# ---- dense_mac_sequencer ----
**dense_mac_sequencer: cell classes on the final placement**

The bar under the picture is 20 um long.
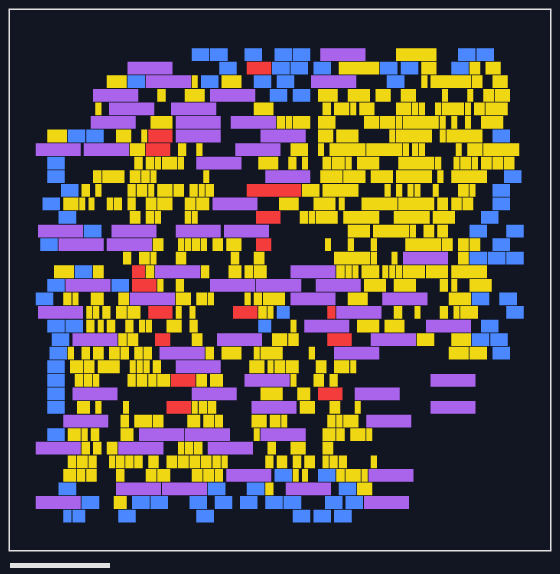
$ cat src/rtl/dense_mac_sequencer.sv
// dense_mac_sequencer: time-multiplexed fully-connected layer.
// One signed MAC per cycle, walking synchronous input/weight/bias buffers
// (1-cycle read latency) and streaming one result per neuron over valid/ready.
// Optional build macro DENSE_SAT_EN: clamp the accumulator to the output range
// instead of truncating it. Timing is identical in both builds.
module dense_mac_sequencer #(
    parameter int INPUT_SIZE  = 4096,
    parameter int OUTPUT_SIZE = 128,
    parameter int DATA_WIDTH  = 8,
    parameter int ACC_WIDTH   = 24,
    localparam int IW = (INPUT_SIZE > 1) ? $clog2(INPUT_SIZE) : 1,
    localparam int WW = (INPUT_SIZE * OUTPUT_SIZE > 1) ? $clog2(INPUT_SIZE * OUTPUT_SIZE) : 1,
    localparam int BW = (OUTPUT_SIZE > 1) ? $clog2(OUTPUT_SIZE) : 1
) (
    input  logic                  clk,
    input  logic                  rst_n,
    input  logic                  start,
    output logic                  busy,
    output logic                  done,
    output logic [IW-1:0]         in_addr,
    input  logic [DATA_WIDTH-1:0] in_data,
    output logic [WW-1:0]         w_addr,
    input  logic [DATA_WIDTH-1:0] w_data,
    output logic [BW-1:0]         b_addr,
    input  logic [DATA_WIDTH-1:0] b_data,
    output logic                  out_valid,
    input  logic                  out_ready,
    output logic [BW-1:0]         out_idx,
    output logic [DATA_WIDTH-1:0] out_data
);

    localparam logic [IW-1:0] I_LAST = IW'(INPUT_SIZE - 1);
    localparam logic [BW-1:0] J_LAST = BW'(OUTPUT_SIZE - 1);

    typedef enum logic [2:0] {
        S_IDLE,
        S_BIAS,
        S_MAC,
        S_DRAIN,
        S_OUT,
        S_DONE
    } state_t;

    state_t                        state;
    logic [BW-1:0]                 j;
    logic signed [ACC_WIDTH-1:0]   acc;
    logic signed [2*DATA_WIDTH-1:0] prod;
    logic signed [ACC_WIDTH-1:0]   prod_ext;
    logic signed [ACC_WIDTH-1:0]   bias_ext;
    logic signed [ACC_WIDTH-1:0]   acc_next;
    logic [DATA_WIDTH-1:0]         result;

    // The operands on in_data/w_data always belong to the address issued last cycle.
    assign prod     = $signed(in_data) * $signed(w_data);
    assign prod_ext = ACC_WIDTH'(prod);
    assign bias_ext = ACC_WIDTH'($signed(b_data));
    assign acc_next = acc + prod_ext;

`ifdef DENSE_SAT_EN
    localparam logic signed [ACC_WIDTH-1:0] SAT_MAX = ACC_WIDTH'(2 ** (DATA_WIDTH - 1) - 1);
    localparam logic signed [ACC_WIDTH-1:0] SAT_MIN = ~SAT_MAX;

    // Clamp the final accumulator into the signed output range.
    always_comb begin
        result = acc_next[DATA_WIDTH-1:0];
        if (acc_next > SAT_MAX)
            result = SAT_MAX[DATA_WIDTH-1:0];
        else if (acc_next < SAT_MIN)
            result = SAT_MIN[DATA_WIDTH-1:0];
    end
`else
    // Truncate the final accumulator to the output width.
    always_comb begin
        result = acc_next[DATA_WIDTH-1:0];
    end
`endif

    // Sequencer FSM; every output is registered here.
    always_ff @(posedge clk or negedge rst_n) begin
        if (!rst_n) begin
            state     <= S_IDLE;
            busy      <= 1'b0;
            done      <= 1'b0;
            in_addr   <= '0;
            w_addr    <= '0;
            b_addr    <= '0;
            out_valid <= 1'b0;
            out_idx   <= '0;
            out_data  <= '0;
            acc       <= '0;
            j         <= '0;
        end else begin
            case (state)
                S_IDLE: begin
                    done <= 1'b0;
                    if (start) begin
                        busy    <= 1'b1;
                        j       <= '0;
                        b_addr  <= '0;
                        in_addr <= '0;
                        w_addr  <= '0;
                        state   <= S_BIAS;
                    end
                end
                S_BIAS: begin
                    // w_addr is left at j*N-1 by the previous neuron, so one step
                    // lands on j*N without a multiplier.
                    in_addr <= '0;
                    if (j != '0)
                        w_addr <= w_addr + 1'b1;
                    state <= S_MAC;
                end
                S_MAC: begin
                    if (in_addr == '0)
                        acc <= bias_ext;
                    else
                        acc <= acc_next;
                    if (in_addr == I_LAST) begin
                        state <= S_DRAIN;
                    end else begin
                        in_addr <= in_addr + 1'b1;
                        w_addr  <= w_addr + 1'b1;
                    end
                end
                S_DRAIN: begin
                    acc       <= acc_next;
                    out_data  <= result;
                    out_idx   <= j;
                    out_valid <= 1'b1;
                    state     <= S_OUT;
                end
                S_OUT: begin
                    if (out_ready) begin
                        out_valid <= 1'b0;
                        if (j == J_LAST) begin
                            state <= S_DONE;
                        end else begin
                            j      <= j + 1'b1;
                            b_addr <= j + 1'b1;
                            state  <= S_BIAS;
                        end
                    end
                end
                S_DONE: begin
                    done  <= 1'b1;
                    busy  <= 1'b0;
                    state <= S_IDLE;
                end
                default: state <= S_IDLE;
            endcase
        end
    end

endmodule

$ cat config.mk
export PLATFORM = sky130hd
export DESIGN_NAME = dense_mac_sequencer
export DESIGN_NICKNAME = d
export VERILOG_FILES = /design/src/rtl/dense_mac_sequencer.sv
export SDC_FILE = /design/constraint.sdc
export NUM_CORES = 1
export LEC_CHECK = 0
export CAP_MARGIN = 20
export CORE_MARGIN = 5
export CORE_UTILIZATION = 45
export DETAILED_ROUTE_END_ITERATION = 10
export PLACE_DENSITY = 0.71
export SETUP_SLACK_MARGIN = 0.02
export SLEW_MARGIN = 20
export SYNTH_ARGS = -nofsm -noshare
export SYNTH_HDL_FRONTEND = slang
export SYNTH_SLANG_ARGS = --single-unit
$ cat constraint.sdc
create_clock -name clk -period 6.3 [get_ports clk]
set_input_delay 1.26 -clock clk [delete_from_list [all_inputs] [get_ports clk]]
set_output_delay 1.26 -clock clk [all_outputs]
set_load 0.01 [all_outputs]
==> reports/summary.json <==
{
  "outcome": {"value": "finished, final reports clean"},
  "timing.clock.skew": {"value": 12.5, "unit": "ps"},
  "asyncSetResetFlopFracSynth": {"value": 100, "unit": "%"},
  "cts_resized": {"value": 0},
  "mappedNetlistNets": {"value": 522},
  "clk_pin_slew": {"value": 70, "unit": "ps"},
  "taps": {"value": 129},
  "global_route.usage.met1": {"value": 23.6, "unit": "%"},
  "synth.cells.most_frequent": {"value": "sky130_fd_sc_hd__dfrtp_1, sky130_fd_sc_hd__nand2_1, sky130_fd_sc_hd__o21ai_0"},
  "p_seq_share": {"value": 27.6, "unit": "%"},
  "totalWireLength": {"value": 10000, "unit": "um"},
  "routed.top_layer": {"value": "met4"},
  "finalNetCount": {"value": 603},
  "most_used_logic_cell_in_the_final_layout": {"value": "sky130_fd_sc_hd__clkdlybuf4s50_1"},
  "die_h": {"value": 108, "unit": "um"},
  "cts_tree": {"value": "yes"},
  "globalRouteMet2Util": {"value": 29.5, "unit": "%"},
  "clock_latency": {"value": 350, "unit": "ps"},
  "setup_viol": {"value": 0},
  "globalRouteOverflowTotal": {"value": 0},
  "postCtsHoldBufs": {"value": 0},
  "synth_area_leader_cell": {"value": "sky130_fd_sc_hd__dfrtp_1"},
  "crit_path_end": {"value": "out_data[7]$_DFFE_PN0P_"},
  "ctsLongestPathBuffers": {"value": 2},
  "worstSetupStartpointType": {"value": "input port"},
  "final.period_utilization": {"value": 85.7, "unit": "%"},
  "timing.critical_path.slowest_stage_cell": {"value": "sky130_fd_sc_hd__clkdlybuf4s50_1"},
  "fin_cells": {"value": 666},
  "count_of_library_flops_with_an_enable_pin": {"value": 0},
  "worst_r2r_path_depth": {"value": 14},
  "timing_worst_slew_pin_value": {"value": 986, "unit": "ps"},
  "synthMostInstantiatedCell": {"value": "sky130_fd_sc_hd__dfrtp_1"},
  "finalWorstSetupSlack": {"value": 900, "unit": "ps"},
  "final-max-slew-violation-count": {"value": 0},
  "num_io_pins": {"value": 84},
  "holdPathEnd": {"value": "out_idx[0]$_DFFE_PN0P_"},
  "total_power": {"value": 2260, "unit": "uW"},
  "clock_buffer_count": {"value": 11},
  "muxShareOfSynthArea": {"value": 5.48, "unit": "%"},
  "crit_arrival": {"value": 5630, "unit": "ps"},
  "grt_start_max_net_pins": {"value": 68}
}
## Picture notes: 'cell classes on the final placement' of dense_mac_sequencer
legend:
  clock drivers and dummy loads:
    colour: red
    cells: 16
    share_of_their_area: 4.0%
  remaining buffers and delay cells:
    colour: blue
    cells: 86
    share_of_their_area: 16%
  registers:
    colour: purple
    cells: 67
    share_of_their_area: 31%
  remaining logic cells:
    colour: yellow
    cells: 368
    share_of_their_area: 49%
number of cell rows: 35
total non-filler cell area in the finished layout: 5500 um2
fraction of area in registers: 30.5%


# ---- serial_adder ----
## src/rtl/serial_adder.sv

```systemverilog
// Bit-serial ripple adder: one full-adder cell with a registered carry, LSB-first.
// Define SERIAL_ADDER_SUB_EN to add the sub port and a - b support.
module serial_adder #(
  parameter int unsigned WIDTH = 8
) (
  input  logic             clk,
  input  logic             rst_n,
  input  logic             start,
  input  logic [WIDTH-1:0] a,
  input  logic [WIDTH-1:0] b,
  input  logic             cin,
`ifdef SERIAL_ADDER_SUB_EN
  input  logic             sub,
`endif
  output logic             busy,
  output logic             done,
  output logic [WIDTH-1:0] sum,
  output logic             cout,
  output logic             ovf
);

  localparam int unsigned CntW = (WIDTH > 1) ? $clog2(WIDTH) : 1;
  localparam logic [CntW-1:0] LastBit  = CntW'(WIDTH - 1);
  localparam logic [CntW-1:0] MsbInBit = CntW'(WIDTH - 2);

  typedef enum logic [1:0] {
    StIdle,
    StShift,
    StDone
  } state_e;

  state_e           state_q, state_d;
  logic [WIDTH-1:0] a_sr_q, a_sr_d;
  logic [WIDTH-1:0] b_sr_q, b_sr_d;
  // Holds the WIDTH-1 low result bits; the MSB comes straight from the adder cell.
  logic [WIDTH-2:0] sum_sr_q, sum_sr_d;
  logic             carry_q, carry_d;
  logic [CntW-1:0]  cnt_q, cnt_d;
  logic             c_msb_in_q, c_msb_in_d;
  logic [WIDTH-1:0] sum_q, sum_d;
  logic             cout_q, cout_d;
  logic             ovf_q, ovf_d;
  logic             busy_q, busy_d;
  logic             done_q, done_d;

  logic             bit_s;
  logic             bit_c;
  logic [WIDTH-1:0] sum_shift;
  logic [WIDTH-1:0] b_load;
  logic             carry_load;

  assign bit_s = a_sr_q[0] ^ b_sr_q[0] ^ carry_q;
  assign bit_c = (a_sr_q[0] & b_sr_q[0]) | (a_sr_q[0] & carry_q) | (b_sr_q[0] & carry_q);
  assign sum_shift = {bit_s, sum_sr_q};

`ifdef SERIAL_ADDER_SUB_EN
  // a - b = a + ~b + 1; cin is ignored when subtracting.
  assign b_load     = sub ? ~b : b;
  assign carry_load = sub ? 1'b1 : cin;
`else
  assign b_load     = b;
  assign carry_load = cin;
`endif

  always_comb begin
    state_d    = state_q;
    a_sr_d     = a_sr_q;
    b_sr_d     = b_sr_q;
    sum_sr_d   = sum_sr_q;
    carry_d    = carry_q;
    cnt_d      = cnt_q;
    c_msb_in_d = c_msb_in_q;
    sum_d      = sum_q;
    cout_d     = cout_q;
    ovf_d      = ovf_q;

    unique case (state_q)
      StIdle: begin
        if (start) begin
          a_sr_d  = a;
          b_sr_d  = b_load;
          carry_d = carry_load;
          cnt_d   = '0;
          state_d = StShift;
        end
      end
      StShift: begin
        a_sr_d   = a_sr_q >> 1;
        b_sr_d   = b_sr_q >> 1;
        sum_sr_d = sum_shift[WIDTH-1:1];
        carry_d  = bit_c;
        // Carry out of bit WIDTH-2 is the carry into the MSB.
        if (cnt_q == MsbInBit) begin
          c_msb_in_d = bit_c;
        end
        if (cnt_q == LastBit) begin
          sum_d   = sum_shift;
          cout_d  = bit_c;
          ovf_d   = c_msb_in_q ^ bit_c;
          state_d = StDone;
        end else begin
          cnt_d = cnt_q + CntW'(1);
        end
      end
      StDone: begin
        state_d = StIdle;
      end
      default: begin
        state_d = StIdle;
      end
    endcase

    busy_d = (state_d == StShift);
    done_d = (state_d == StDone);
  end

  always_ff @(posedge clk) begin
    if (!rst_n) begin
      state_q    <= StIdle;
      a_sr_q     <= '0;
      b_sr_q     <= '0;
      sum_sr_q   <= '0;
      carry_q    <= 1'b0;
      cnt_q      <= '0;
      c_msb_in_q <= 1'b0;
      sum_q      <= '0;
      cout_q     <= 1'b0;
      ovf_q      <= 1'b0;
      busy_q     <= 1'b0;
      done_q     <= 1'b0;
    end else begin
      state_q    <= state_d;
      a_sr_q     <= a_sr_d;
      b_sr_q     <= b_sr_d;
      sum_sr_q   <= sum_sr_d;
      carry_q    <= carry_d;
      cnt_q      <= cnt_d;
      c_msb_in_q <= c_msb_in_d;
      sum_q      <= sum_d;
      cout_q     <= cout_d;
      ovf_q      <= ovf_d;
      busy_q     <= busy_d;
      done_q     <= done_d;
    end
  end

  assign busy = busy_q;
  assign done = done_q;
  assign sum  = sum_q;
  assign cout = cout_q;
  assign ovf  = ovf_q;

  busy_done_exclusive: assert property (@(posedge clk) !(busy_q && done_q));

endmodule

```

## config.mk

```make
export PLATFORM = sky130hd
export DESIGN_NAME = serial_adder
export DESIGN_NICKNAME = d
export VERILOG_FILES = /design/src/rtl/serial_adder.sv
export SDC_FILE = /design/constraint.sdc
export NUM_CORES = 1
export LEC_CHECK = 0
export CAP_MARGIN = 10
export CORE_ASPECT_RATIO = 2
export CORE_UTILIZATION = 30
export DETAILED_ROUTE_END_ITERATION = 8
export PLACE_DENSITY = 0.62
export SLEW_MARGIN = 20
export SYNTH_ARGS = -nofsm -noshare
export SYNTH_HDL_FRONTEND = slang
export SYNTH_SLANG_ARGS = --single-unit
```

## constraint.sdc

```tcl
create_clock -name clk -period 1.34 [get_ports clk]
set_input_delay 0.268 -clock clk [delete_from_list [all_inputs] [get_ports clk]]
set_output_delay 0.268 -clock clk [all_outputs]
set_load 0.02 [all_outputs]
```

==> reports/summary.json <==
{
  "outcome": {"value": "finished, final reports clean"},
  "share_of_synthesized_cell_area_in_and_or_and_or_and_compound_cells": {"value": 19.4, "unit": "%"},
  "logic_area": {"value": 882, "unit": "um2"},
  "timing.clock.skew": {"value": 2.74, "unit": "ps"},
  "seq_area": {"value": 845, "unit": "um2"},
  "final-nonclk-buf-share": {"value": 19.2, "unit": "%"},
  "synth_area": {"value": 1780, "unit": "um2"},
  "timing_worst_slew_pin_value": {"value": 237, "unit": "ps"},
  "htree_num_levels": {"value": 2},
  "final_layout_top_logic_cells": {"value": "sky130_fd_sc_hd__dfxtp_1, sky130_fd_sc_hd__nand2_1, sky130_fd_sc_hd__nor2_1"},
  "period_minus_slack": {"value": 1290, "unit": "ps"},
  "rd_place_congestion": {"value": 0.714},
  "synth.cells.most_frequent": {"value": "sky130_fd_sc_hd__dfxtp_1, sky130_fd_sc_hd__nand2_1, sky130_fd_sc_hd__nor2_1"},
  "globalRouteOverflowTotal": {"value": 0},
  "drt_iter0_drc": {"value": 22},
  "crit_arrival": {"value": 1450, "unit": "ps"},
  "cts_resized": {"value": 17},
  "routed.top_layer": {"value": "met4"},
  "timing.critical_path.slowest_stage_cell": {"value": "sky130_fd_sc_hd__dfxtp_2"},
  "synth.yosys.warnings": {"value": 0},
  "n_all_inverters": {"value": 3},
  "cts_buffers": {"value": 5},
  "met1_length": {"value": 1440, "unit": "um"},
  "count_of_warning_messages_emitted_by_the_tools": {"value": 27},
  "place_ws": {"value": -213, "unit": "ps"},
  "taps": {"value": 61},
  "cells_in_synth_stat_txt": {"value": 190},
  "worstPathBufferInverterCount": {"value": 1},
  "clock_latency": {"value": 280, "unit": "ps"},
  "diodes": {"value": 0},
  "routed-via-count": {"value": 1426},
  "fmaxAchievable": {"value": 776, "unit": "MHz"},
  "critPathRequiredTime": {"value": 1500, "unit": "ps"},
  "worst_r2r_path_depth": {"value": 6},
  "finalHoldViolations": {"value": 0},
  "route.antenna.remaining_nets": {"value": 0},
  "final.setup.tns": {"value": 0, "unit": "ps"},
  "post_synth_num_cell_types": {"value": 29},
  "p_clk_share": {"value": 40.1, "unit": "%"},
  "slew-limit-headroom": {"value": 84.2, "unit": "%"},
  "n_fill_cell": {"value": 555},
  "clock_buffer_count": {"value": 5},
  "crit_start": {"value": "cnt_q[1]$_SDFFE_PN0P_"},
  "ys_dominant_reg_cell": {"value": "sky130_fd_sc_hd__dfxtp_1"},
  "worstSetupStartpointType": {"value": "flip-flop"}
}
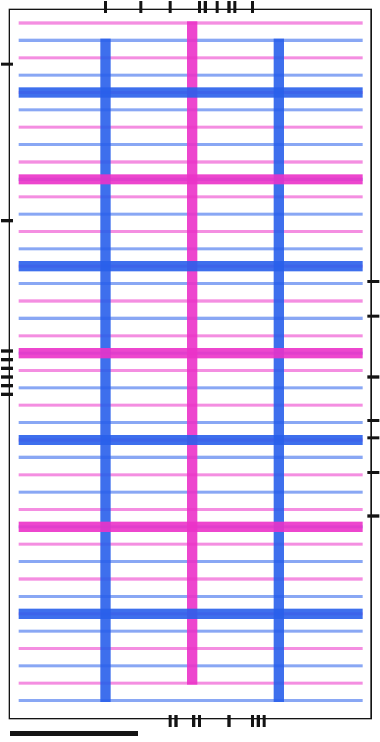
**Above:** serial_adder (PDN straps and rails).
The bar under the picture is 20 um long. Pins as bars on the die edge.
legend:
  VSS:
    colour: blue
  VDD:
    colour: magenta
met4 straps: 3
signal pins: 32
met1 rails: 40
rows: 39
Core Footprint: 5710 um2
die height: 111 um
Die Span X: 56.4 um
largest voltage drop on the vdd net: 1110 uV

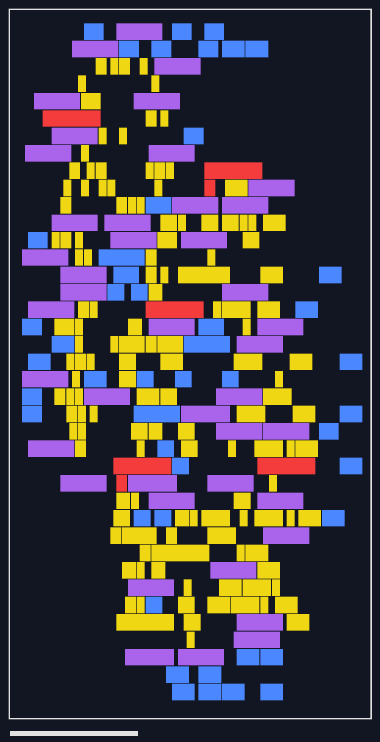
**Above:** serial_adder (cell classes on the final placement).
The bar under the picture is 20 um long.
legend:
  clock drivers and dummy loads:
    colour: red
    cells: 7
    share_of_their_area: 5.8%
  remaining logic cells:
    colour: yellow
    cells: 135
    share_of_their_area: 38%
  remaining buffers and delay cells:
    colour: blue
    cells: 47
    share_of_their_area: 20%
  registers:
    colour: purple
    cells: 42
    share_of_their_area: 36%
final core occ: 42.3%
fraction of area in registers: 35.0%
number of cell rows: 39


# ---- load_buffer ----
**load_buffer: PDN straps and rails**

The bar under the picture is 50 um long. Pins as bars on the die edge.
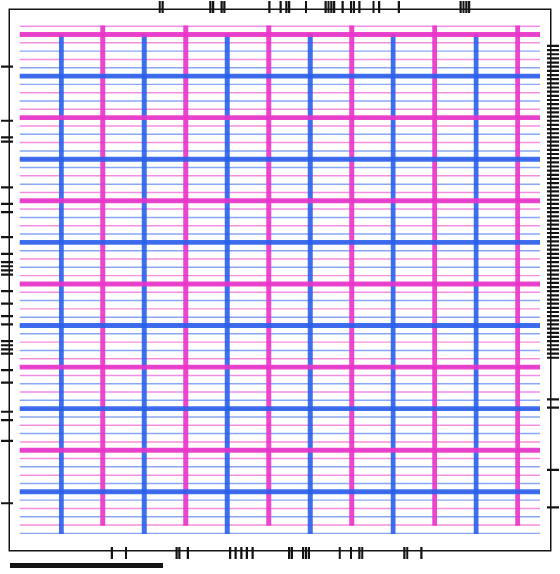
**load_buffer: cell classes on the final placement**

The bar under the picture is 50 um long.
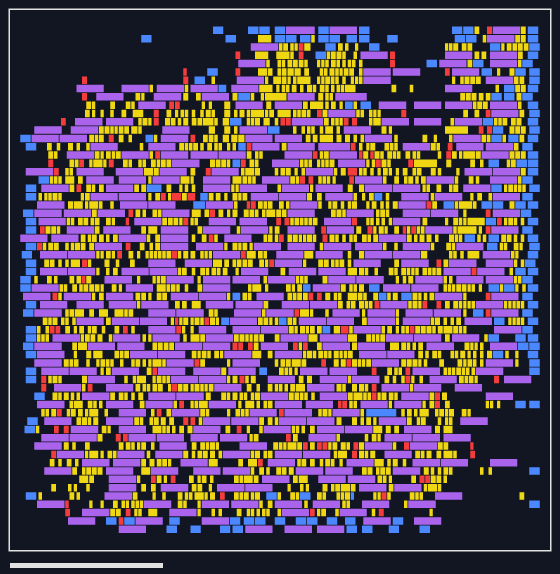
**load_buffer: routed clock nets over the placement**

The bar under the picture is 50 um long.
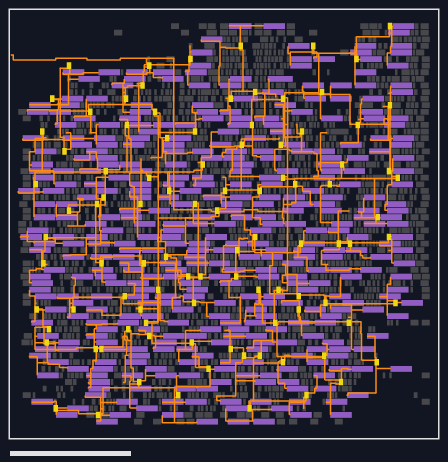
[config.mk]
export PLATFORM = sky130hd
export DESIGN_NAME = load_buffer
export DESIGN_NICKNAME = d
export VERILOG_FILES = /design/src/rtl/load_buffer_pkg.sv /design/src/rtl/load_buffer_extend.sv /design/src/rtl/load_buffer.sv
export SDC_FILE = /design/constraint.sdc
export NUM_CORES = 1
export LEC_CHECK = 0
export ABC_AREA = 1
export CAP_MARGIN = 20
export CORE_MARGIN = 3
export CORE_UTILIZATION = 60
export CTS_BUF_LIST = sky130_fd_sc_hd__clkbuf_2
export DETAILED_ROUTE_END_ITERATION = 8
export HOLD_SLACK_MARGIN = 0.08
export PLACE_DENSITY = 0.88
export RECOVER_POWER = 25
export REMOVE_ABC_BUFFERS = 1
export SKIP_CTS_REPAIR_TIMING = 1
export SLEW_MARGIN = 40
export SYNTH_ARGS = -nofsm -noshare
export SYNTH_HDL_FRONTEND = slang
export SYNTH_SLANG_ARGS = --single-unit
[constraint.sdc]
create_clock -name clk_in -period 22.8 [get_ports clk_in]
set_clock_uncertainty 0.2 [all_clocks]
set_input_delay 4.56 -clock clk_in [delete_from_list [all_inputs] [get_ports clk_in]]
set_output_delay 4.56 -clock clk_in [all_outputs]
set_load 0.03 [all_outputs]
[src/rtl/load_buffer_pkg.sv]
// Shared load-queue constants, state encoding, entry payload and mem-length helper.
package load_buffer_pkg;

    localparam int unsigned LB_DEPTH   = 8;
    localparam int unsigned LB_WIDTH   = 3;
    localparam int unsigned ROB_WIDTH  = 4;
    localparam int unsigned ID_WIDTH   = 32;
    localparam int unsigned ADDR_WIDTH = 32;
    localparam int unsigned CNT_WIDTH  = LB_WIDTH + 1;

    localparam logic [2:0] F3_LB  = 3'b000;
    localparam logic [2:0] F3_LH  = 3'b001;
    localparam logic [2:0] F3_LW  = 3'b010;
    localparam logic [2:0] F3_LBU = 3'b100;
    localparam logic [2:0] F3_LHU = 3'b101;

    localparam logic [1:0] LEN_BYTE  = 2'd0;
    localparam logic [1:0] LEN_HALF  = 2'd1;
    localparam logic [1:0] LEN_WORD  = 2'd2;
    localparam logic [1:0] IO_PREFIX = 2'b11;

    localparam logic [ROB_WIDTH-1:0] NO_TAG = '0;

    typedef enum logic [1:0] {
        ST_IDLE,
        ST_WAIT_MEM,
        ST_BROADCAST,
        ST_DRAIN
    } lb_state_e;

    typedef struct packed {
        logic [ADDR_WIDTH-1:0] addr;
        logic [ROB_WIDTH-1:0]  dest;
        logic [2:0]            funct3;
    } lb_entry_t;

    function automatic logic [1:0] mem_len(input logic [2:0] funct3);
        case (funct3)
            F3_LB, F3_LBU: mem_len = LEN_BYTE;
            F3_LH, F3_LHU: mem_len = LEN_HALF;
            default:       mem_len = LEN_WORD;
        endcase
    endfunction

endpackage

[src/rtl/load_buffer_extend.sv]
// Combinational sign/zero extension of right-aligned load data by funct3.
module lb_load_extend
    import load_buffer_pkg::*;
(
    input  logic [2:0]          funct3_in,
    input  logic [ID_WIDTH-1:0] data_in,
    output logic [ID_WIDTH-1:0] result_c
);

    always_comb begin
        case (funct3_in)
            F3_LB:   result_c = {{(ID_WIDTH-8){data_in[7]}}, data_in[7:0]};
            F3_LH:   result_c = {{(ID_WIDTH-16){data_in[15]}}, data_in[15:0]};
            F3_LBU:  result_c = {{(ID_WIDTH-8){1'b0}}, data_in[7:0]};
            F3_LHU:  result_c = {{(ID_WIDTH-16){1'b0}}, data_in[15:0]};
            default: result_c = data_in;
        endcase
    end

endmodule

[src/rtl/load_buffer.sv]
// In-order load queue: issues loads to memory one at a time and broadcasts results on the CDB.
module load_buffer
    import load_buffer_pkg::*;
(
    input  logic                  clk_in,
    input  logic                  rst_in,
    input  logic                  rdy_in,
    input  logic                  rs_lbuffer_en_in,
    input  logic [ADDR_WIDTH-1:0] rs_lbuffer_a_in,
    input  logic [ROB_WIDTH-1:0]  rs_lbuffer_dest_in,
    input  logic [2:0]            rs_lbuffer_funct3_in,
    output logic                  lbuffer_rs_rdy_out,
    input  logic                  rob_lbuffer_rst_in,
    input  logic [ROB_WIDTH-1:0]  rob_lbuffer_head_in,
    output logic                  lbuffer_mem_req_out,
    output logic [ADDR_WIDTH-1:0] lbuffer_mem_addr_out,
    output logic [1:0]            lbuffer_mem_len_out,
    input  logic                  mem_lbuffer_done_in,
    input  logic [ID_WIDTH-1:0]   mem_lbuffer_data_in,
    output logic                  lbuffer_cdb_en_out,
    output logic [ROB_WIDTH-1:0]  lbuffer_cdb_b_out,
    output logic [ID_WIDTH-1:0]   lbuffer_cdb_result_out,
    input  logic                  cdb_lbuffer_grant_in
);

    lb_state_e             state_q, state_d;
    lb_entry_t             entry_q [LB_DEPTH];
    lb_entry_t             entry_d [LB_DEPTH];
    logic [LB_WIDTH-1:0]   head_q, head_d, tail_q, tail_d;
    logic [CNT_WIDTH-1:0]  count_q, count_d;
    logic                  rs_rdy_q, rs_rdy_d;
    logic                  req_q, req_d;
    logic [ADDR_WIDTH-1:0] addr_q, addr_d;
    logic [1:0]            len_q, len_d;
    logic                  cdb_en_q, cdb_en_d;
    logic [ROB_WIDTH-1:0]  cdb_b_q, cdb_b_d;
    logic [ID_WIDTH-1:0]   result_q, result_d;

    lb_entry_t             head_e;
    logic                  issuable;
    logic                  push, pop;
    logic [ID_WIDTH-1:0]   ext_result_c;

    assign head_e = entry_q[head_q];

    // IO loads must wait until they are the oldest uncommitted instruction.
    assign issuable = (head_e.addr[17:16] != IO_PREFIX) || (rob_lbuffer_head_in == head_e.dest);

    lb_load_extend u_extend (
        .funct3_in (head_e.funct3),
        .data_in   (mem_lbuffer_data_in),
        .result_c  (ext_result_c)
    );

    always_comb begin
        state_d  = state_q;
        entry_d  = entry_q;
        head_d   = head_q;
        tail_d   = tail_q;
        count_d  = count_q;
        rs_rdy_d = rs_rdy_q;
        req_d    = req_q;
        addr_d   = addr_q;
        len_d    = len_q;
        cdb_en_d = cdb_en_q;
        cdb_b_d  = cdb_b_q;
        result_d = result_q;
        push     = 1'b0;
        pop      = 1'b0;

        if (rdy_in) begin
            push = rs_lbuffer_en_in && (count_q != CNT_WIDTH'(LB_DEPTH)) && !rob_lbuffer_rst_in;

            case (state_q)
                ST_IDLE: begin
                    if ((count_q != '0) && issuable) begin
                        state_d = ST_WAIT_MEM;
                        req_d   = 1'b1;
                        addr_d  = head_e.addr;
                        len_d   = mem_len(head_e.funct3);
                    end
                end
                ST_WAIT_MEM: begin
                    if (mem_lbuffer_done_in) begin
                        state_d  = ST_BROADCAST;
                        req_d    = 1'b0;
                        cdb_en_d = 1'b1;
                        cdb_b_d  = head_e.dest;
                        result_d = ext_result_c;
                    end
                end
                ST_BROADCAST: begin
                    if (cdb_lbuffer_grant_in) begin
                        pop      = 1'b1;
                        cdb_en_d = 1'b0;
                        state_d  = ST_IDLE;
                    end
                end
                ST_DRAIN: begin
                    if (mem_lbuffer_done_in) begin
                        req_d   = 1'b0;
                        state_d = ST_IDLE;
                    end
                end
                default: state_d = ST_IDLE;
            endcase

            if (push) begin
                entry_d[tail_q] = '{addr: rs_lbuffer_a_in, dest: rs_lbuffer_dest_in,
                                    funct3: rs_lbuffer_funct3_in};
                tail_d = tail_q + LB_WIDTH'(1);
            end
            head_d  = head_q + LB_WIDTH'(pop);
            count_d = count_q + CNT_WIDTH'(push) - CNT_WIDTH'(pop);

            // An outstanding memory read must still be absorbed after a flush.
            if (rob_lbuffer_rst_in) begin
                head_d   = '0;
                tail_d   = '0;
                count_d  = '0;
                cdb_en_d = 1'b0;
                if ((state_q == ST_WAIT_MEM || state_q == ST_DRAIN) && !mem_lbuffer_done_in) begin
                    state_d = ST_DRAIN;
                    req_d   = 1'b1;
                end else begin
                    state_d = ST_IDLE;
                    req_d   = 1'b0;
                end
            end

            rs_rdy_d = (count_d != CNT_WIDTH'(LB_DEPTH));
        end
    end

    always_ff @(posedge clk_in or posedge rst_in) begin
        if (rst_in) begin
            state_q  <= ST_IDLE;
            for (int i = 0; i < LB_DEPTH; i++) entry_q[i] <= '0;
            head_q   <= '0;
            tail_q   <= '0;
            count_q  <= '0;
            rs_rdy_q <= 1'b1;
            req_q    <= 1'b0;
            addr_q   <= '0;
            len_q    <= '0;
            cdb_en_q <= 1'b0;
            cdb_b_q  <= NO_TAG;
            result_q <= '0;
        end else begin
            state_q  <= state_d;
            entry_q  <= entry_d;
            head_q   <= head_d;
            tail_q   <= tail_d;
            count_q  <= count_d;
            rs_rdy_q <= rs_rdy_d;
            req_q    <= req_d;
            addr_q   <= addr_d;
            len_q    <= len_d;
            cdb_en_q <= cdb_en_d;
            cdb_b_q  <= cdb_b_d;
            result_q <= result_d;
        end
    end

    assign lbuffer_rs_rdy_out     = rs_rdy_q;
    assign lbuffer_mem_req_out    = req_q;
    assign lbuffer_mem_addr_out   = addr_q;
    assign lbuffer_mem_len_out    = len_q;
    assign lbuffer_cdb_en_out     = cdb_en_q;
    assign lbuffer_cdb_b_out      = cdb_b_q;
    assign lbuffer_cdb_result_out = result_q;

endmodule
==> reports/summary.json <==
{
  "power.static_leakage": {"value": 0.00941, "unit": "uW"},
  "finalWorstSetupSlack": {"value": 11360, "unit": "ps"},
  "outcome": {"value": "finished, violations left"},
  "power_switching_share": {"value": 38.1, "unit": "%"},
  "max_cap_violations": {"value": 2},
  "post-route-drc-count": {"value": 8},
  "antenna_found_initial": {"value": 2},
  "period_minus_slack": {"value": 11440, "unit": "ps"},
  "final_layout_top_logic_cells": {"value": "sky130_fd_sc_hd__nand2_1, sky130_fd_sc_hd__dfrtp_1, sky130_fd_sc_hd__o21ai_0"},
  "failing_checks": {"value": "design-rule violations, max-capacitance violations, max-slew violations"},
  "final-nonclk-buf-share": {"value": 8.77, "unit": "%"},
  "max_stage_delay": {"value": 3260, "unit": "ps"},
  "layout.comb_gates.multi_input": {"value": 1372},
  "critPathMaxFanout": {"value": 140},
  "worstSetupPathDepth": {"value": 5},
  "crit_start": {"value": "rst_in"},
  "share_of_post_route_cells_with_drive_strength_above_1": {"value": 8.50, "unit": "%"},
  "cells_in_synth_stat_txt": {"value": 2021},
  "fmaxAchievable": {"value": 87.4, "unit": "MHz"},
  "final-max-slew-violation-count": {"value": 204},
  "count_of_warning_messages_emitted_by_the_tools": {"value": 30}
}
Notes on 'PDN straps and rails' of load_buffer above:
legend:
  VSS:
    colour: blue
  VDD:
    colour: magenta
rows: 61
met4 straps: 12
met5 straps: 12
met1 rails: 62
Die Span X: 177 um
Core Footprint: 28200 um2
largest voltage drop on the vdd net: 57.1 uV

Notes on 'cell classes on the final placement' of load_buffer above:
legend:
  clock drivers and dummy loads:
    colour: red
    cells: 158
    share_of_their_area: 4.1%
  registers:
    colour: purple
    cells: 397
    share_of_their_area: 51%
  remaining logic cells:
    colour: yellow
    cells: 1481
    share_of_their_area: 35%
  remaining buffers and delay cells:
    colour: blue
    cells: 175
    share_of_their_area: 9.0%
final core occ: 70.2%
fraction of area in registers: 50.2%

Notes on 'routed clock nets over the placement' of load_buffer above:
legend:
  clock-net drivers:
    colour: yellow
    count: 97
  flip-flops:
    colour: purple
    count: 397
  clock wires:
    colour: orange
    length: 5010 um
routed clock nets: 98
flops lie: widely spread
Clock power frac: 20.8%
Clock Latency Late Sink: 970 ps
power consumed by the clock network: 442 uW


# ---- seg7_scan_display ----
**config.mk**
```make
export PLATFORM = sky130hd
export DESIGN_NAME = seg7_scan_display
export DESIGN_NICKNAME = d
export VERILOG_FILES = /design/src/rtl/seg7_pkg.sv /design/src/rtl/seg7_scan_display_decoder.sv /design/src/rtl/seg7_scan_display.sv
export SDC_FILE = /design/constraint.sdc
export NUM_CORES = 1
export LEC_CHECK = 0
export ABC_AREA = 1
export CELL_PAD_IN_SITES_DETAIL_PLACEMENT = 1
export CELL_PAD_IN_SITES_GLOBAL_PLACEMENT = 2
export CORE_ASPECT_RATIO = 0.6
export CORE_MARGIN = 2
export CORE_UTILIZATION = 19
export CTS_CLUSTER_SIZE = 25
export DETAILED_ROUTE_END_ITERATION = 8
export GPL_ROUTABILITY_DRIVEN = 0
export HOLD_SLACK_MARGIN = 0.05
export PLACE_DENSITY = 0.87
export SLEW_MARGIN = 20
export SYNTH_ARGS = -nofsm -noshare
export SYNTH_HDL_FRONTEND = slang
export SYNTH_HIERARCHICAL = 1
export SYNTH_SLANG_ARGS = --single-unit
```
**constraint.sdc**
```tcl
create_clock -name clk -period 2.7 [get_ports clk]
set_clock_uncertainty 0.05 [all_clocks]
set_input_delay 0.54 -clock clk [delete_from_list [all_inputs] [get_ports clk]]
set_output_delay 0.54 -clock clk [all_outputs]
set_load 0.02 [all_outputs]
```
**src/rtl/seg7_pkg.sv**
```systemverilog
// -----------------------------------------------------------------------------
// seg7_pkg
// Shared constants for the multiplexed seven-segment display slice:
//   - src_e      : source select codes for the display mux
//   - SEG_BLANK  : active-low segment word with every segment (and dp) dark
//   - SEG_ZERO   : active-low segment word showing "0" with dp dark
//   - NUM_DIGITS : number of multiplexed digits on the display
// -----------------------------------------------------------------------------
package seg7_pkg;

    localparam int NUM_DIGITS = 8;

    // Segment order is {dp, g, f, e, d, c, b, a}; a 0 lights the segment.
    localparam logic [7:0] SEG_BLANK = 8'hFF;
    localparam logic [7:0] SEG_ZERO  = 8'hC0;

    // Codes 5..7 are unassigned and fall back to the hex display word.
    typedef enum logic [2:0] {
        SRC_HEX   = 3'd0,
        SRC_R     = 3'd1,
        SRC_I     = 3'd2,
        SRC_J     = 3'd3,
        SRC_TOTAL = 3'd4
    } src_e;

endpackage

```
**src/rtl/seg7_scan_display_decoder.sv**
```systemverilog
// -----------------------------------------------------------------------------
// hex7seg_decoder
// Combinational hex digit to seven-segment pattern, active-low.
// Ports:
//   nibble  in   4  hex digit 0..F
//   pattern out  7  active-low segments {g, f, e, d, c, b, a}
// Letters use the usual mixed-case forms: A, b, C, d, E, F.
// -----------------------------------------------------------------------------
module hex7seg_decoder
    import seg7_pkg::*;
(
    input  logic [3:0] nibble,
    output logic [6:0] pattern
);

    always_comb begin
        // NOTE: a default before the case keeps every path assigned, so no latch is inferred.
        pattern = SEG_BLANK[6:0];
        case (nibble)
            4'h0: pattern = 7'h40;
            4'h1: pattern = 7'h79;
            4'h2: pattern = 7'h24;
            4'h3: pattern = 7'h30;
            4'h4: pattern = 7'h19;
            4'h5: pattern = 7'h12;
            4'h6: pattern = 7'h02;
            4'h7: pattern = 7'h78;
            4'h8: pattern = 7'h00;
            4'h9: pattern = 7'h10;
            4'hA: pattern = 7'h08;
            4'hB: pattern = 7'h03;
            4'hC: pattern = 7'h46;
            4'hD: pattern = 7'h21;
            4'hE: pattern = 7'h06;
            4'hF: pattern = 7'h0E;
            default: pattern = SEG_BLANK[6:0];
        endcase
    end

endmodule

```
**src/rtl/seg7_scan_display.sv**
```systemverilog
// -----------------------------------------------------------------------------
// seg7_scan_display
// Drives an 8-digit multiplexed common-anode seven-segment display from one of
// five 32-bit sources. The displayed word is latched once per refresh frame
// (on the digit 7 -> 0 step) so a digit never shows a half-updated value.
//
// Parameters:
//   CLK_DIV        clk cycles per digit slot (>= 1)
//   BLANK_LEADING  1 = dark leading-zero digits, 0 = show all 8
// Ports:
//   clk          in   1   system clock
//   rst          in   1   synchronous, active-high reset
//   hex_in       in   32  syscall display word
//   stat_r       in   32  R-type instruction count
//   stat_i       in   32  I-type instruction count
//   stat_j       in   32  J-type instruction count
//   stat_total   in   32  total instruction count
//   src_sel      in   3   source select (see seg7_pkg::src_e)
//   freeze       in   1   hold shown_value; also lights dp on digit 0
//   an           out  8   digit enables, active-low, bit k = digit k
//   seg          out  8   segments, active-low, {dp,g,f,e,d,c,b,a}
//   shown_value  out  32  word currently on the display
// -----------------------------------------------------------------------------
module seg7_scan_display
    import seg7_pkg::*;
#(
    parameter int CLK_DIV       = 100000,
    parameter bit BLANK_LEADING = 1'b1
) (
    input  logic        clk,
    input  logic        rst,
    input  logic [31:0] hex_in,
    input  logic [31:0] stat_r,
    input  logic [31:0] stat_i,
    input  logic [31:0] stat_j,
    input  logic [31:0] stat_total,
    input  logic [2:0]  src_sel,
    input  logic        freeze,
    output logic [7:0]  an,
    output logic [7:0]  seg,
    output logic [31:0] shown_value
);

    localparam int              PW       = (CLK_DIV > 1) ? $clog2(CLK_DIV) : 1;
    localparam logic [PW-1:0]   PS_LAST  = PW'(CLK_DIV - 1);
    localparam logic [2:0]      IDX_LAST = 3'(NUM_DIGITS - 1);
    localparam logic [7:0]      AN_RESET = 8'hFE;

    logic [PW-1:0] prescaler;
    logic [2:0]    idx;
    logic          primed;

    logic          tick;
    logic          wrap;
    logic          load;
    logic [31:0]   src_value;
    logic [31:0]   next_shown;
    logic [2:0]    next_idx;
    logic [4:0]    bit_base;
    logic [3:0]    nibble;
    logic [6:0]    pattern;
    logic          blank;
    logic          dp_n;

    assign tick = (prescaler == PS_LAST);
    assign wrap = tick && (idx == IDX_LAST);

    // The first free cycle after reset primes the display regardless of
    // freeze; prime and wrap share one load term, so a coincidence of the two
    // still loads exactly once.
    assign load = !primed || (wrap && !freeze);

    always_comb begin
        src_value = hex_in;
        case (src_sel)
            SRC_R:     src_value = stat_r;
            SRC_I:     src_value = stat_i;
            SRC_J:     src_value = stat_j;
            SRC_TOTAL: src_value = stat_total;
            default:   src_value = hex_in;
        endcase
    end

    // an/seg are registered from the values idx and shown_value take on this
    // same edge, so the digit slot and its contents change together.
    assign next_idx   = tick ? idx + 3'd1 : idx;
    assign next_shown = load ? src_value : shown_value;
    assign bit_base   = {next_idx, 2'b00};
    assign nibble     = next_shown[bit_base +: 4];

    // A digit is a leading zero when it and everything above it are zero;
    // digit 0 always shows so the value 0 still reads as "0".
    assign blank = BLANK_LEADING && (next_idx != 3'd0)
                   && ((next_shown >> bit_base) == 32'd0);

    // dp marks "frozen" on the rightmost digit only.
    assign dp_n = !((next_idx == 3'd0) && freeze);

    hex7seg_decoder u_decoder (
        .nibble  (nibble),
        .pattern (pattern)
    );

    always_ff @(posedge clk) begin
        // NOTE: non-blocking assignments here so every register samples the pre-edge values.
        if (rst) begin
            prescaler   <= '0;
            idx         <= '0;
            primed      <= 1'b0;
            shown_value <= '0;
            an          <= AN_RESET;
            seg         <= SEG_ZERO;
        end else begin
            prescaler   <= tick ? '0 : prescaler + PW'(1);
            idx         <= next_idx;
            primed      <= 1'b1;
            shown_value <= next_shown;
            if (blank) begin
                an  <= '1;
                seg <= SEG_BLANK;
            end else begin
                an  <= ~(8'd1 << next_idx);
                seg <= {dp_n, pattern};
            end
        end
    end

endmodule

```
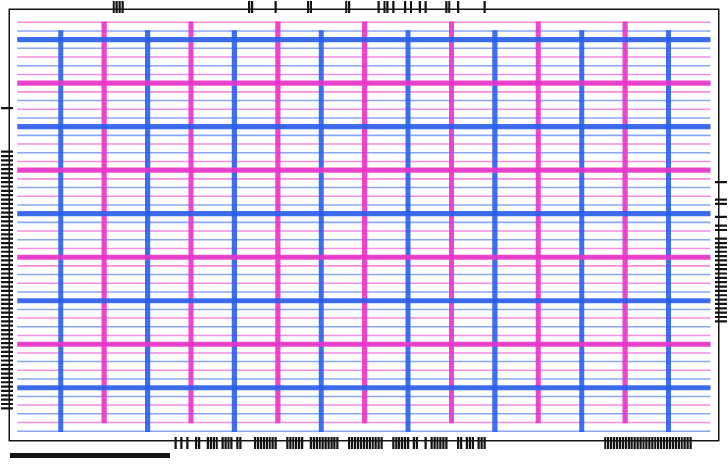
**Above:** seg7_scan_display (PDN straps and rails).
The bar under the picture is 50 um long. Pins as bars on the die edge.
legend:
  VDD:
    colour: magenta
  VSS:
    colour: blue
signal pins: 214
rows: 47
met1 rails: 48
met5 straps: 9
Core Footprint: 27700 um2
largest voltage drop on the vdd net: 261 uV
Die Span X: 221 um
die height: 134 um

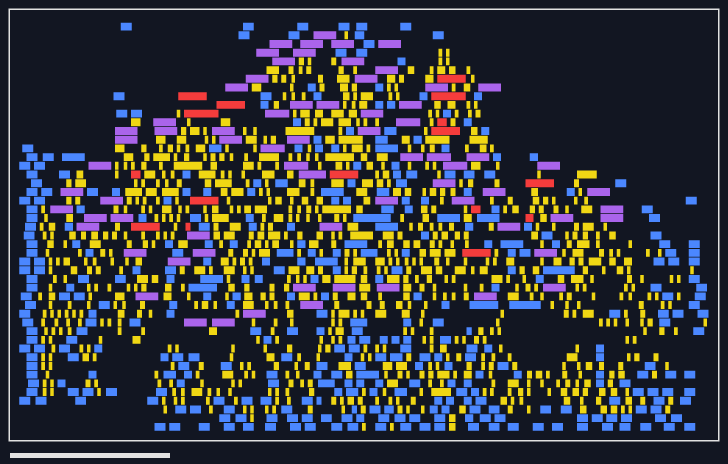
**Above:** seg7_scan_display (cell classes on the final placement).
The bar under the picture is 50 um long.
legend:
  remaining buffers and delay cells:
    colour: blue
    cells: 370
    share_of_their_area: 37%
  clock drivers and dummy loads:
    colour: red
    cells: 16
    share_of_their_area: 3.3%
  remaining logic cells:
    colour: yellow
    cells: 835
    share_of_their_area: 45%
  registers:
    colour: purple
    cells: 69
    share_of_their_area: 14%
total non-filler cell area in the finished layout: 10200 um2
fraction of area in registers: 13.7%

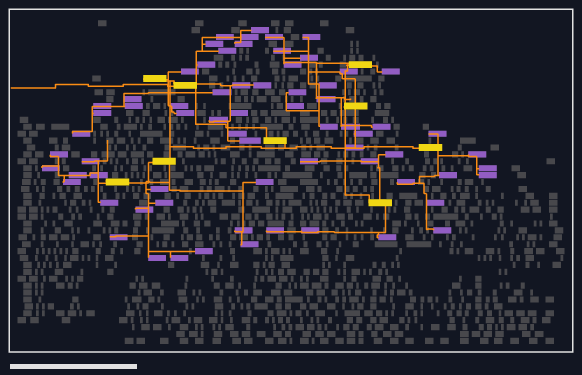
**Above:** seg7_scan_display (routed clock nets over the placement).
The bar under the picture is 50 um long.
legend:
  flip-flops:
    colour: purple
    count: 69
  clock-net drivers:
    colour: yellow
    count: 9
  clock wires:
    colour: orange
    length: 1290 um
routed clock nets: 10
power consumed by the clock network: 1340 uW
Clock Latency Late Sink: 350 ps

==> reports/summary.json <==
{
  "top_area_cell_type_share_of_the_netlist_area": {"value": 25.7, "unit": "%"},
  "muxShareOfSynthArea": {"value": 0, "unit": "%"},
  "worstSetupPathDepth": {"value": 15},
  "antenna_found_initial": {"value": 0},
  "cell_internal_pwr": {"value": 2540, "unit": "uW"},
  "most_used_logic_cell_in_the_final_layout": {"value": "sky130_fd_sc_hd__nand2_1"},
  "power_switching_share": {"value": 32.9, "unit": "%"},
  "postLayoutCoreUtil": {"value": 36.8, "unit": "%"},
  "finalHoldViolations": {"value": 0},
  "grt_pass1_vias": {"value": 7905},
  "largest_cell_class": {"value": "multi-input combinational cells"},
  "cts_resized": {"value": 98},
  "timing_worst_slew_pin_value": {"value": 396, "unit": "ps"},
  "power.group.top": {"value": "combinational logic"},
  "p_seq_share": {"value": 29.3, "unit": "%"},
  "critPathMaxFanout": {"value": 15},
  "cts_tree": {"value": "yes"},
  "p_sw": {"value": 1250, "unit": "uW"},
  "fmaxAchievable": {"value": 361, "unit": "MHz"},
  "setup_viol": {"value": 10},
  "ctsLongestPathBuffers": {"value": 2},
  "postCtsHoldBufs": {"value": 0},
  "grt_most_used_layer": {"value": "met2"},
  "synth_area": {"value": 5380, "unit": "um2"},
  "finalWorstSetupSlack": {"value": -67.1, "unit": "ps"},
  "max_cap_violations": {"value": 0},
  "asyncSetResetFlopFracSynth": {"value": 0, "unit": "%"},
  "holdPathEnd": {"value": "prescaler[12]$_SDFF_PP0_"},
  "row_count": {"value": 47},
  "grt_setup_unrepaired": {"value": "true"},
  "n_all_inverters": {"value": 124},
  "failing_checks": {"value": "negative setup slack"},
  "met1_length": {"value": 14300, "unit": "um"},
  "synthMostInstantiatedCell": {"value": "sky130_fd_sc_hd__nand2_1"},
  "vias_per_cell": {"value": 4.56},
  "crit_start": {"value": "prescaler[6]$_SDFF_PP0_"},
  "global_route.usage.met1": {"value": 26.3, "unit": "%"},
  "outcome": {"value": "finished, violations left"},
  "crit_path_end": {"value": "seg[5]$_SDFF_PP0_"},
  "hpwl": {"value": 22000, "unit": "um"},
  "synth.logic.top_family": {"value": "simple AND/OR/NAND/NOR gates"}
}

# ---- clkdiv_ratio_ctrl ----
==> config.mk <==
export PLATFORM = sky130hd
export DESIGN_NAME = clkdiv_ratio_ctrl
export DESIGN_NICKNAME = d
export VERILOG_FILES = /design/src/rtl/clkdiv_pkg.sv /design/src/rtl/sync_2ff.sv /design/src/rtl/clkdiv_ratio_ctrl.sv
export SDC_FILE = /design/constraint.sdc
export NUM_CORES = 1
export LEC_CHECK = 0
export ABC_AREA = 1
export CAP_MARGIN = 30
export CELL_PAD_IN_SITES_DETAIL_PLACEMENT = 0
export CELL_PAD_IN_SITES_GLOBAL_PLACEMENT = 2
export CORE_MARGIN = 10
export CORE_UTILIZATION = 31
export DETAILED_ROUTE_END_ITERATION = 8
export GPL_ROUTABILITY_DRIVEN = 0
export GPL_TIMING_DRIVEN = 0
export PLACE_DENSITY_LB_ADDON = 0.1
export REMOVE_ABC_BUFFERS = 1
export SYNTH_ARGS = -nofsm -noshare
export SYNTH_HDL_FRONTEND = slang
export SYNTH_HIERARCHICAL = 1
export SYNTH_SLANG_ARGS = --single-unit
==> constraint.sdc <==
create_clock -name clkin -period 2 [get_ports clkin]
set_input_delay 0.4 -clock clkin [delete_from_list [all_inputs] [get_ports clkin]]
set_output_delay 0.4 -clock clkin [all_outputs]
set_load 0.02 [all_outputs]
==> src/rtl/clkdiv_pkg.sv <==
// Shared types for the clock-divider ratio control path.
// Latency: n/a (types and constants only).
// Backpressure: n/a.
package clkdiv_pkg;

  // Default ratio bus width for the divider and its control stage.
  localparam int RATIO_W_DFLT = 10;

  typedef enum logic [2:0] {
    IDLE  = 3'd0,
    REQ   = 3'd1,
    HOLD  = 3'd2,
    DROP  = 3'd3,
    ABORT = 3'd4
  } state_e;

  typedef enum logic [1:0] {
    NONE    = 2'b00,
    RANGE   = 2'b01,
    TIMEOUT = 2'b10
  } err_e;

endpackage

==> src/rtl/sync_2ff.sv <==
// Two-flop synchronizer for a single asynchronous level.
// Latency: 2 clkin cycles from a stable input to q.
// Backpressure: none; level signal only.
// Ports: clkin/rstb clock and async active-low reset, d async input, q synchronized output.
module sync_2ff (
  input  logic clkin,
  input  logic rstb,
  input  logic d,
  output logic q
);

  logic meta;

  always_ff @(posedge clkin or negedge rstb) begin
    if (!rstb) begin
      meta <= 1'b0;
      q    <= 1'b0;
    end else begin
      meta <= d;
      q    <= meta;
    end
  end

endmodule

==> src/rtl/clkdiv_ratio_ctrl.sv <==
// Range-checks ratio writes and hands them to the divider over a four-phase req/ack handshake.
// Latency: req rises 1 cycle after an accepted write; done/err pulses 1 cycle after the deciding event.
// Backpressure: none on cfg_wr; one pending write is held (last wins), cfg_busy reports it.
// Ports: clkin/rstb; cfg_wr/cfg_ratio write in; cfg_busy/cfg_done/cfg_err/err_code status out;
//        cur_ratio last acknowledged ratio; ratio/ratio_upd_req to divider, ratio_upd_ack from divider.
module clkdiv_ratio_ctrl
  import clkdiv_pkg::*;
#(
  parameter int RATIO_W     = RATIO_W_DFLT,
  parameter int RATIO_MIN   = 2,
  parameter int RATIO_MAX   = 1023,
  parameter int RESET_RATIO = 10,
  parameter int HOLD_CYC    = 2,
  parameter int ACK_TIMEOUT = 255
) (
  input  logic               clkin,
  input  logic               rstb,
  input  logic               cfg_wr,
  input  logic [RATIO_W-1:0] cfg_ratio,
  output logic               cfg_busy,
  output logic               cfg_done,
  output logic               cfg_err,
  output logic [1:0]         err_code,
  output logic [RATIO_W-1:0] cur_ratio,
  output logic [RATIO_W-1:0] ratio,
  output logic               ratio_upd_req,
  input  logic               ratio_upd_ack
);

  localparam int                 TMR_W     = $clog2(ACK_TIMEOUT + 1);
  localparam logic [TMR_W-1:0]   TMR_MAX   = TMR_W'(ACK_TIMEOUT);
  localparam int                 HOLD_W    = (HOLD_CYC > 1) ? $clog2(HOLD_CYC) : 1;
  localparam logic [HOLD_W-1:0]  HOLD_LAST = HOLD_W'(HOLD_CYC - 1);
  // Range limits are compared one bit wider so a limit at the top of the bus stays a real compare.
  localparam logic [RATIO_W:0]   MIN_X     = (RATIO_W + 1)'(RATIO_MIN);
  localparam logic [RATIO_W:0]   MAX_X     = (RATIO_W + 1)'(RATIO_MAX);
  localparam logic [RATIO_W-1:0] RST_R     = RATIO_W'(RESET_RATIO);

  state_e             state_q, state_d;
  err_e               err_q;
  logic               ack_s;
  logic [TMR_W-1:0]   timer_q;
  logic [HOLD_W-1:0]  hold_q;
  logic               pend_v;
  logic [RATIO_W-1:0] pend_r;

  logic [RATIO_W:0]   cfg_ratio_x;
  logic               wr_ok, wr_bad;
  logic               idle_req_v, idle_noop;
  logic [RATIO_W-1:0] idle_req_r;
  logic               drop_done, abort_entry, launch;

  sync_2ff u_ack_sync (
    .clkin (clkin),
    .rstb  (rstb),
    .d     (ratio_upd_ack),
    .q     (ack_s)
  );

  assign cfg_ratio_x = {1'b0, cfg_ratio};
  assign wr_ok       = cfg_wr & (cfg_ratio_x >= MIN_X) & (cfg_ratio_x <= MAX_X);
  assign wr_bad      = cfg_wr & ~wr_ok;

  // In IDLE a fresh legal write supersedes the pending one (last wins).
  assign idle_req_v  = (state_q == IDLE) & (wr_ok | pend_v);
  assign idle_req_r  = wr_ok ? cfg_ratio : pend_r;
  assign idle_noop   = idle_req_v & (idle_req_r == cur_ratio);

  assign drop_done   = (state_q == DROP) & ~ack_s;
  assign abort_entry = (state_d == ABORT) & (state_q != ABORT);
  assign launch      = (state_q == IDLE) & (state_d == REQ);

  // State register
  always_ff @(posedge clkin or negedge rstb) begin
    if (!rstb) state_q <= IDLE;
    else       state_q <= state_d;
  end

  // Next-state logic
  always_comb begin
    state_d = state_q;
    case (state_q)
      IDLE:  if (idle_req_v && !idle_noop) state_d = REQ;
      REQ:   if (ack_s) state_d = HOLD;
             else if (timer_q == TMR_MAX) state_d = ABORT;
      HOLD:  if (hold_q == HOLD_LAST) state_d = DROP;
      DROP:  if (!ack_s) state_d = IDLE;
             else if (timer_q == TMR_MAX) state_d = ABORT;
      ABORT: state_d = IDLE;
      default: state_d = IDLE;
    endcase
  end

  // Outputs decoded from state
  always_comb begin
    ratio_upd_req = (state_q == REQ) || (state_q == HOLD);
    cfg_busy      = (state_q != IDLE) || pend_v;
  end

  assign err_code = err_q;

  // Datapath: timers, ratio registers, pending slot and status pulses
  always_ff @(posedge clkin or negedge rstb) begin
    if (!rstb) begin
      timer_q   <= '0;
      hold_q    <= '0;
      ratio     <= RST_R;
      cur_ratio <= RST_R;
      pend_v    <= 1'b0;
      pend_r    <= '0;
      cfg_done  <= 1'b0;
      cfg_err   <= 1'b0;
      err_q     <= NONE;
    end else begin
      // Per-phase timer restarts on every state change and only advances while waiting on ack_s.
      if (state_d != state_q)
        timer_q <= '0;
      else if (((state_q == REQ) || (state_q == DROP)) && (timer_q != TMR_MAX))
        timer_q <= timer_q + 1'b1;

      hold_q <= (state_q == HOLD) ? hold_q + 1'b1 : '0;

      // ratio only moves with req low: on launch out of IDLE, or restored after an abort.
      if (launch)
        ratio <= idle_req_r;
      else if (state_q == ABORT)
        ratio <= cur_ratio;

      if (drop_done)
        cur_ratio <= ratio;

      // Pending slot: consumed in IDLE, flushed by abort, overwritten by any legal write elsewhere.
      if (idle_req_v || (state_q == ABORT))
        pend_v <= 1'b0;
      if ((state_q != IDLE) && wr_ok) begin
        pend_v <= 1'b1;
        pend_r <= cfg_ratio;
      end

      cfg_done <= drop_done | idle_noop;
      cfg_err  <= wr_bad | abort_entry;

      if (abort_entry)
        err_q <= TIMEOUT;
      else if (wr_bad)
        err_q <= RANGE;
      else if (cfg_wr)
        err_q <= NONE;
    end
  end

endmodule

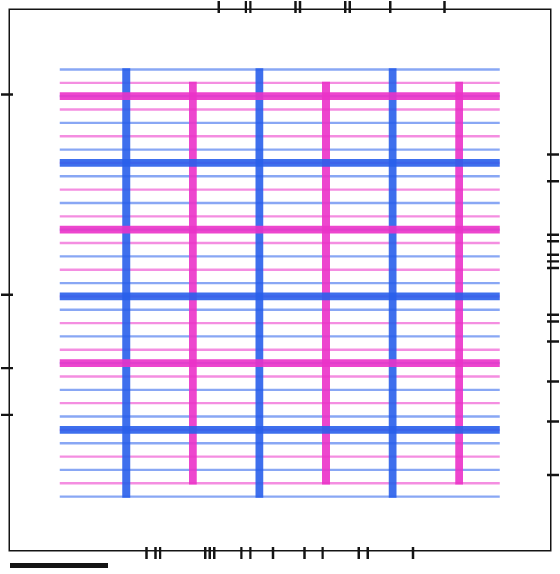
**Above:** clkdiv_ratio_ctrl (PDN straps and rails).
The bar under the picture is 20 um long. Pins as bars on the die edge.
legend:
  VSS:
    colour: blue
  VDD:
    colour: magenta
signal pins: 40
met5 straps: 6
met4 straps: 6
die height: 110 um
Core Footprint: 7810 um2
largest voltage drop on the vdd net: 597 uV
Die Span X: 110 um

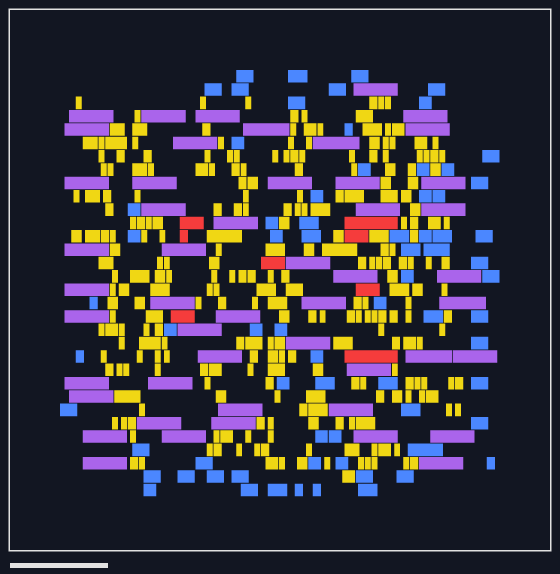
**Above:** clkdiv_ratio_ctrl (cell classes on the final placement).
The bar under the picture is 20 um long.
legend:
  remaining logic cells:
    colour: yellow
    cells: 260
    share_of_their_area: 41%
  registers:
    colour: purple
    cells: 49
    share_of_their_area: 36%
  remaining buffers and delay cells:
    colour: blue
    cells: 71
    share_of_their_area: 19%
  clock drivers and dummy loads:
    colour: red
    cells: 8
    share_of_their_area: 3.9%
final core occ: 45.5%
total non-filler cell area in the finished layout: 3550 um2
fraction of area in registers: 34.6%
number of cell rows: 32

==> reports/summary.json <==
{
  "cts_tree": {"value": "yes"},
  "outcome": {"value": "finished, final reports clean"},
  "synth.cells.most_frequent": {"value": "sky130_fd_sc_hd__nand2_1, sky130_fd_sc_hd__dfrtp_1, sky130_fd_sc_hd__inv_1"},
  "finalHoldViolations": {"value": 0},
  "wl_per_cell": {"value": 14.6, "unit": "um"},
  "power_switching_share": {"value": 41.4, "unit": "%"},
  "portBuffers": {"value": 39},
  "routed-wl-met2": {"value": 3640, "unit": "um"},
  "top_area_cell_type_share_of_the_netlist_area": {"value": 44.8, "unit": "%"},
  "finalWorstSetupSlack": {"value": 31.5, "unit": "ps"},
  "final-nonclk-buf-share": {"value": 18.2, "unit": "%"},
  "critPathMaxFanout": {"value": 8},
  "synth.yosys.warnings": {"value": 6},
  "post-cts-setup-buffer-count": {"value": 25},
  "min-delay-path-class": {"value": "input port to async pin"},
  "netlist_instances": {"value": 315},
  "num_io_pins": {"value": 40},
  "global_route.usage.met1": {"value": 15.2, "unit": "%"},
  "grt_use_total": {"value": 12.4, "unit": "%"},
  "globalRouteMet2Util": {"value": 21.2, "unit": "%"},
  "postCtsHoldBufs": {"value": 0},
  "share_of_synthesized_cell_area_in_and_or_and_or_and_compound_cells": {"value": 10.6, "unit": "%"},
  "diodes": {"value": 0},
  "cell_internal_pwr": {"value": 2950, "unit": "uW"},
  "critPathRequiredTime": {"value": 2220, "unit": "ps"}
}

# ---- wb_arbiter ----
**wb_arbiter: PDN straps and rails**

The bar under the picture is 50 um long. Pins as bars on the die edge.
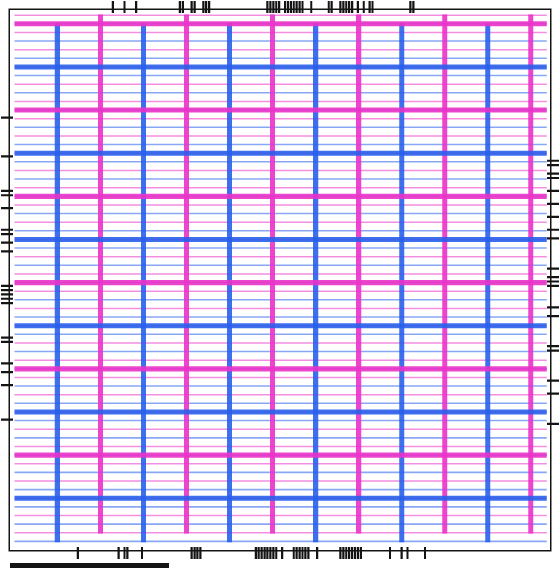
**wb_arbiter: cell classes on the final placement**

The bar under the picture is 50 um long.
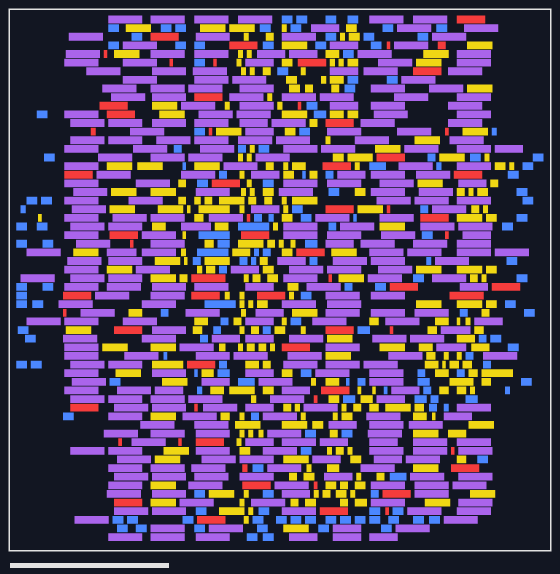
==> src/rtl/reg_file_pkg.sv <==
// Shared register-file types: default widths, the writeback request record and
// the round-robin source selector used by wb_arbiter.
package reg_file_pkg;

    localparam int RF_ADDR_WIDTH = 3;
    localparam int RF_REG_WIDTH  = 32;

    typedef struct packed {
        logic [RF_ADDR_WIDTH-1:0] addr;
        logic [RF_REG_WIDTH-1:0]  val;
    } wb_req_t;

    typedef enum logic {
        SRC_A = 1'b0,
        SRC_B = 1'b1
    } wb_src_e;

endpackage

==> src/rtl/wb_fifo.sv <==
// Synchronous FIFO of writeback requests; pointers carry one extra wrap bit so
// full and empty are distinguished without a separate counter.
module wb_fifo #(
    parameter int  DEPTH = 4,
    parameter type T     = reg_file_pkg::wb_req_t
) (
    input  logic clk,
    input  logic rst,
    input  logic push,
    input  T     push_data,
    input  logic pop,
    output logic full,
    output logic empty,
    output T     head
);

    localparam int PW = $clog2(DEPTH);

    logic [PW:0] wr_ptr;
    logic [PW:0] rd_ptr;
    T            mem [DEPTH];

    always_ff @(posedge clk or posedge rst) begin
        if (rst) begin
            wr_ptr <= '0;
            rd_ptr <= '0;
        end else begin
            if (push) wr_ptr <= wr_ptr + (PW+1)'(1);
            if (pop)  rd_ptr <= rd_ptr + (PW+1)'(1);
        end
    end

    // Storage needs no reset: only slots between rd_ptr and wr_ptr are ever read.
    always_ff @(posedge clk) begin
        if (push) mem[wr_ptr[PW-1:0]] <= push_data;
    end

    assign empty = (wr_ptr == rd_ptr);
    assign full  = (wr_ptr[PW] != rd_ptr[PW]) && (wr_ptr[PW-1:0] == rd_ptr[PW-1:0]);
    assign head  = mem[rd_ptr[PW-1:0]];

endmodule

==> src/rtl/wb_arbiter.sv <==
// Two-source writeback arbiter feeding the register file write port.
// Build option WB_ARB_ZERO_REG_EN: requests to register 0 are accepted and discarded.
module wb_arbiter #(
    parameter int ADDR_WIDTH = reg_file_pkg::RF_ADDR_WIDTH,
    parameter int REG_WIDTH  = reg_file_pkg::RF_REG_WIDTH,
    parameter int FIFO_DEPTH = 4
) (
    input  logic                  i_clk,
    input  logic                  i_rst,
    input  logic                  i_a_valid,
    output logic                  o_a_ready,
    input  logic [ADDR_WIDTH-1:0] i_a_addr,
    input  logic [REG_WIDTH-1:0]  i_a_val,
    input  logic                  i_b_valid,
    output logic                  o_b_ready,
    input  logic [ADDR_WIDTH-1:0] i_b_addr,
    input  logic [REG_WIDTH-1:0]  i_b_val,
    output logic [ADDR_WIDTH-1:0] o_reg_addr_w,
    output logic [REG_WIDTH-1:0]  o_reg_val_w,
    output logic                  o_write_en,
    output logic                  o_idle
);

    import reg_file_pkg::*;

    // rr_q  | meaning
    // SRC_A | A wins the next contended slot
    // SRC_B | B wins the next contended slot

    typedef struct packed {
        logic [ADDR_WIDTH-1:0] addr;
        logic [REG_WIDTH-1:0]  val;
    } req_t;

    logic    a_push, a_pop, a_full, a_empty;
    logic    b_push, b_pop, b_full, b_empty;
    req_t    a_in, b_in, a_head, b_head;
    wb_src_e rr_q, rr_d;

    assign o_a_ready = !a_full;
    assign o_b_ready = !b_full;
    assign a_in      = '{addr: i_a_addr, val: i_a_val};
    assign b_in      = '{addr: i_b_addr, val: i_b_val};

`ifdef WB_ARB_ZERO_REG_EN
    assign a_push = i_a_valid && !a_full && (i_a_addr != '0);
    assign b_push = i_b_valid && !b_full && (i_b_addr != '0);
`else
    assign a_push = i_a_valid && !a_full;
    assign b_push = i_b_valid && !b_full;
`endif

    wb_fifo #(.DEPTH(FIFO_DEPTH), .T(req_t)) u_fifo_a (
        .clk(i_clk), .rst(i_rst), .push(a_push), .push_data(a_in),
        .pop(a_pop), .full(a_full), .empty(a_empty), .head(a_head)
    );

    wb_fifo #(.DEPTH(FIFO_DEPTH), .T(req_t)) u_fifo_b (
        .clk(i_clk), .rst(i_rst), .push(b_push), .push_data(b_in),
        .pop(b_pop), .full(b_full), .empty(b_empty), .head(b_head)
    );

    always_ff @(posedge i_clk or posedge i_rst) begin
        if (i_rst) rr_q <= SRC_A;
        else       rr_q <= rr_d;
    end

    always_comb begin
        rr_d  = rr_q;
        a_pop = 1'b0;
        b_pop = 1'b0;
        if (!a_empty && !b_empty) begin
            if (rr_q == SRC_A) begin
                a_pop = 1'b1;
                rr_d  = SRC_B;
            end else begin
                b_pop = 1'b1;
                rr_d  = SRC_A;
            end
        end else if (!a_empty) begin
            a_pop = 1'b1;
        end else if (!b_empty) begin
            b_pop = 1'b1;
        end
    end

    always_ff @(posedge i_clk or posedge i_rst) begin
        if (i_rst) begin
            o_write_en   <= 1'b0;
            o_reg_addr_w <= '0;
            o_reg_val_w  <= '0;
        end else begin
            o_write_en <= a_pop || b_pop;
            if (a_pop) begin
                o_reg_addr_w <= a_head.addr;
                o_reg_val_w  <= a_head.val;
            end else if (b_pop) begin
                o_reg_addr_w <= b_head.addr;
                o_reg_val_w  <= b_head.val;
            end
        end
    end

    assign o_idle = a_empty && b_empty && !o_write_en;

endmodule

==> config.mk <==
export PLATFORM = sky130hd
export DESIGN_NAME = wb_arbiter
export DESIGN_NICKNAME = d
export VERILOG_FILES = /design/src/rtl/reg_file_pkg.sv /design/src/rtl/wb_fifo.sv /design/src/rtl/wb_arbiter.sv
export SDC_FILE = /design/constraint.sdc
export NUM_CORES = 1
export LEC_CHECK = 0
export CAP_MARGIN = 30
export CELL_PAD_IN_SITES_DETAIL_PLACEMENT = 1
export CELL_PAD_IN_SITES_GLOBAL_PLACEMENT = 1
export CORE_UTILIZATION = 46
export CTS_BUF_LIST = sky130_fd_sc_hd__clkbuf_16
export CTS_CLUSTER_SIZE = 12
export DETAILED_ROUTE_END_ITERATION = 10
export GPL_TIMING_DRIVEN = 0
export PLACE_DENSITY = 0.78
export RECOVER_POWER = 50
export SLEW_MARGIN = 30
export SYNTH_ARGS = -nofsm -noshare
export SYNTH_HDL_FRONTEND = slang
export SYNTH_SLANG_ARGS = --single-unit
==> constraint.sdc <==
create_clock -name i_clk -period 2.7 [get_ports i_clk]
set_input_delay 0.81 -clock i_clk [delete_from_list [all_inputs] [get_ports i_clk]]
set_output_delay 0.81 -clock i_clk [all_outputs]
set_load 0.05 [all_outputs]
==> reports/summary.json <==
{
  "crit_type": {"value": "flip-flop to output port"},
  "worstSetupPathDepth": {"value": 7},
  "mappedNetlistNets": {"value": 726},
  "hold-worst-slack": {"value": 545, "unit": "ps"},
  "count_of_warning_messages_emitted_by_the_tools": {"value": 34},
  "clock_latency": {"value": 510, "unit": "ps"},
  "vias_per_cell": {"value": 5.67},
  "largest_cell_class": {"value": "sequential cells"},
  "ctsLongestPathBuffers": {"value": 3},
  "finalWorstSetupSlack": {"value": -11.7, "unit": "ps"},
  "power.group.top": {"value": "combinational logic"},
  "average_footprint_of_a_synthesized_cell": {"value": 20.3, "unit": "um2"},
  "timing_worst_slew_pin_value": {"value": 1160, "unit": "ps"},
  "failing_checks": {"value": "negative setup slack"},
  "max_cap_violations": {"value": 0},
  "holdPathEnd": {"value": "u_fifo_b.wr_ptr[2]$_DFFE_PP0N_"},
  "clk_pin_slew": {"value": 60, "unit": "ps"},
  "wl_per_cell": {"value": 26.2, "unit": "um"},
  "postCtsHoldBufs": {"value": 0},
  "flow.area_growth_from_synthesis": {"value": 23.3, "unit": "%"},
  "seqAreaFraction": {"value": 60.0, "unit": "%"},
  "clock_buffer_count": {"value": 37},
  "slew-limit-headroom": {"value": 22.4, "unit": "%"},
  "min-delay-path-class": {"value": "flip-flop to flip-flop"},
  "top_area_cell_type_share_of_the_netlist_area": {"value": 64.5, "unit": "%"},
  "hp-start": {"value": "u_fifo_b.wr_ptr[2]$_DFFE_PP0N_"},
  "routed-via-count": {"value": 6917},
  "cts.root.buffer_cell": {"value": "sky130_fd_sc_hd__clkbuf_16"},
  "grt_use_total": {"value": 22.5, "unit": "%"},
  "seq_area": {"value": 9640, "unit": "um2"},
  "p_seq_share": {"value": 35.2, "unit": "%"},
  "finalNetCount": {"value": 899},
  "cts_resized": {"value": 28},
  "outcome": {"value": "finished, violations left"},
  "critical_path_most_common_cell": {"value": "sky130_fd_sc_hd__buf_6"},
  "signal_buffers": {"value": 174},
  "synthMostInstantiatedCell": {"value": "sky130_fd_sc_hd__edfxtp_1"},
  "fin_cells": {"value": 1221},
  "critPathRequiredTime": {"value": 1890, "unit": "ps"},
  "drt_iter0_drc": {"value": 599},
  "diodes": {"value": 3},
  "totalWireLength": {"value": 32000, "unit": "um"},
  "setup_viol": {"value": 1},
  "antenna_found_initial": {"value": 3},
  "finalHoldViolations": {"value": 0}
}
About 'PDN straps and rails' of wb_arbiter:
legend:
  VSS:
    colour: blue
  VDD:
    colour: magenta
met4 straps: 12
met5 straps: 12
met1 rails: 62
rows: 61
Core Footprint: 27900 um2
largest voltage drop on the vdd net: 559 uV
die height: 170 um

About 'cell classes on the final placement' of wb_arbiter:
legend:
  clock drivers and dummy loads:
    colour: red
    cells: 63
    share_of_their_area: 6.9%
  remaining buffers and delay cells:
    colour: blue
    cells: 174
    share_of_their_area: 11%
  remaining logic cells:
    colour: yellow
    cells: 274
    share_of_their_area: 21%
  registers:
    colour: purple
    cells: 329
    share_of_their_area: 62%
total non-filler cell area in the finished layout: 16100 um2
number of cell rows: 61


# ---- commutation_sequencer ----
**commutation_sequencer: PDN straps and rails**

The bar under the picture is 20 um long. Pins as bars on the die edge.
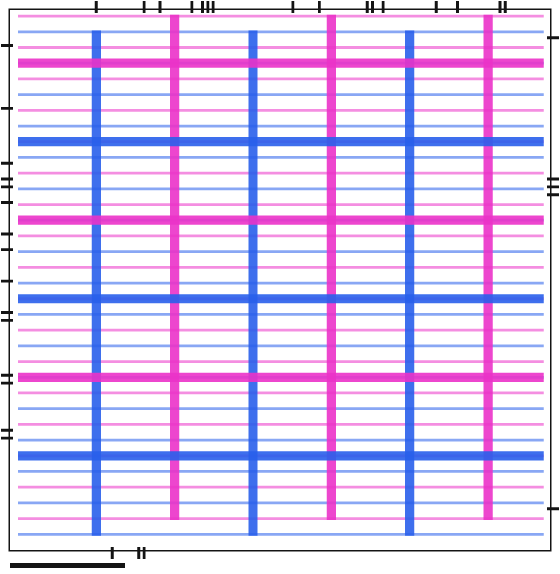
**commutation_sequencer: cell classes on the final placement**

The bar under the picture is 20 um long.
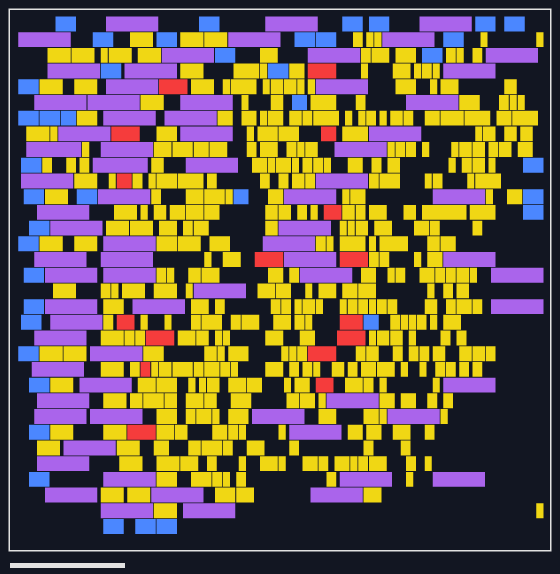
**commutation_sequencer: routed clock nets over the placement**

The bar under the picture is 20 um long.
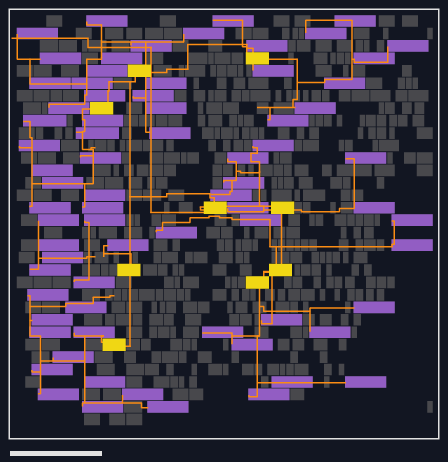
==> src/rtl/commutation_sequencer_pkg.sv <==
// Shared definitions for the six-step commutation sequencer: drive pattern
// table, step count, FSM state encoding and the step-advance helper.
package commutation_sequencer_pkg;

    localparam int NUM_STEPS = 6;

    localparam logic [7:0] PAT_0 = 8'h90;
    localparam logic [7:0] PAT_1 = 8'h18;
    localparam logic [7:0] PAT_2 = 8'h48;
    localparam logic [7:0] PAT_3 = 8'h60;
    localparam logic [7:0] PAT_4 = 8'h24;
    localparam logic [7:0] PAT_5 = 8'h84;

    typedef enum logic [1:0] {
        ST_IDLE  = 2'd0,
        ST_DRIVE = 2'd1,
        ST_DEAD  = 2'd2
    } state_t;

    // Next table index in the given direction (0 = forward, 1 = reverse),
    // wrapping at both ends. Out-of-range indices fall back into the table.
    function automatic logic [2:0] next_step_idx(input logic [2:0] idx, input logic dir);
        logic [2:0] nxt;
        if (!dir) begin
            nxt = (idx >= 3'(NUM_STEPS - 1)) ? 3'd0 : idx + 3'd1;
        end else begin
            nxt = (idx == 3'd0 || idx > 3'(NUM_STEPS - 1)) ? 3'(NUM_STEPS - 1) : idx - 3'd1;
        end
        return nxt;
    endfunction

endpackage

==> src/rtl/commutation_pattern_rom.sv <==
// Combinational lookup of the six drive patterns; unused indices give all-off.
module commutation_pattern_rom
    import commutation_sequencer_pkg::*;
(
    input  logic [2:0] idx,
    output logic [7:0] pattern
);

    // Table decode, defaulting to all-off so an illegal index can never drive a leg
    always_comb begin
        pattern = 8'h00;
        case (idx)
            3'd0:    pattern = PAT_0;
            3'd1:    pattern = PAT_1;
            3'd2:    pattern = PAT_2;
            3'd3:    pattern = PAT_3;
            3'd4:    pattern = PAT_4;
            3'd5:    pattern = PAT_5;
            default: pattern = 8'h00;
        endcase
    end

endmodule

==> src/rtl/commutation_sequencer.sv <==
// Timed six-step commutation controller: holds each pattern for a programmable
// number of cycles, inserts optional all-off dead time between steps, runs in
// either direction and takes new configuration only at step boundaries.
module commutation_sequencer
    import commutation_sequencer_pkg::*;
#(
    parameter int PERIOD_W = 16,
    parameter int DEAD_W   = 4,
    parameter int OUT_W    = 8
) (
    input  logic                clk,
    input  logic                reset,
    input  logic                run,
    input  logic                cfg_valid,
    output logic                cfg_ready,
    input  logic [PERIOD_W-1:0] cfg_period,
    input  logic [DEAD_W-1:0]   cfg_dead,
    input  logic                cfg_dir,
    output logic [OUT_W-1:0]    drive,
    output logic [2:0]          step_idx,
    output logic                step_pulse,
    output logic                busy
);

    state_t              state_reg;
    logic [PERIOD_W-1:0] cnt_reg;

    // Active configuration
    logic [PERIOD_W-1:0] act_period_reg;
    logic [DEAD_W-1:0]   act_dead_reg;
    logic                act_dir_reg;

    // One-entry shadow holding an accepted but not yet applied configuration
    logic                sh_valid_reg;
    logic [PERIOD_W-1:0] sh_period_reg;
    logic [DEAD_W-1:0]   sh_dead_reg;
    logic                sh_dir_reg;

    // Output registers
    logic [OUT_W-1:0]    drive_reg;
    logic [2:0]          step_idx_reg;
    logic                step_pulse_reg;
    logic                busy_reg;
    logic                cfg_ready_reg;

    logic [PERIOD_W-1:0] eff_period;
    logic                eff_dir;
    logic [PERIOD_W-1:0] period_load;
    logic [PERIOD_W-1:0] dead_load;
    logic [2:0]          adv_idx;
    logic [2:0]          rom_idx;
    logic [7:0]          rom_pattern;
    logic                cfg_fire;

    // Settings that take effect at the next step start: the shadow if one is
    // pending (it is applied at that moment), otherwise the active set
    always_comb begin
        eff_period  = sh_valid_reg ? sh_period_reg : act_period_reg;
        eff_dir     = sh_valid_reg ? sh_dir_reg    : act_dir_reg;
        period_load = (eff_period == '0) ? '0 : eff_period - PERIOD_W'(1);
        dead_load   = PERIOD_W'(act_dead_reg) - PERIOD_W'(1);
        adv_idx     = next_step_idx(step_idx_reg, eff_dir);
        // Leaving IDLE restarts the retained step; elsewhere we load the advanced one
        rom_idx     = (state_reg == ST_IDLE) ? step_idx_reg : adv_idx;
        cfg_fire    = cfg_valid & cfg_ready_reg;
    end

    commutation_pattern_rom u_rom (
        .idx     (rom_idx),
        .pattern (rom_pattern)
    );

    // Sequencer FSM with counters, config shadow and registered outputs
    always_ff @(posedge clk or posedge reset) begin
        if (reset) begin
            state_reg      <= ST_IDLE;
            cnt_reg        <= '0;
            act_period_reg <= PERIOD_W'(1);
            act_dead_reg   <= '0;
            act_dir_reg    <= 1'b0;
            sh_valid_reg   <= 1'b0;
            sh_period_reg  <= '0;
            sh_dead_reg    <= '0;
            sh_dir_reg     <= 1'b0;
            drive_reg      <= '0;
            step_idx_reg   <= 3'd0;
            step_pulse_reg <= 1'b0;
            busy_reg       <= 1'b0;
            cfg_ready_reg  <= 1'b1;
        end else begin
            step_pulse_reg <= 1'b0;
            case (state_reg)
                ST_IDLE: begin
                    drive_reg <= '0;
                    if (sh_valid_reg) begin
                        act_period_reg <= sh_period_reg;
                        act_dead_reg   <= sh_dead_reg;
                        act_dir_reg    <= sh_dir_reg;
                        sh_valid_reg   <= 1'b0;
                        cfg_ready_reg  <= 1'b1;
                    end
                    if (run) begin
                        state_reg      <= ST_DRIVE;
                        busy_reg       <= 1'b1;
                        drive_reg      <= OUT_W'(rom_pattern);
                        step_pulse_reg <= 1'b1;
                        cnt_reg        <= period_load;
                    end
                end
                ST_DRIVE, ST_DEAD: begin
                    if (!run) begin
                        // Stop takes priority over any boundary; the step is kept
                        state_reg <= ST_IDLE;
                        busy_reg  <= 1'b0;
                        drive_reg <= '0;
                        cnt_reg   <= '0;
                    end else if (cnt_reg != '0) begin
                        cnt_reg <= cnt_reg - PERIOD_W'(1);
                    end else if (state_reg == ST_DRIVE && act_dead_reg != '0) begin
                        state_reg <= ST_DEAD;
                        drive_reg <= '0;
                        cnt_reg   <= dead_load;
                    end else begin
                        // Step boundary: advance and apply any pending configuration
                        state_reg      <= ST_DRIVE;
                        step_idx_reg   <= adv_idx;
                        drive_reg      <= OUT_W'(rom_pattern);
                        step_pulse_reg <= 1'b1;
                        cnt_reg        <= period_load;
                        if (sh_valid_reg) begin
                            act_period_reg <= sh_period_reg;
                            act_dead_reg   <= sh_dead_reg;
                            act_dir_reg    <= sh_dir_reg;
                            sh_valid_reg   <= 1'b0;
                            cfg_ready_reg  <= 1'b1;
                        end
                    end
                end
                default: begin
                    state_reg <= ST_IDLE;
                    busy_reg  <= 1'b0;
                    drive_reg <= '0;
                    cnt_reg   <= '0;
                end
            endcase
            // Acceptance only happens with an empty shadow, so it never
            // collides with an apply on the same edge
            if (cfg_fire) begin
                sh_valid_reg  <= 1'b1;
                sh_period_reg <= cfg_period;
                sh_dead_reg   <= cfg_dead;
                sh_dir_reg    <= cfg_dir;
                cfg_ready_reg <= 1'b0;
            end
        end
    end

    assign drive      = drive_reg;
    assign step_idx   = step_idx_reg;
    assign step_pulse = step_pulse_reg;
    assign busy       = busy_reg;
    assign cfg_ready  = cfg_ready_reg;

endmodule

==> config.mk <==
export PLATFORM = sky130hd
export DESIGN_NAME = commutation_sequencer
export DESIGN_NICKNAME = d
export VERILOG_FILES = /design/src/rtl/commutation_sequencer_pkg.sv /design/src/rtl/commutation_pattern_rom.sv /design/src/rtl/commutation_sequencer.sv
export SDC_FILE = /design/constraint.sdc
export NUM_CORES = 1
export LEC_CHECK = 0
export CORE_UTILIZATION = 55
export DETAILED_ROUTE_END_ITERATION = 12
export PLACE_DENSITY = 0.76
export SYNTH_ARGS = -nofsm -noshare
export SYNTH_HDL_FRONTEND = slang
export SYNTH_SLANG_ARGS = --single-unit
==> constraint.sdc <==
create_clock -name clk -period 5.1 [get_ports clk]
set_clock_uncertainty 0.15 [all_clocks]
set_input_delay 0.51 -clock clk [delete_from_list [all_inputs] [get_ports clk]]
set_output_delay 0.51 -clock clk [all_outputs]
set_load 0.05 [all_outputs]
==> reports/summary.json <==
{
  "antenna_found_initial": {"value": 0},
  "grt_setup_unrepaired": {"value": "false"},
  "final-nonclk-buf-share": {"value": 7.48, "unit": "%"},
  "cts_tree": {"value": "yes"},
  "finalNetCount": {"value": 561},
  "p_seq_share": {"value": 34.2, "unit": "%"},
  "seq_area": {"value": 1830, "unit": "um2"},
  "drt_pre_antenna_iters": {"value": 6},
  "grt.met3_usage": {"value": 6.50, "unit": "%"},
  "totalWireLength": {"value": 11100, "unit": "um"},
  "ys_sh_simple": {"value": 19.9, "unit": "%"},
  "flops_latches_synth": {"value": 73},
  "powerDensity": {"value": 423, "unit": "nW/um2"},
  "ctsLongestPathBuffers": {"value": 2},
  "area_fraction_of_clock_buffers_and_clock_inverters": {"value": 3.48, "unit": "%"},
  "synth.cells.most_frequent": {"value": "sky130_fd_sc_hd__dfrtp_1, sky130_fd_sc_hd__nand2_1, sky130_fd_sc_hd__mux2_2, sky130_fd_sc_hd__nor2_1, sky130_fd_sc_hd__a21oi_1"},
  "worstPathBufferInverterCount": {"value": 1},
  "post_synth_num_cell_types": {"value": 61},
  "synth.yosys.warnings": {"value": 0},
  "fin_cells": {"value": 635},
  "total_power": {"value": 2210, "unit": "uW"},
  "hpwl": {"value": 8110, "unit": "um"},
  "postCtsHoldBufs": {"value": 0},
  "place_ws": {"value": 1500, "unit": "ps"},
  "htree_num_levels": {"value": 3},
  "comb_power": {"value": 1020, "unit": "uW"},
  "power.group.top": {"value": "combinational logic"},
  "power_sequential": {"value": 755, "unit": "uW"},
  "n_all_inverters": {"value": 15},
  "synth_sequential_area_ratio": {"value": 39.7, "unit": "%"},
  "cell_internal_pwr": {"value": 1210, "unit": "uW"},
  "outcome": {"value": "finished, final reports clean"},
  "worstSetupStartpointType": {"value": "flip-flop"},
  "cts_resized": {"value": 0},
  "share_of_post_route_cells_with_drive_strength_above_1": {"value": 14.0, "unit": "%"},
  "crit_start": {"value": "cnt_reg[0]$_DFFE_PP0N_"},
  "crit_chain": {"value": "inv_1, ha_1, or4b_4, nor4_4, nand3_2, nand2_1, nand2_1, mux2_2"},
  "synthMostInstantiatedCell": {"value": "sky130_fd_sc_hd__dfrtp_1"},
  "asyncSetResetFlopFracSynth": {"value": 100, "unit": "%"},
  "synth_area": {"value": 4610, "unit": "um2"}
}
## Picture notes: 'PDN straps and rails' of commutation_sequencer
legend:
  VSS:
    colour: blue
  VDD:
    colour: magenta
met5 straps: 6
signal pins: 39
met4 straps: 6
rows: 33
die height: 93.5 um
Core Footprint: 8180 um2
Die Span X: 93.5 um
largest voltage drop on the vdd net: 189 uV

## Picture notes: 'cell classes on the final placement' of commutation_sequencer
legend:
  remaining logic cells:
    colour: yellow
    cells: 401
    share_of_their_area: 53%
  clock drivers and dummy loads:
    colour: red
    cells: 16
    share_of_their_area: 3.6%
  registers:
    colour: purple
    cells: 73
    share_of_their_area: 36%
  remaining buffers and delay cells:
    colour: blue
    cells: 40
    share_of_their_area: 7.7%
total non-filler cell area in the finished layout: 5220 um2
final core occ: 63.8%

## Picture notes: 'routed clock nets over the placement' of commutation_sequencer
legend:
  flip-flops:
    colour: purple
    count: 73
  clock-net drivers:
    colour: yellow
    count: 9
  clock wires:
    colour: orange
    length: 978 um
routed clock nets: 10
flops lie: widely spread
Clock power frac: 19.6%
power consumed by the clock network: 433 uW
Clock Latency Late Sink: 360 ps


# ---- reservation_station_flat ----
File: src/rtl/tomasulo_pkg.sv
// Shared Tomasulo definitions: widths, reserved tag, supported opcodes and
// the reservation-station entry lifecycle.
package tomasulo_pkg;

    localparam int TAG_W  = 3;
    localparam int DATA_W = 16;
    localparam int INST_W = 16;
    localparam int OP_W   = 4;

    localparam logic [TAG_W-1:0] TAG_NONE = '0;

    localparam logic [OP_W-1:0] OP_ADD = 4'b0000;
    localparam logic [OP_W-1:0] OP_SUB = 4'b0001;
    localparam logic [OP_W-1:0] OP_MUL = 4'b0100;

    typedef enum logic [1:0] {
        FREE,
        WAITING,
        READY,
        EXECUTING
    } rs_state_e;

    // True for opcodes the attached functional unit can execute.
    function automatic logic op_supported(input logic [OP_W-1:0] op);
        return (op == OP_ADD) || (op == OP_SUB) || (op == OP_MUL);
    endfunction

endpackage

File: src/rtl/reservation_station_if.sv
// Bundle of issue, CDB and functional-unit handshake signals around one
// reservation station. slave = the station, master = its environment.
interface reservation_station_if #(
    parameter int ENTRIES = 3
);
    import tomasulo_pkg::*;

    localparam int CNT_W = $clog2(ENTRIES + 1);

    // issue side
    logic              issue_valid;
    logic              issue_ready;
    logic [INST_W-1:0] issue_inst;
    logic [DATA_W-1:0] issue_vj;
    logic [DATA_W-1:0] issue_vk;
    logic [TAG_W-1:0]  issue_qj;
    logic [TAG_W-1:0]  issue_qk;
    logic [TAG_W-1:0]  issued_tag;
    logic              bad_op;

    // common data bus
    logic              cdb_valid;
    logic [TAG_W-1:0]  cdb_tag;
    logic [DATA_W-1:0] cdb_data;

    // functional unit
    logic              fu_available;
    logic              fu_start;
    logic [INST_W-1:0] fu_inst;
    logic [TAG_W-1:0]  fu_tag;
    logic [DATA_W-1:0] fu_reg1;
    logic [DATA_W-1:0] fu_reg2;

    logic [CNT_W-1:0]  busy_count;

    modport slave (
        input  issue_valid, issue_inst, issue_vj, issue_vk, issue_qj, issue_qk,
        input  cdb_valid, cdb_tag, cdb_data, fu_available,
        output issue_ready, issued_tag, bad_op,
        output fu_start, fu_inst, fu_tag, fu_reg1, fu_reg2, busy_count
    );

    modport master (
        output issue_valid, issue_inst, issue_vj, issue_vk, issue_qj, issue_qk,
        output cdb_valid, cdb_tag, cdb_data, fu_available,
        input  issue_ready, issued_tag, bad_op,
        input  fu_start, fu_inst, fu_tag, fu_reg1, fu_reg2, busy_count
    );

endinterface

File: src/rtl/reservation_station_entry.sv
// One reservation-station slot: holds the instruction and its operands,
// snoops the CDB for pending operands and tracks the slot lifecycle.
module rs_entry
    import tomasulo_pkg::*;
#(
    parameter logic [TAG_W-1:0] TAG = 3'd1
) (
    input  logic              clock,
    input  logic              reset,
    input  logic              i_alloc,
    input  logic [INST_W-1:0] i_inst,
    input  logic [DATA_W-1:0] i_vj,
    input  logic [DATA_W-1:0] i_vk,
    input  logic [TAG_W-1:0]  i_qj,
    input  logic [TAG_W-1:0]  i_qk,
    input  logic              i_cdb_valid,
    input  logic [TAG_W-1:0]  i_cdb_tag,
    input  logic [DATA_W-1:0] i_cdb_data,
    input  logic              i_dispatch,
    output logic              o_free,
    output logic              o_ready,
    output logic              o_executing,
    output logic [INST_W-1:0] o_inst,
    output logic [DATA_W-1:0] o_vj,
    output logic [DATA_W-1:0] o_vk
);

    rs_state_e         r_state;
    logic [INST_W-1:0] r_inst;
    logic [DATA_W-1:0] r_vj;
    logic [DATA_W-1:0] r_vk;
    logic [TAG_W-1:0]  r_qj;
    logic [TAG_W-1:0]  r_qk;

    logic              w_cdb_live;
    logic [TAG_W-1:0]  w_src_qj;
    logic [TAG_W-1:0]  w_src_qk;
    logic [DATA_W-1:0] w_src_vj;
    logic [DATA_W-1:0] w_src_vk;
    logic              w_hit_j;
    logic              w_hit_k;
    logic [TAG_W-1:0]  w_nqj;
    logic [TAG_W-1:0]  w_nqk;
    logic [DATA_W-1:0] w_nvj;
    logic [DATA_W-1:0] w_nvk;

    // Operand capture shared by allocation (same-cycle forwarding from the
    // issue operands) and WAITING snoop (from the stored operands).
    always_comb begin
        w_cdb_live = i_cdb_valid && (i_cdb_tag != TAG_NONE);
        w_src_qj   = (r_state == FREE) ? i_qj : r_qj;
        w_src_qk   = (r_state == FREE) ? i_qk : r_qk;
        w_src_vj   = (r_state == FREE) ? i_vj : r_vj;
        w_src_vk   = (r_state == FREE) ? i_vk : r_vk;
        w_hit_j    = w_cdb_live && (w_src_qj == i_cdb_tag);
        w_hit_k    = w_cdb_live && (w_src_qk == i_cdb_tag);
        w_nqj      = w_hit_j ? TAG_NONE   : w_src_qj;
        w_nqk      = w_hit_k ? TAG_NONE   : w_src_qk;
        w_nvj      = w_hit_j ? i_cdb_data : w_src_vj;
        w_nvk      = w_hit_k ? i_cdb_data : w_src_vk;
    end

    // Slot lifecycle: allocate, wake up on CDB, dispatch, free on own tag.
    always_ff @(posedge clock) begin
        if (reset) begin
            r_state <= FREE;
            r_inst  <= '0;
            r_vj    <= '0;
            r_vk    <= '0;
            r_qj    <= '0;
            r_qk    <= '0;
        end else begin
            case (r_state)
                FREE: begin
                    if (i_alloc) begin
                        r_inst  <= i_inst;
                        r_vj    <= w_nvj;
                        r_vk    <= w_nvk;
                        r_qj    <= w_nqj;
                        r_qk    <= w_nqk;
                        r_state <= ((w_nqj == TAG_NONE) && (w_nqk == TAG_NONE))
                                   ? READY : WAITING;
                    end
                end
                WAITING: begin
                    r_vj    <= w_nvj;
                    r_vk    <= w_nvk;
                    r_qj    <= w_nqj;
                    r_qk    <= w_nqk;
                    r_state <= ((w_nqj == TAG_NONE) && (w_nqk == TAG_NONE))
                               ? READY : WAITING;
                end
                READY: begin
                    if (i_dispatch) begin
                        r_state <= EXECUTING;
                    end
                end
                EXECUTING: begin
                    if (i_cdb_valid && (i_cdb_tag == TAG)) begin
                        r_state <= FREE;
                    end
                end
                default: r_state <= FREE;
            endcase
        end
    end

    assign o_free      = (r_state == FREE);
    assign o_ready     = (r_state == READY);
    assign o_executing = (r_state == EXECUTING);
    assign o_inst      = r_inst;
    assign o_vj        = r_vj;
    assign o_vk        = r_vk;

endmodule

File: src/rtl/reservation_station.sv
// Reservation station for one functional unit: lowest-index allocation and
// dispatch priority, registered FU dispatch interface and occupancy count.
module reservation_station
    import tomasulo_pkg::*;
#(
    parameter int ENTRIES  = 3,
    parameter int TAG_BASE = 1
) (
    input  logic                  clock,
    input  logic                  reset,
    reservation_station_if.slave  bus
);

    localparam int IDX_W = (ENTRIES > 1) ? $clog2(ENTRIES) : 1;
    localparam int CNT_W = $clog2(ENTRIES + 1);

    logic [ENTRIES-1:0] w_free;
    logic [ENTRIES-1:0] w_ready;
    logic [ENTRIES-1:0] w_exec;
    logic [ENTRIES-1:0] w_alloc_vec;
    logic [ENTRIES-1:0] w_disp_vec;
    logic [INST_W-1:0]  w_ent_inst [ENTRIES];
    logic [DATA_W-1:0]  w_ent_vj   [ENTRIES];
    logic [DATA_W-1:0]  w_ent_vk   [ENTRIES];

    logic [IDX_W-1:0]   w_alloc_idx;
    logic [IDX_W-1:0]   w_disp_idx;
    logic               w_any_free;
    logic               w_any_ready;
    logic               w_op_ok;
    logic               w_issue_hs;
    logic               w_alloc_fire;
    logic               w_disp_fire;
    logic [CNT_W-1:0]   w_busy;

    logic               r_fu_start;
    logic [INST_W-1:0]  r_fu_inst;
    logic [TAG_W-1:0]   r_fu_tag;
    logic [DATA_W-1:0]  r_fu_reg1;
    logic [DATA_W-1:0]  r_fu_reg2;
    logic               r_bad_op;

    function automatic logic [TAG_W-1:0] f_tag(input logic [IDX_W-1:0] idx);
        return TAG_W'(TAG_BASE + int'(idx));
    endfunction

    for (genvar g = 0; g < ENTRIES; g++) begin : g_entry
        rs_entry #(
            .TAG (TAG_W'(TAG_BASE + g))
        ) u_entry (
            .clock       (clock),
            .reset       (reset),
            .i_alloc     (w_alloc_vec[g]),
            .i_inst      (bus.issue_inst),
            .i_vj        (bus.issue_vj),
            .i_vk        (bus.issue_vk),
            .i_qj        (bus.issue_qj),
            .i_qk        (bus.issue_qk),
            .i_cdb_valid (bus.cdb_valid),
            .i_cdb_tag   (bus.cdb_tag),
            .i_cdb_data  (bus.cdb_data),
            .i_dispatch  (w_disp_vec[g]),
            .o_free      (w_free[g]),
            .o_ready     (w_ready[g]),
            .o_executing (w_exec[g]),
            .o_inst      (w_ent_inst[g]),
            .o_vj        (w_ent_vj[g]),
            .o_vk        (w_ent_vk[g])
        );
    end

    // Lowest-index FREE and READY priority encoders plus occupancy count.
    always_comb begin
        w_alloc_idx = '0;
        w_any_free  = 1'b0;
        w_disp_idx  = '0;
        w_any_ready = 1'b0;
        w_busy      = '0;
        for (int unsigned i = 0; i < ENTRIES; i++) begin
            if (w_free[i] && !w_any_free) begin
                w_alloc_idx = IDX_W'(i);
                w_any_free  = 1'b1;
            end
            if (w_ready[i] && !w_any_ready) begin
                w_disp_idx  = IDX_W'(i);
                w_any_ready = 1'b1;
            end
            if (!w_free[i]) begin
                w_busy = w_busy + CNT_W'(1);
            end
        end
    end

    // Handshake qualification and one-hot strobes to the entries.
    always_comb begin
        w_op_ok      = op_supported(bus.issue_inst[OP_W-1:0]);
        w_issue_hs   = bus.issue_valid && w_any_free;
        w_alloc_fire = w_issue_hs && w_op_ok;
        w_disp_fire  = bus.fu_available && !r_fu_start && !(|w_exec) && w_any_ready;
        w_alloc_vec  = '0;
        w_disp_vec   = '0;
        for (int unsigned i = 0; i < ENTRIES; i++) begin
            w_alloc_vec[i] = w_alloc_fire && (w_alloc_idx == IDX_W'(i));
            w_disp_vec[i]  = w_disp_fire  && (w_disp_idx  == IDX_W'(i));
        end
    end

    // Registered FU dispatch: one-cycle start pulse with latched operands.
    always_ff @(posedge clock) begin
        if (reset) begin
            r_fu_start <= 1'b0;
            r_fu_inst  <= '0;
            r_fu_tag   <= TAG_NONE;
            r_fu_reg1  <= '0;
            r_fu_reg2  <= '0;
        end else begin
            r_fu_start <= w_disp_fire;
            if (w_disp_fire) begin
                r_fu_inst <= w_ent_inst[w_disp_idx];
                r_fu_tag  <= f_tag(w_disp_idx);
                r_fu_reg1 <= w_ent_vk[w_disp_idx];
                r_fu_reg2 <= w_ent_vj[w_disp_idx];
            end
        end
    end

    // Unsupported-opcode pulse; an offer while full is ignored entirely.
    always_ff @(posedge clock) begin
        if (reset) begin
            r_bad_op <= 1'b0;
        end else begin
            r_bad_op <= w_issue_hs && !w_op_ok;
        end
    end

    assign bus.issue_ready = w_any_free;
    assign bus.issued_tag  = w_any_free ? f_tag(w_alloc_idx) : TAG_NONE;
    assign bus.bad_op      = r_bad_op;
    assign bus.fu_start    = r_fu_start;
    assign bus.fu_inst     = r_fu_inst;
    assign bus.fu_tag      = r_fu_tag;
    assign bus.fu_reg1     = r_fu_reg1;
    assign bus.fu_reg2     = r_fu_reg2;
    assign bus.busy_count  = w_busy;

endmodule

File: src/flat_wrapper.sv
// flat-port wrapper written by rule: the top's interface ports become plain ports
module reservation_station_flat import tomasulo_pkg::*;
#(
    parameter int ENTRIES  = 3,
    parameter int TAG_BASE = 1
)
  (clock, reset, bus_issue_valid, bus_issue_inst, bus_issue_vj, bus_issue_vk, bus_issue_qj, bus_issue_qk, bus_cdb_valid, bus_cdb_tag, bus_cdb_data, bus_fu_available, bus_issue_ready, bus_issued_tag, bus_bad_op, bus_fu_start, bus_fu_inst, bus_fu_tag, bus_fu_reg1, bus_fu_reg2, bus_busy_count);
  reservation_station_if #(.ENTRIES(ENTRIES)) bus_i ();
  input  logic clock;
  input  logic reset;
  input wire logic [$bits(bus_i.issue_valid)-1:0] bus_issue_valid;
  input wire logic [$bits(bus_i.issue_inst)-1:0] bus_issue_inst;
  input wire logic [$bits(bus_i.issue_vj)-1:0] bus_issue_vj;
  input wire logic [$bits(bus_i.issue_vk)-1:0] bus_issue_vk;
  input wire logic [$bits(bus_i.issue_qj)-1:0] bus_issue_qj;
  input wire logic [$bits(bus_i.issue_qk)-1:0] bus_issue_qk;
  input wire logic [$bits(bus_i.cdb_valid)-1:0] bus_cdb_valid;
  input wire logic [$bits(bus_i.cdb_tag)-1:0] bus_cdb_tag;
  input wire logic [$bits(bus_i.cdb_data)-1:0] bus_cdb_data;
  input wire logic [$bits(bus_i.fu_available)-1:0] bus_fu_available;
  output wire logic [$bits(bus_i.issue_ready)-1:0] bus_issue_ready;
  output wire logic [$bits(bus_i.issued_tag)-1:0] bus_issued_tag;
  output wire logic [$bits(bus_i.bad_op)-1:0] bus_bad_op;
  output wire logic [$bits(bus_i.fu_start)-1:0] bus_fu_start;
  output wire logic [$bits(bus_i.fu_inst)-1:0] bus_fu_inst;
  output wire logic [$bits(bus_i.fu_tag)-1:0] bus_fu_tag;
  output wire logic [$bits(bus_i.fu_reg1)-1:0] bus_fu_reg1;
  output wire logic [$bits(bus_i.fu_reg2)-1:0] bus_fu_reg2;
  output wire logic [$bits(bus_i.busy_count)-1:0] bus_busy_count;
  assign bus_i.issue_valid = bus_issue_valid;
  assign bus_i.issue_inst = bus_issue_inst;
  assign bus_i.issue_vj = bus_issue_vj;
  assign bus_i.issue_vk = bus_issue_vk;
  assign bus_i.issue_qj = bus_issue_qj;
  assign bus_i.issue_qk = bus_issue_qk;
  assign bus_i.cdb_valid = bus_cdb_valid;
  assign bus_i.cdb_tag = bus_cdb_tag;
  assign bus_i.cdb_data = bus_cdb_data;
  assign bus_i.fu_available = bus_fu_available;
  assign bus_issue_ready = bus_i.issue_ready;
  assign bus_issued_tag = bus_i.issued_tag;
  assign bus_bad_op = bus_i.bad_op;
  assign bus_fu_start = bus_i.fu_start;
  assign bus_fu_inst = bus_i.fu_inst;
  assign bus_fu_tag = bus_i.fu_tag;
  assign bus_fu_reg1 = bus_i.fu_reg1;
  assign bus_fu_reg2 = bus_i.fu_reg2;
  assign bus_busy_count = bus_i.busy_count;
  reservation_station #(.ENTRIES(ENTRIES), .TAG_BASE(TAG_BASE)) u_core (.clock(clock), .reset(reset), .bus(bus_i));
endmodule
File: config.mk
export PLATFORM = sky130hd
export DESIGN_NAME = reservation_station_flat
export DESIGN_NICKNAME = d
export VERILOG_FILES = /design/src/rtl/tomasulo_pkg.sv /design/src/rtl/reservation_station_if.sv /design/src/rtl/reservation_station_entry.sv /design/src/rtl/reservation_station.sv /design/src/flat_wrapper.sv
export SDC_FILE = /design/constraint.sdc
export NUM_CORES = 1
export LEC_CHECK = 0
export ABC_AREA = 1
export CAP_MARGIN = 20
export CORE_MARGIN = 5
export CORE_UTILIZATION = 40
export DETAILED_ROUTE_END_ITERATION = 12
export DONT_BUFFER_PORTS = 1
export REMOVE_ABC_BUFFERS = 1
export SYNTH_ARGS = -nofsm -noshare
export SYNTH_HDL_FRONTEND = slang
export SYNTH_SLANG_ARGS = --single-unit
File: constraint.sdc
create_clock -name clock -period 2.9 [get_ports clock]
set_input_delay 0.58 -clock clock [delete_from_list [all_inputs] [get_ports clock]]
set_output_delay 0.58 -clock clock [all_outputs]
set_load 0.01 [all_outputs]
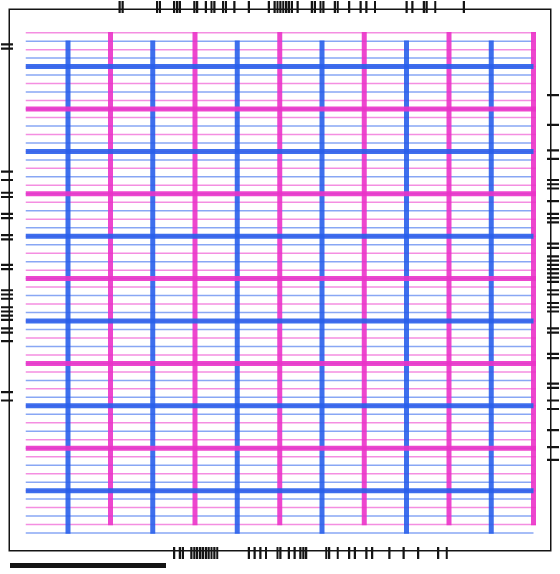
**Above:** reservation_station_flat (PDN straps and rails).
The bar under the picture is 50 um long. Pins as bars on the die edge.
legend:
  VDD:
    colour: magenta
  VSS:
    colour: blue
signal pins: 137
met5 straps: 11
met1 rails: 60
met4 straps: 12
rows: 59
largest voltage drop on the vdd net: 430 uV
Core Footprint: 26100 um2

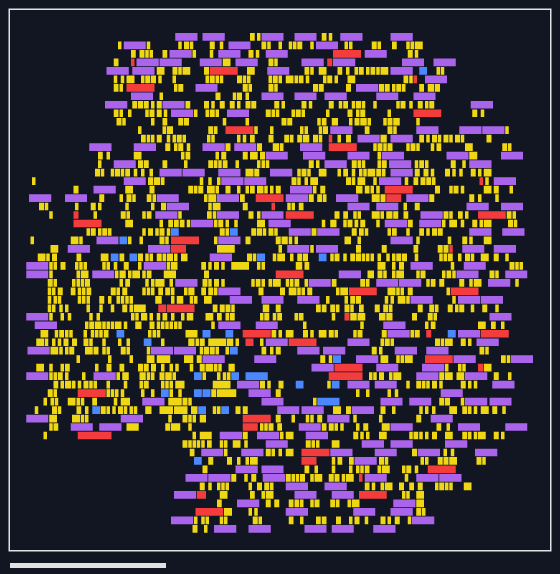
**Above:** reservation_station_flat (cell classes on the final placement).
The bar under the picture is 50 um long.
legend:
  remaining logic cells:
    colour: yellow
    cells: 1231
    share_of_their_area: 51%
  clock drivers and dummy loads:
    colour: red
    cells: 48
    share_of_their_area: 7.7%
  remaining buffers and delay cells:
    colour: blue
    cells: 28
    share_of_their_area: 2.1%
  registers:
    colour: purple
    cells: 221
    share_of_their_area: 39%
number of cell rows: 59
fraction of area in registers: 37.7%

==> reports/summary.json <==
{
  "post_synth_num_cell_types": {"value": 34},
  "grt_use_total": {"value": 20.7, "unit": "%"},
  "worstSetupStartpointType": {"value": "flip-flop"},
  "totalWireLength": {"value": 32300, "unit": "um"},
  "hold-worst-slack": {"value": 134, "unit": "ps"},
  "p_seq_share": {"value": 36.3, "unit": "%"},
  "fmaxAchievable": {"value": 386, "unit": "MHz"},
  "synthMostInstantiatedCell": {"value": "sky130_fd_sc_hd__nand2_1"},
  "synth.cells.most_frequent": {"value": "sky130_fd_sc_hd__nand2_1, sky130_fd_sc_hd__dfxtp_1, sky130_fd_sc_hd__o21ai_0"},
  "cts_buffers": {"value": 27},
  "ys_dominant_reg_cell": {"value": "sky130_fd_sc_hd__dfxtp_1"},
  "synth_area_leader_cell": {"value": "sky130_fd_sc_hd__dfxtp_1"},
  "cells_in_synth_stat_txt": {"value": 1555},
  "synth_sequential_area_ratio": {"value": 41.5, "unit": "%"},
  "taps": {"value": 335},
  "drt_iter0_drc": {"value": 940},
  "n_all_inverters": {"value": 76},
  "clock_latency": {"value": 520, "unit": "ps"},
  "share_of_synthesized_cell_area_in_and_or_and_or_and_compound_cells": {"value": 23.0, "unit": "%"},
  "hpwl": {"value": 21000, "unit": "um"},
  "met1_length": {"value": 14600, "unit": "um"},
  "grt.met3_usage": {"value": 4.50, "unit": "%"},
  "postLayoutCellArea": {"value": 11700, "unit": "um2"},
  "total_power": {"value": 10900, "unit": "uW"},
  "timing.rr.end": {"value": "u_core.g_entry[0].u_entry.o_vk[2]$_SDFFE_PP0P_"},
  "flow.area_growth_from_synthesis": {"value": 10.1, "unit": "%"},
  "power.static_leakage": {"value": 0.00470, "unit": "uW"},
  "p_sw": {"value": 4230, "unit": "uW"},
  "count_of_warning_messages_emitted_by_the_tools": {"value": 30},
  "slew-limit-headroom": {"value": 60.4, "unit": "%"},
  "powerDensity": {"value": 934, "unit": "nW/um2"},
  "timing.critical_path.slowest_stage_cell": {"value": "sky130_fd_sc_hd__dfxtp_1"},
  "final_layout_top_logic_cells": {"value": "sky130_fd_sc_hd__nand2_1, sky130_fd_sc_hd__dfxtp_1, sky130_fd_sc_hd__o21ai_0"},
  "outcome": {"value": "finished, final reports clean"},
  "globalRouteMet2Util": {"value": 33.4, "unit": "%"},
  "antenna_found_initial": {"value": 0},
  "most_used_logic_cell_in_the_final_layout": {"value": "sky130_fd_sc_hd__nand2_1"},
  "max_stage_delay": {"value": 490, "unit": "ps"},
  "postCtsHoldBufs": {"value": 0},
  "globalRouteOverflowTotal": {"value": 0},
  "drt_pre_antenna_iters": {"value": 5},
  "cts.root.buffer_cell": {"value": "sky130_fd_sc_hd__clkbuf_16"},
  "cts.sink_count": {"value": 221},
  "signal_buffers": {"value": 28}
}

# ---- uart_tx_arbiter ----
==> src/rtl/uart_tx_arbiter.sv <==
// rtl/uart_tx_arbiter.sv - round-robin, packet-locked arbiter for the shared UART transmit path
//
// Purpose: lets NREQ requesters share one uart core write port. A requester
// owns the port for a whole packet; after the last byte a fixed idle gap is
// inserted before the next round-robin decision.
//
// Ports:
//   PCLK, PRESET      clock, asynchronous active-high reset
//   REQ/LAST/DATA     per-requester byte valid, end-of-packet, byte (packed)
//   ACK               combinational; requester's byte is taken at this edge
//   GNT               registered one-hot owner, zero when no owner
//   TX_FULL           uart transmit FIFO full
//   WR_UART/W_DATA    registered write strobe and byte to the uart core
//   BUSY              registered, high whenever the arbiter is not idle
module uart_tx_arbiter #(
    parameter int NREQ       = 4,
    parameter int BITWIDTH   = 8,
    parameter int GAP_CYCLES = 2
) (
    input  logic                     PCLK,
    input  logic                     PRESET,
    input  logic [NREQ-1:0]          REQ,
    input  logic [NREQ-1:0]          LAST,
    input  logic [NREQ*BITWIDTH-1:0] DATA,
    output logic [NREQ-1:0]          ACK,
    output logic [NREQ-1:0]          GNT,
    input  logic                     TX_FULL,
    output logic                     WR_UART,
    output logic [BITWIDTH-1:0]      W_DATA,
    output logic                     BUSY
);

    localparam int PW = (NREQ > 1) ? $clog2(NREQ) : 1;
    localparam int GW = (GAP_CYCLES > 1) ? $clog2(GAP_CYCLES) : 1;
    localparam logic [GW-1:0] GAP_LOAD = (GAP_CYCLES > 0) ? GW'(GAP_CYCLES - 1) : '0;

    typedef enum logic [1:0] {
        ST_IDLE = 2'd0,
        ST_SEND = 2'd1,
        ST_HOLD = 2'd2,
        ST_GAP  = 2'd3
    } state_t;

    state_t                state_q, state_d;
    logic [PW-1:0]         ptr_q, ptr_d;
    logic [PW-1:0]         owner_q, owner_d;
    logic [NREQ-1:0]       gnt_q, gnt_d;
    logic                  wr_q, wr_d;
    logic [BITWIDTH-1:0]   wdata_q, wdata_d;
    logic                  busy_q, busy_d;
    logic [GW-1:0]         gap_q, gap_d;

    logic [BITWIDTH-1:0]   data_arr [NREQ];
    logic                  win_found;
    logic [PW-1:0]         win_idx;
    logic [PW-1:0]         cand;
    logic                  accept;
    logic [PW-1:0]         owner_inc;

    for (genvar g = 0; g < NREQ; g++) begin : g_slice
        assign data_arr[g] = DATA[BITWIDTH*g +: BITWIDTH];
    end

    // First requesting index at or above the pointer, wrapping modulo NREQ.
    always_comb begin
        win_found = 1'b0;
        win_idx   = '0;
        cand      = '0;
        for (int k = 0; k < NREQ; k++) begin
            cand = PW'((int'(ptr_q) + k) % NREQ);
            if (!win_found && REQ[cand]) begin
                win_found = 1'b1;
                win_idx   = cand;
            end
        end
    end

    assign owner_inc = (owner_q == PW'(NREQ - 1)) ? '0 : owner_q + PW'(1);

    // Only the owner can be acknowledged, and only while the uart has room.
    assign accept = (state_q == ST_SEND) && REQ[owner_q] && !TX_FULL;
    assign ACK    = accept ? gnt_q : '0;

    always_comb begin
        state_d = state_q;
        ptr_d   = ptr_q;
        owner_d = owner_q;
        gnt_d   = gnt_q;
        wr_d    = 1'b0;
        wdata_d = wdata_q;
        gap_d   = gap_q;
        case (state_q)
            ST_IDLE: begin
                if (win_found) begin
                    owner_d = win_idx;
                    gnt_d   = {{(NREQ-1){1'b0}}, 1'b1} << win_idx;
                    state_d = ST_SEND;
                end
            end
            ST_SEND: begin
                if (accept) begin
                    wr_d    = 1'b1;
                    wdata_d = data_arr[owner_q];
                    if (LAST[owner_q]) begin
                        gnt_d = '0;
                        ptr_d = owner_inc;
                        if (GAP_CYCLES == 0) begin
                            state_d = ST_IDLE;
                        end else begin
                            state_d = ST_GAP;
                            gap_d   = GAP_LOAD;
                        end
                    end else begin
                        state_d = ST_HOLD;
                    end
                end
            end
            // Bubble so TX_FULL can reflect the write just issued.
            ST_HOLD: state_d = ST_SEND;
            ST_GAP: begin
                if (gap_q == '0) begin
                    state_d = ST_IDLE;
                end else begin
                    gap_d = gap_q - GW'(1);
                end
            end
            default: state_d = ST_IDLE;
        endcase
        busy_d = (state_d != ST_IDLE);
    end

    always_ff @(posedge PCLK or posedge PRESET) begin
        if (PRESET) begin
            state_q <= ST_IDLE;
            ptr_q   <= '0;
            owner_q <= '0;
            gnt_q   <= '0;
            wr_q    <= 1'b0;
            wdata_q <= '0;
            busy_q  <= 1'b0;
            gap_q   <= '0;
        end else begin
            state_q <= state_d;
            ptr_q   <= ptr_d;
            owner_q <= owner_d;
            gnt_q   <= gnt_d;
            wr_q    <= wr_d;
            wdata_q <= wdata_d;
            busy_q  <= busy_d;
            gap_q   <= gap_d;
        end
    end

    assign GNT     = gnt_q;
    assign WR_UART = wr_q;
    assign W_DATA  = wdata_q;
    assign BUSY    = busy_q;

endmodule

==> config.mk <==
export PLATFORM = sky130hd
export DESIGN_NAME = uart_tx_arbiter
export DESIGN_NICKNAME = d
export VERILOG_FILES = /design/src/rtl/uart_tx_arbiter.sv
export SDC_FILE = /design/constraint.sdc
export NUM_CORES = 1
export LEC_CHECK = 0
export CAP_MARGIN = 20
export CORE_ASPECT_RATIO = 1.1
export CORE_MARGIN = 1.5
export CORE_UTILIZATION = 39
export CTS_CLUSTER_SIZE = 30
export DETAILED_ROUTE_END_ITERATION = 16
export GPL_ROUTABILITY_DRIVEN = 1
export HOLD_SLACK_MARGIN = 0.06
export PLACE_DENSITY_LB_ADDON = 0.2
export SYNTH_ARGS = -nofsm -noshare
export SYNTH_HDL_FRONTEND = slang
export SYNTH_SLANG_ARGS = --single-unit
==> constraint.sdc <==
create_clock -name PCLK -period 2 [get_ports PCLK]
set_input_delay 0.5 -clock PCLK [delete_from_list [all_inputs] [get_ports PCLK]]
set_output_delay 0.5 -clock PCLK [all_outputs]
set_load 0.05 [all_outputs]
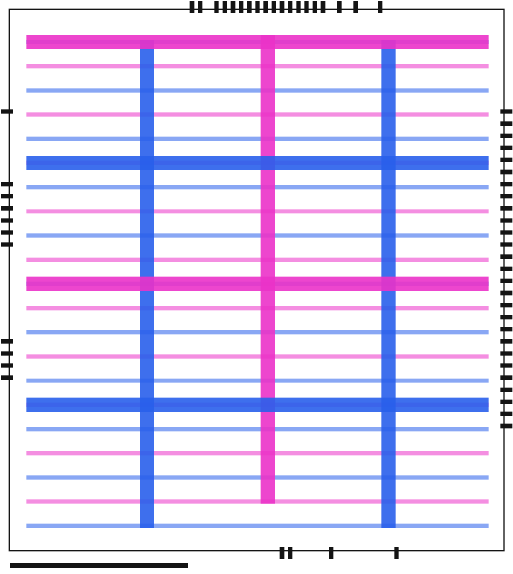
**Above:** uart_tx_arbiter (PDN straps and rails).
The bar under the picture is 20 um long. Pins as bars on the die edge.
legend:
  VSS:
    colour: blue
  VDD:
    colour: magenta
rows: 20
met4 straps: 3
met1 rails: 21
met5 straps: 4
signal pins: 61
Core Footprint: 2830 um2
largest voltage drop on the vdd net: 1070 uV
Die Span X: 55.5 um
die height: 60.7 um

==> reports/summary.json <==
{
  "hold-worst-slack": {"value": 511, "unit": "ps"},
  "grt_start_max_net_pins": {"value": 22},
  "timing.rr.end": {"value": "ptr_q[1]$_DFFE_PP0P_"},
  "fin_cells": {"value": 201},
  "routed.top_layer": {"value": "met4"},
  "finalWorstSetupSlack": {"value": -177, "unit": "ps"},
  "finalNetCount": {"value": 213},
  "failing_checks": {"value": "negative setup slack"},
  "synth.yosys.warnings": {"value": 0},
  "cts.sink_count": {"value": 21},
  "outcome": {"value": "finished, violations left"},
  "clock_buffer_count": {"value": 4},
  "cells_in_synth_stat_txt": {"value": 94},
  "setup_viol": {"value": 4},
  "drt_iter0_drc": {"value": 26},
  "rd_place_congestion": {"value": 0.869},
  "powerClk": {"value": 201, "unit": "uW"},
  "p_seq_share": {"value": 28.2, "unit": "%"},
  "crit_chain": {"value": "dlygate4sd2_1, mux4_2, nand3_2, inv_4, and2_4, buf_12"}
}
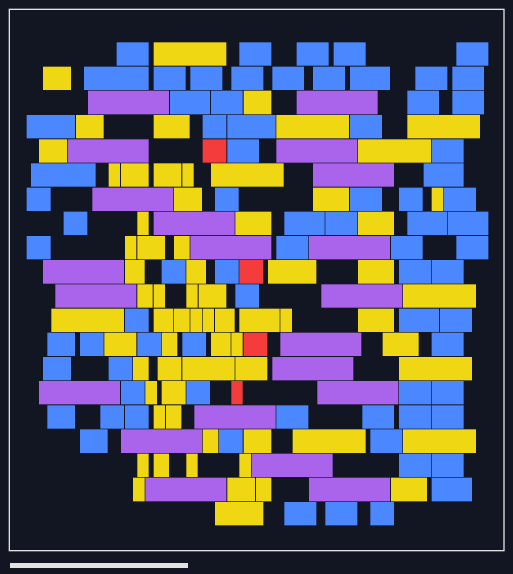
**Above:** uart_tx_arbiter (cell classes on the final placement).
The bar under the picture is 20 um long.
legend:
  registers:
    colour: purple
    cells: 21
    share_of_their_area: 27%
  remaining logic cells:
    colour: yellow
    cells: 68
    share_of_their_area: 33%
  remaining buffers and delay cells:
    colour: blue
    cells: 75
    share_of_their_area: 38%
  clock drivers and dummy loads:
    colour: red
    cells: 4
    share_of_their_area: 1.4%
total non-filler cell area in the finished layout: 1980 um2
number of cell rows: 20
final core occ: 70.2%
fraction of area in registers: 26.5%


# ---- seq_control_unit ----
**seq_control_unit: PDN straps and rails**

The bar under the picture is 10 um long. Pins as bars on the die edge.
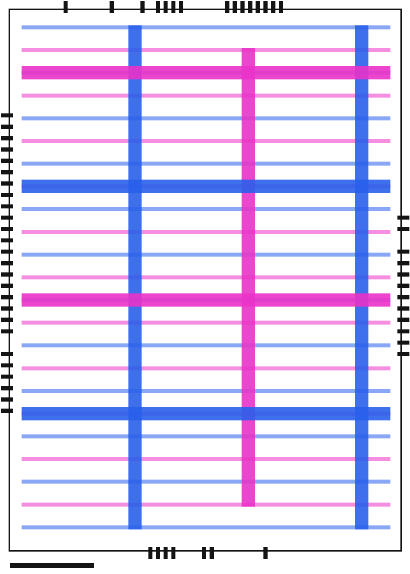
**seq_control_unit: cell classes on the final placement**

The bar under the picture is 10 um long.
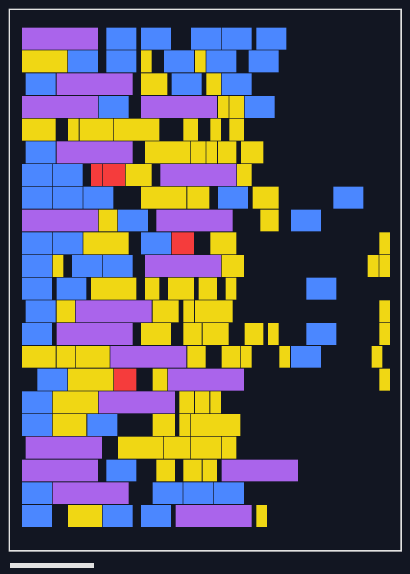
### config.mk
export PLATFORM = sky130hd
export DESIGN_NAME = seq_control_unit
export DESIGN_NICKNAME = d
export VERILOG_FILES = /design/src/rtl/seq_control_unit.sv
export SDC_FILE = /design/constraint.sdc
export NUM_CORES = 1
export LEC_CHECK = 0
export CAP_MARGIN = 20
export CORE_ASPECT_RATIO = 1.4
export CORE_MARGIN = 1
export CORE_UTILIZATION = 43
export CTS_CLUSTER_SIZE = 8
export DETAILED_ROUTE_END_ITERATION = 10
export GPL_TIMING_DRIVEN = 1
export PLACE_DENSITY = 0.93
export SYNTH_ARGS = -nofsm -noshare
export SYNTH_HDL_FRONTEND = slang
export SYNTH_SLANG_ARGS = --single-unit
### constraint.sdc
create_clock -name clk -period 4.89 [get_ports clk]
set_input_delay 1.467 -clock clk [delete_from_list [all_inputs] [get_ports clk]]
set_output_delay 1.467 -clock clk [all_outputs]
set_load 0.03 [all_outputs]
### src/rtl/seq_control_unit.sv
// seq_control_unit: multi-cycle sequencer (IDLE/OPA/OPB/MEM/STORE) driving datapath strobes from a latched instruction.
// Define SEQ_CU_LS_TIMEOUT_EN to add an LS_TIMEOUT-cycle watchdog on the MEM state; ls_err is then meaningful.
module seq_control_unit #(
   parameter int DATA_W     = 16,
   parameter int LS_TIMEOUT = 15
) (
   input  logic              clk,
   input  logic              reset,
   input  logic              run,
   input  logic [15:0]       instruction,
   input  logic              ls_done,
   output logic [3:0]        mux_sel,
   output logic [2:0]        sel,
   output logic              en_s,
   output logic              en_c,
   output logic              sel_reg_c,
   output logic [1:0]        en_ls,
   output logic [7:0]        en,
   output logic              en_inst,
   output logic [DATA_W-1:0] immediate,
   output logic              busy,
   output logic              done,
   output logic              ls_err
);
   typedef enum logic [2:0] {IDLE, OPA, OPB, MEM, STORE} state_t;
   state_t      state;
   logic [15:0] ir;
   logic        timed_out;
   logic        wr;
   wire  [1:0]  fmt     = ir[1:0];
   wire         ls_flag = ir[2];
   wire  [2:0]  op      = ir[4:2];
   wire  [2:0]  rb      = ir[12:10];
   wire  [2:0]  ra      = ir[15:13];
`ifdef SEQ_CU_LS_TIMEOUT_EN
   logic [7:0]  cnt;
   logic        err;
   always_ff @(posedge clk or negedge reset)
      if (!reset) begin
         state <= IDLE;
         ir    <= '0;
         cnt   <= '0;
         err   <= 1'b0;
      end else begin
         case (state)
            IDLE: if (run) begin
               ir    <= instruction;
               err   <= 1'b0;
               state <= (instruction[1:0] == 2'b10) ? STORE : OPA;
            end
            OPA: state <= OPB;
            OPB: begin
               cnt   <= '0;
               state <= (fmt == 2'b11) ? MEM : STORE;
            end
            // a completion arriving on the final watchdog cycle still counts as success
            MEM: if (ls_done) state <= STORE;
               else if (cnt == 8'(LS_TIMEOUT - 1)) begin
                  err   <= 1'b1;
                  state <= STORE;
               end else cnt <= cnt + 8'd1;
            STORE: begin
               err   <= 1'b0;
               state <= IDLE;
            end
            default: state <= IDLE;
         endcase
      end
   assign timed_out = err;
`else
   always_ff @(posedge clk or negedge reset)
      if (!reset) begin
         state <= IDLE;
         ir    <= '0;
      end else begin
         case (state)
            IDLE: if (run) begin
               ir    <= instruction;
               state <= (instruction[1:0] == 2'b10) ? STORE : OPA;
            end
            OPA: state <= OPB;
            OPB: state <= (fmt == 2'b11) ? MEM : STORE;
            MEM: if (ls_done) state <= STORE;
            STORE: state <= IDLE;
            default: state <= IDLE;
         endcase
      end
   assign timed_out = 1'b0;
`endif
   // only ALU/immediate results and completed loads write back
   assign wr        = !fmt[1] || (fmt == 2'b11 && !ls_flag && !timed_out);
   assign immediate = DATA_W'(ir[12:5]);
   always_comb begin
      mux_sel   = 4'd9;
      sel       = '0;
      en_s      = 1'b0;
      en_c      = 1'b0;
      sel_reg_c = 1'b0;
      en_ls     = 2'b00;
      en        = '0;
      en_inst   = 1'b0;
      busy      = 1'b0;
      done      = 1'b0;
      ls_err    = 1'b0;
      case (state)
         IDLE: en_inst = 1'b1;
         OPA: begin
            busy    = 1'b1;
            en_s    = 1'b1;
            mux_sel = {1'b0, ra};
         end
         OPB: begin
            busy    = 1'b1;
            sel     = op;
            mux_sel = (fmt == 2'b01) ? 4'd8 : {1'b0, rb};
            en_c    = !fmt[1];
         end
         MEM: begin
            busy      = 1'b1;
            en_ls     = ls_flag ? 2'b10 : 2'b01;
            sel_reg_c = 1'b1;
            en_c      = ls_done;
         end
         STORE: begin
            busy   = 1'b1;
            done   = 1'b1;
            en     = wr ? (8'd1 << ra) : 8'd0;
            ls_err = timed_out;
         end
         default: ;
      endcase
   end
endmodule

==> reports/summary.json <==
{
  "ys_dominant_reg_cell": {"value": "sky130_fd_sc_hd__dfrtp_1"},
  "p_clk_share": {"value": 7.1, "unit": "%"},
  "worst_r2r_path_depth": {"value": 3},
  "r2r_start": {"value": "state[2]$_DFFE_PN0P_"},
  "power.static_leakage": {"value": 0.000666, "unit": "uW"},
  "final-nonclk-buf-share": {"value": 31.0, "unit": "%"},
  "synth.logic.top_family": {"value": "simple AND/OR/NAND/NOR gates"},
  "average_footprint_of_a_synthesized_cell": {"value": 10.9, "unit": "um2"},
  "antenna_found_initial": {"value": 0},
  "seq_area": {"value": 475, "unit": "um2"},
  "yosysChipArea": {"value": 1200, "unit": "um2"},
  "timing_worst_slew_pin_value": {"value": 880, "unit": "ps"},
  "power_sequential": {"value": 333, "unit": "uW"},
  "grt_setup_unrepaired": {"value": "false"},
  "finalHoldViolations": {"value": 0},
  "flow.area_growth_from_synthesis": {"value": 34.2, "unit": "%"},
  "n_fill_cell": {"value": 208},
  "comb_power_share": {"value": 63.2, "unit": "%"},
  "num_io_pins": {"value": 60},
  "totalWireLength": {"value": 2860, "unit": "um"},
  "largestRegisters": {"value": "ir (16), state (3)"},
  "worstSetupPathDepth": {"value": 4},
  "post_synth_xor_area_fraction": {"value": 0.727, "unit": "%"},
  "clk_pin_slew": {"value": 100, "unit": "ps"},
  "worst_hold_path.num_cells": {"value": 1},
  "final.setup.tns": {"value": 0, "unit": "ps"},
  "wl_per_cell": {"value": 15.4, "unit": "um"},
  "first_pass_grt_wire_length": {"value": 4690, "unit": "um"},
  "outcome": {"value": "finished, final reports clean"},
  "comb_area_share": {"value": 34.5, "unit": "%"}
}
About 'PDN straps and rails' of seq_control_unit:
legend:
  VDD:
    colour: magenta
  VSS:
    colour: blue
signal pins: 60
met1 rails: 23
Die Span X: 46.7 um
die height: 64.6 um
largest voltage drop on the vdd net: 569 uV
Core Footprint: 2640 um2

About 'cell classes on the final placement' of seq_control_unit:
legend:
  remaining buffers and delay cells:
    colour: blue
    cells: 50
    share_of_their_area: 32%
  registers:
    colour: purple
    cells: 19
    share_of_their_area: 30%
  remaining logic cells:
    colour: yellow
    cells: 77
    share_of_their_area: 36%
  clock drivers and dummy loads:
    colour: red
    cells: 4
    share_of_their_area: 1.7%
total non-filler cell area in the finished layout: 1620 um2
fraction of area in registers: 29.4%
final core occ: 61.2%
number of cell rows: 22



==> notes/layouts.md <==
Pictures saved along the way, in no particular order.

Placement view.
image #1
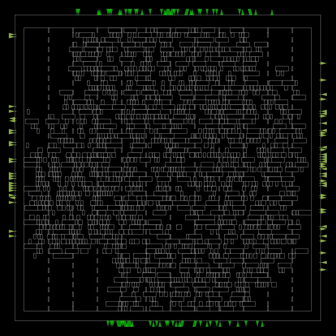
image #2
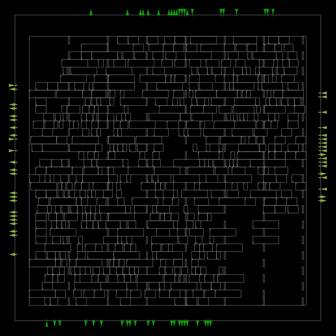
image #3
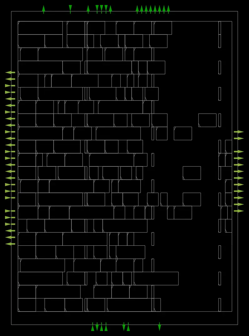
image #4
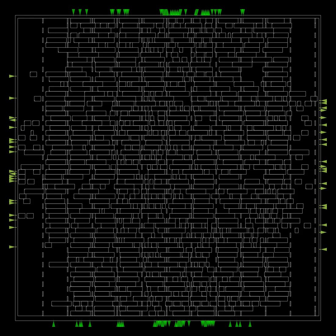
image #5
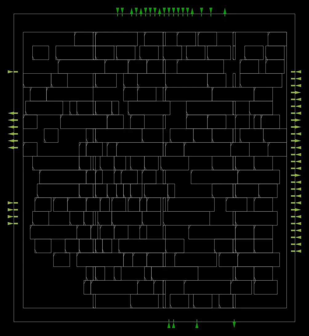
image #6
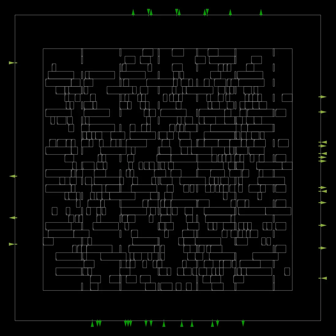
Of these, most sequential cells: image #4
Of these, most cells: image #1
uart_tx_arbiter is image #5.
dense_mac_sequencer is image #2.
wb_arbiter is image #4.
clkdiv_ratio_ctrl is image #6.
reservation_station_flat is image #1.
seq_control_unit is image #3.


==> layout pictures side by side <==
Placement view.
picture 1
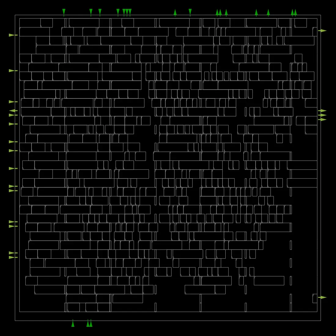
picture 2
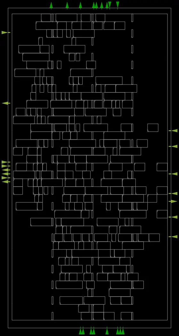
picture 3
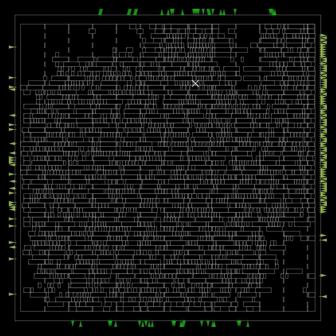
picture 4
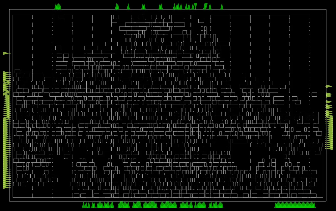
- most cells: picture 3
- most sequential cells: picture 3
- picture 3 = load_buffer
- picture 2 = serial_adder
- picture 4 = seg7_scan_display
- picture 1 = commutation_sequencer

Power and IR drop assume default switching activity.
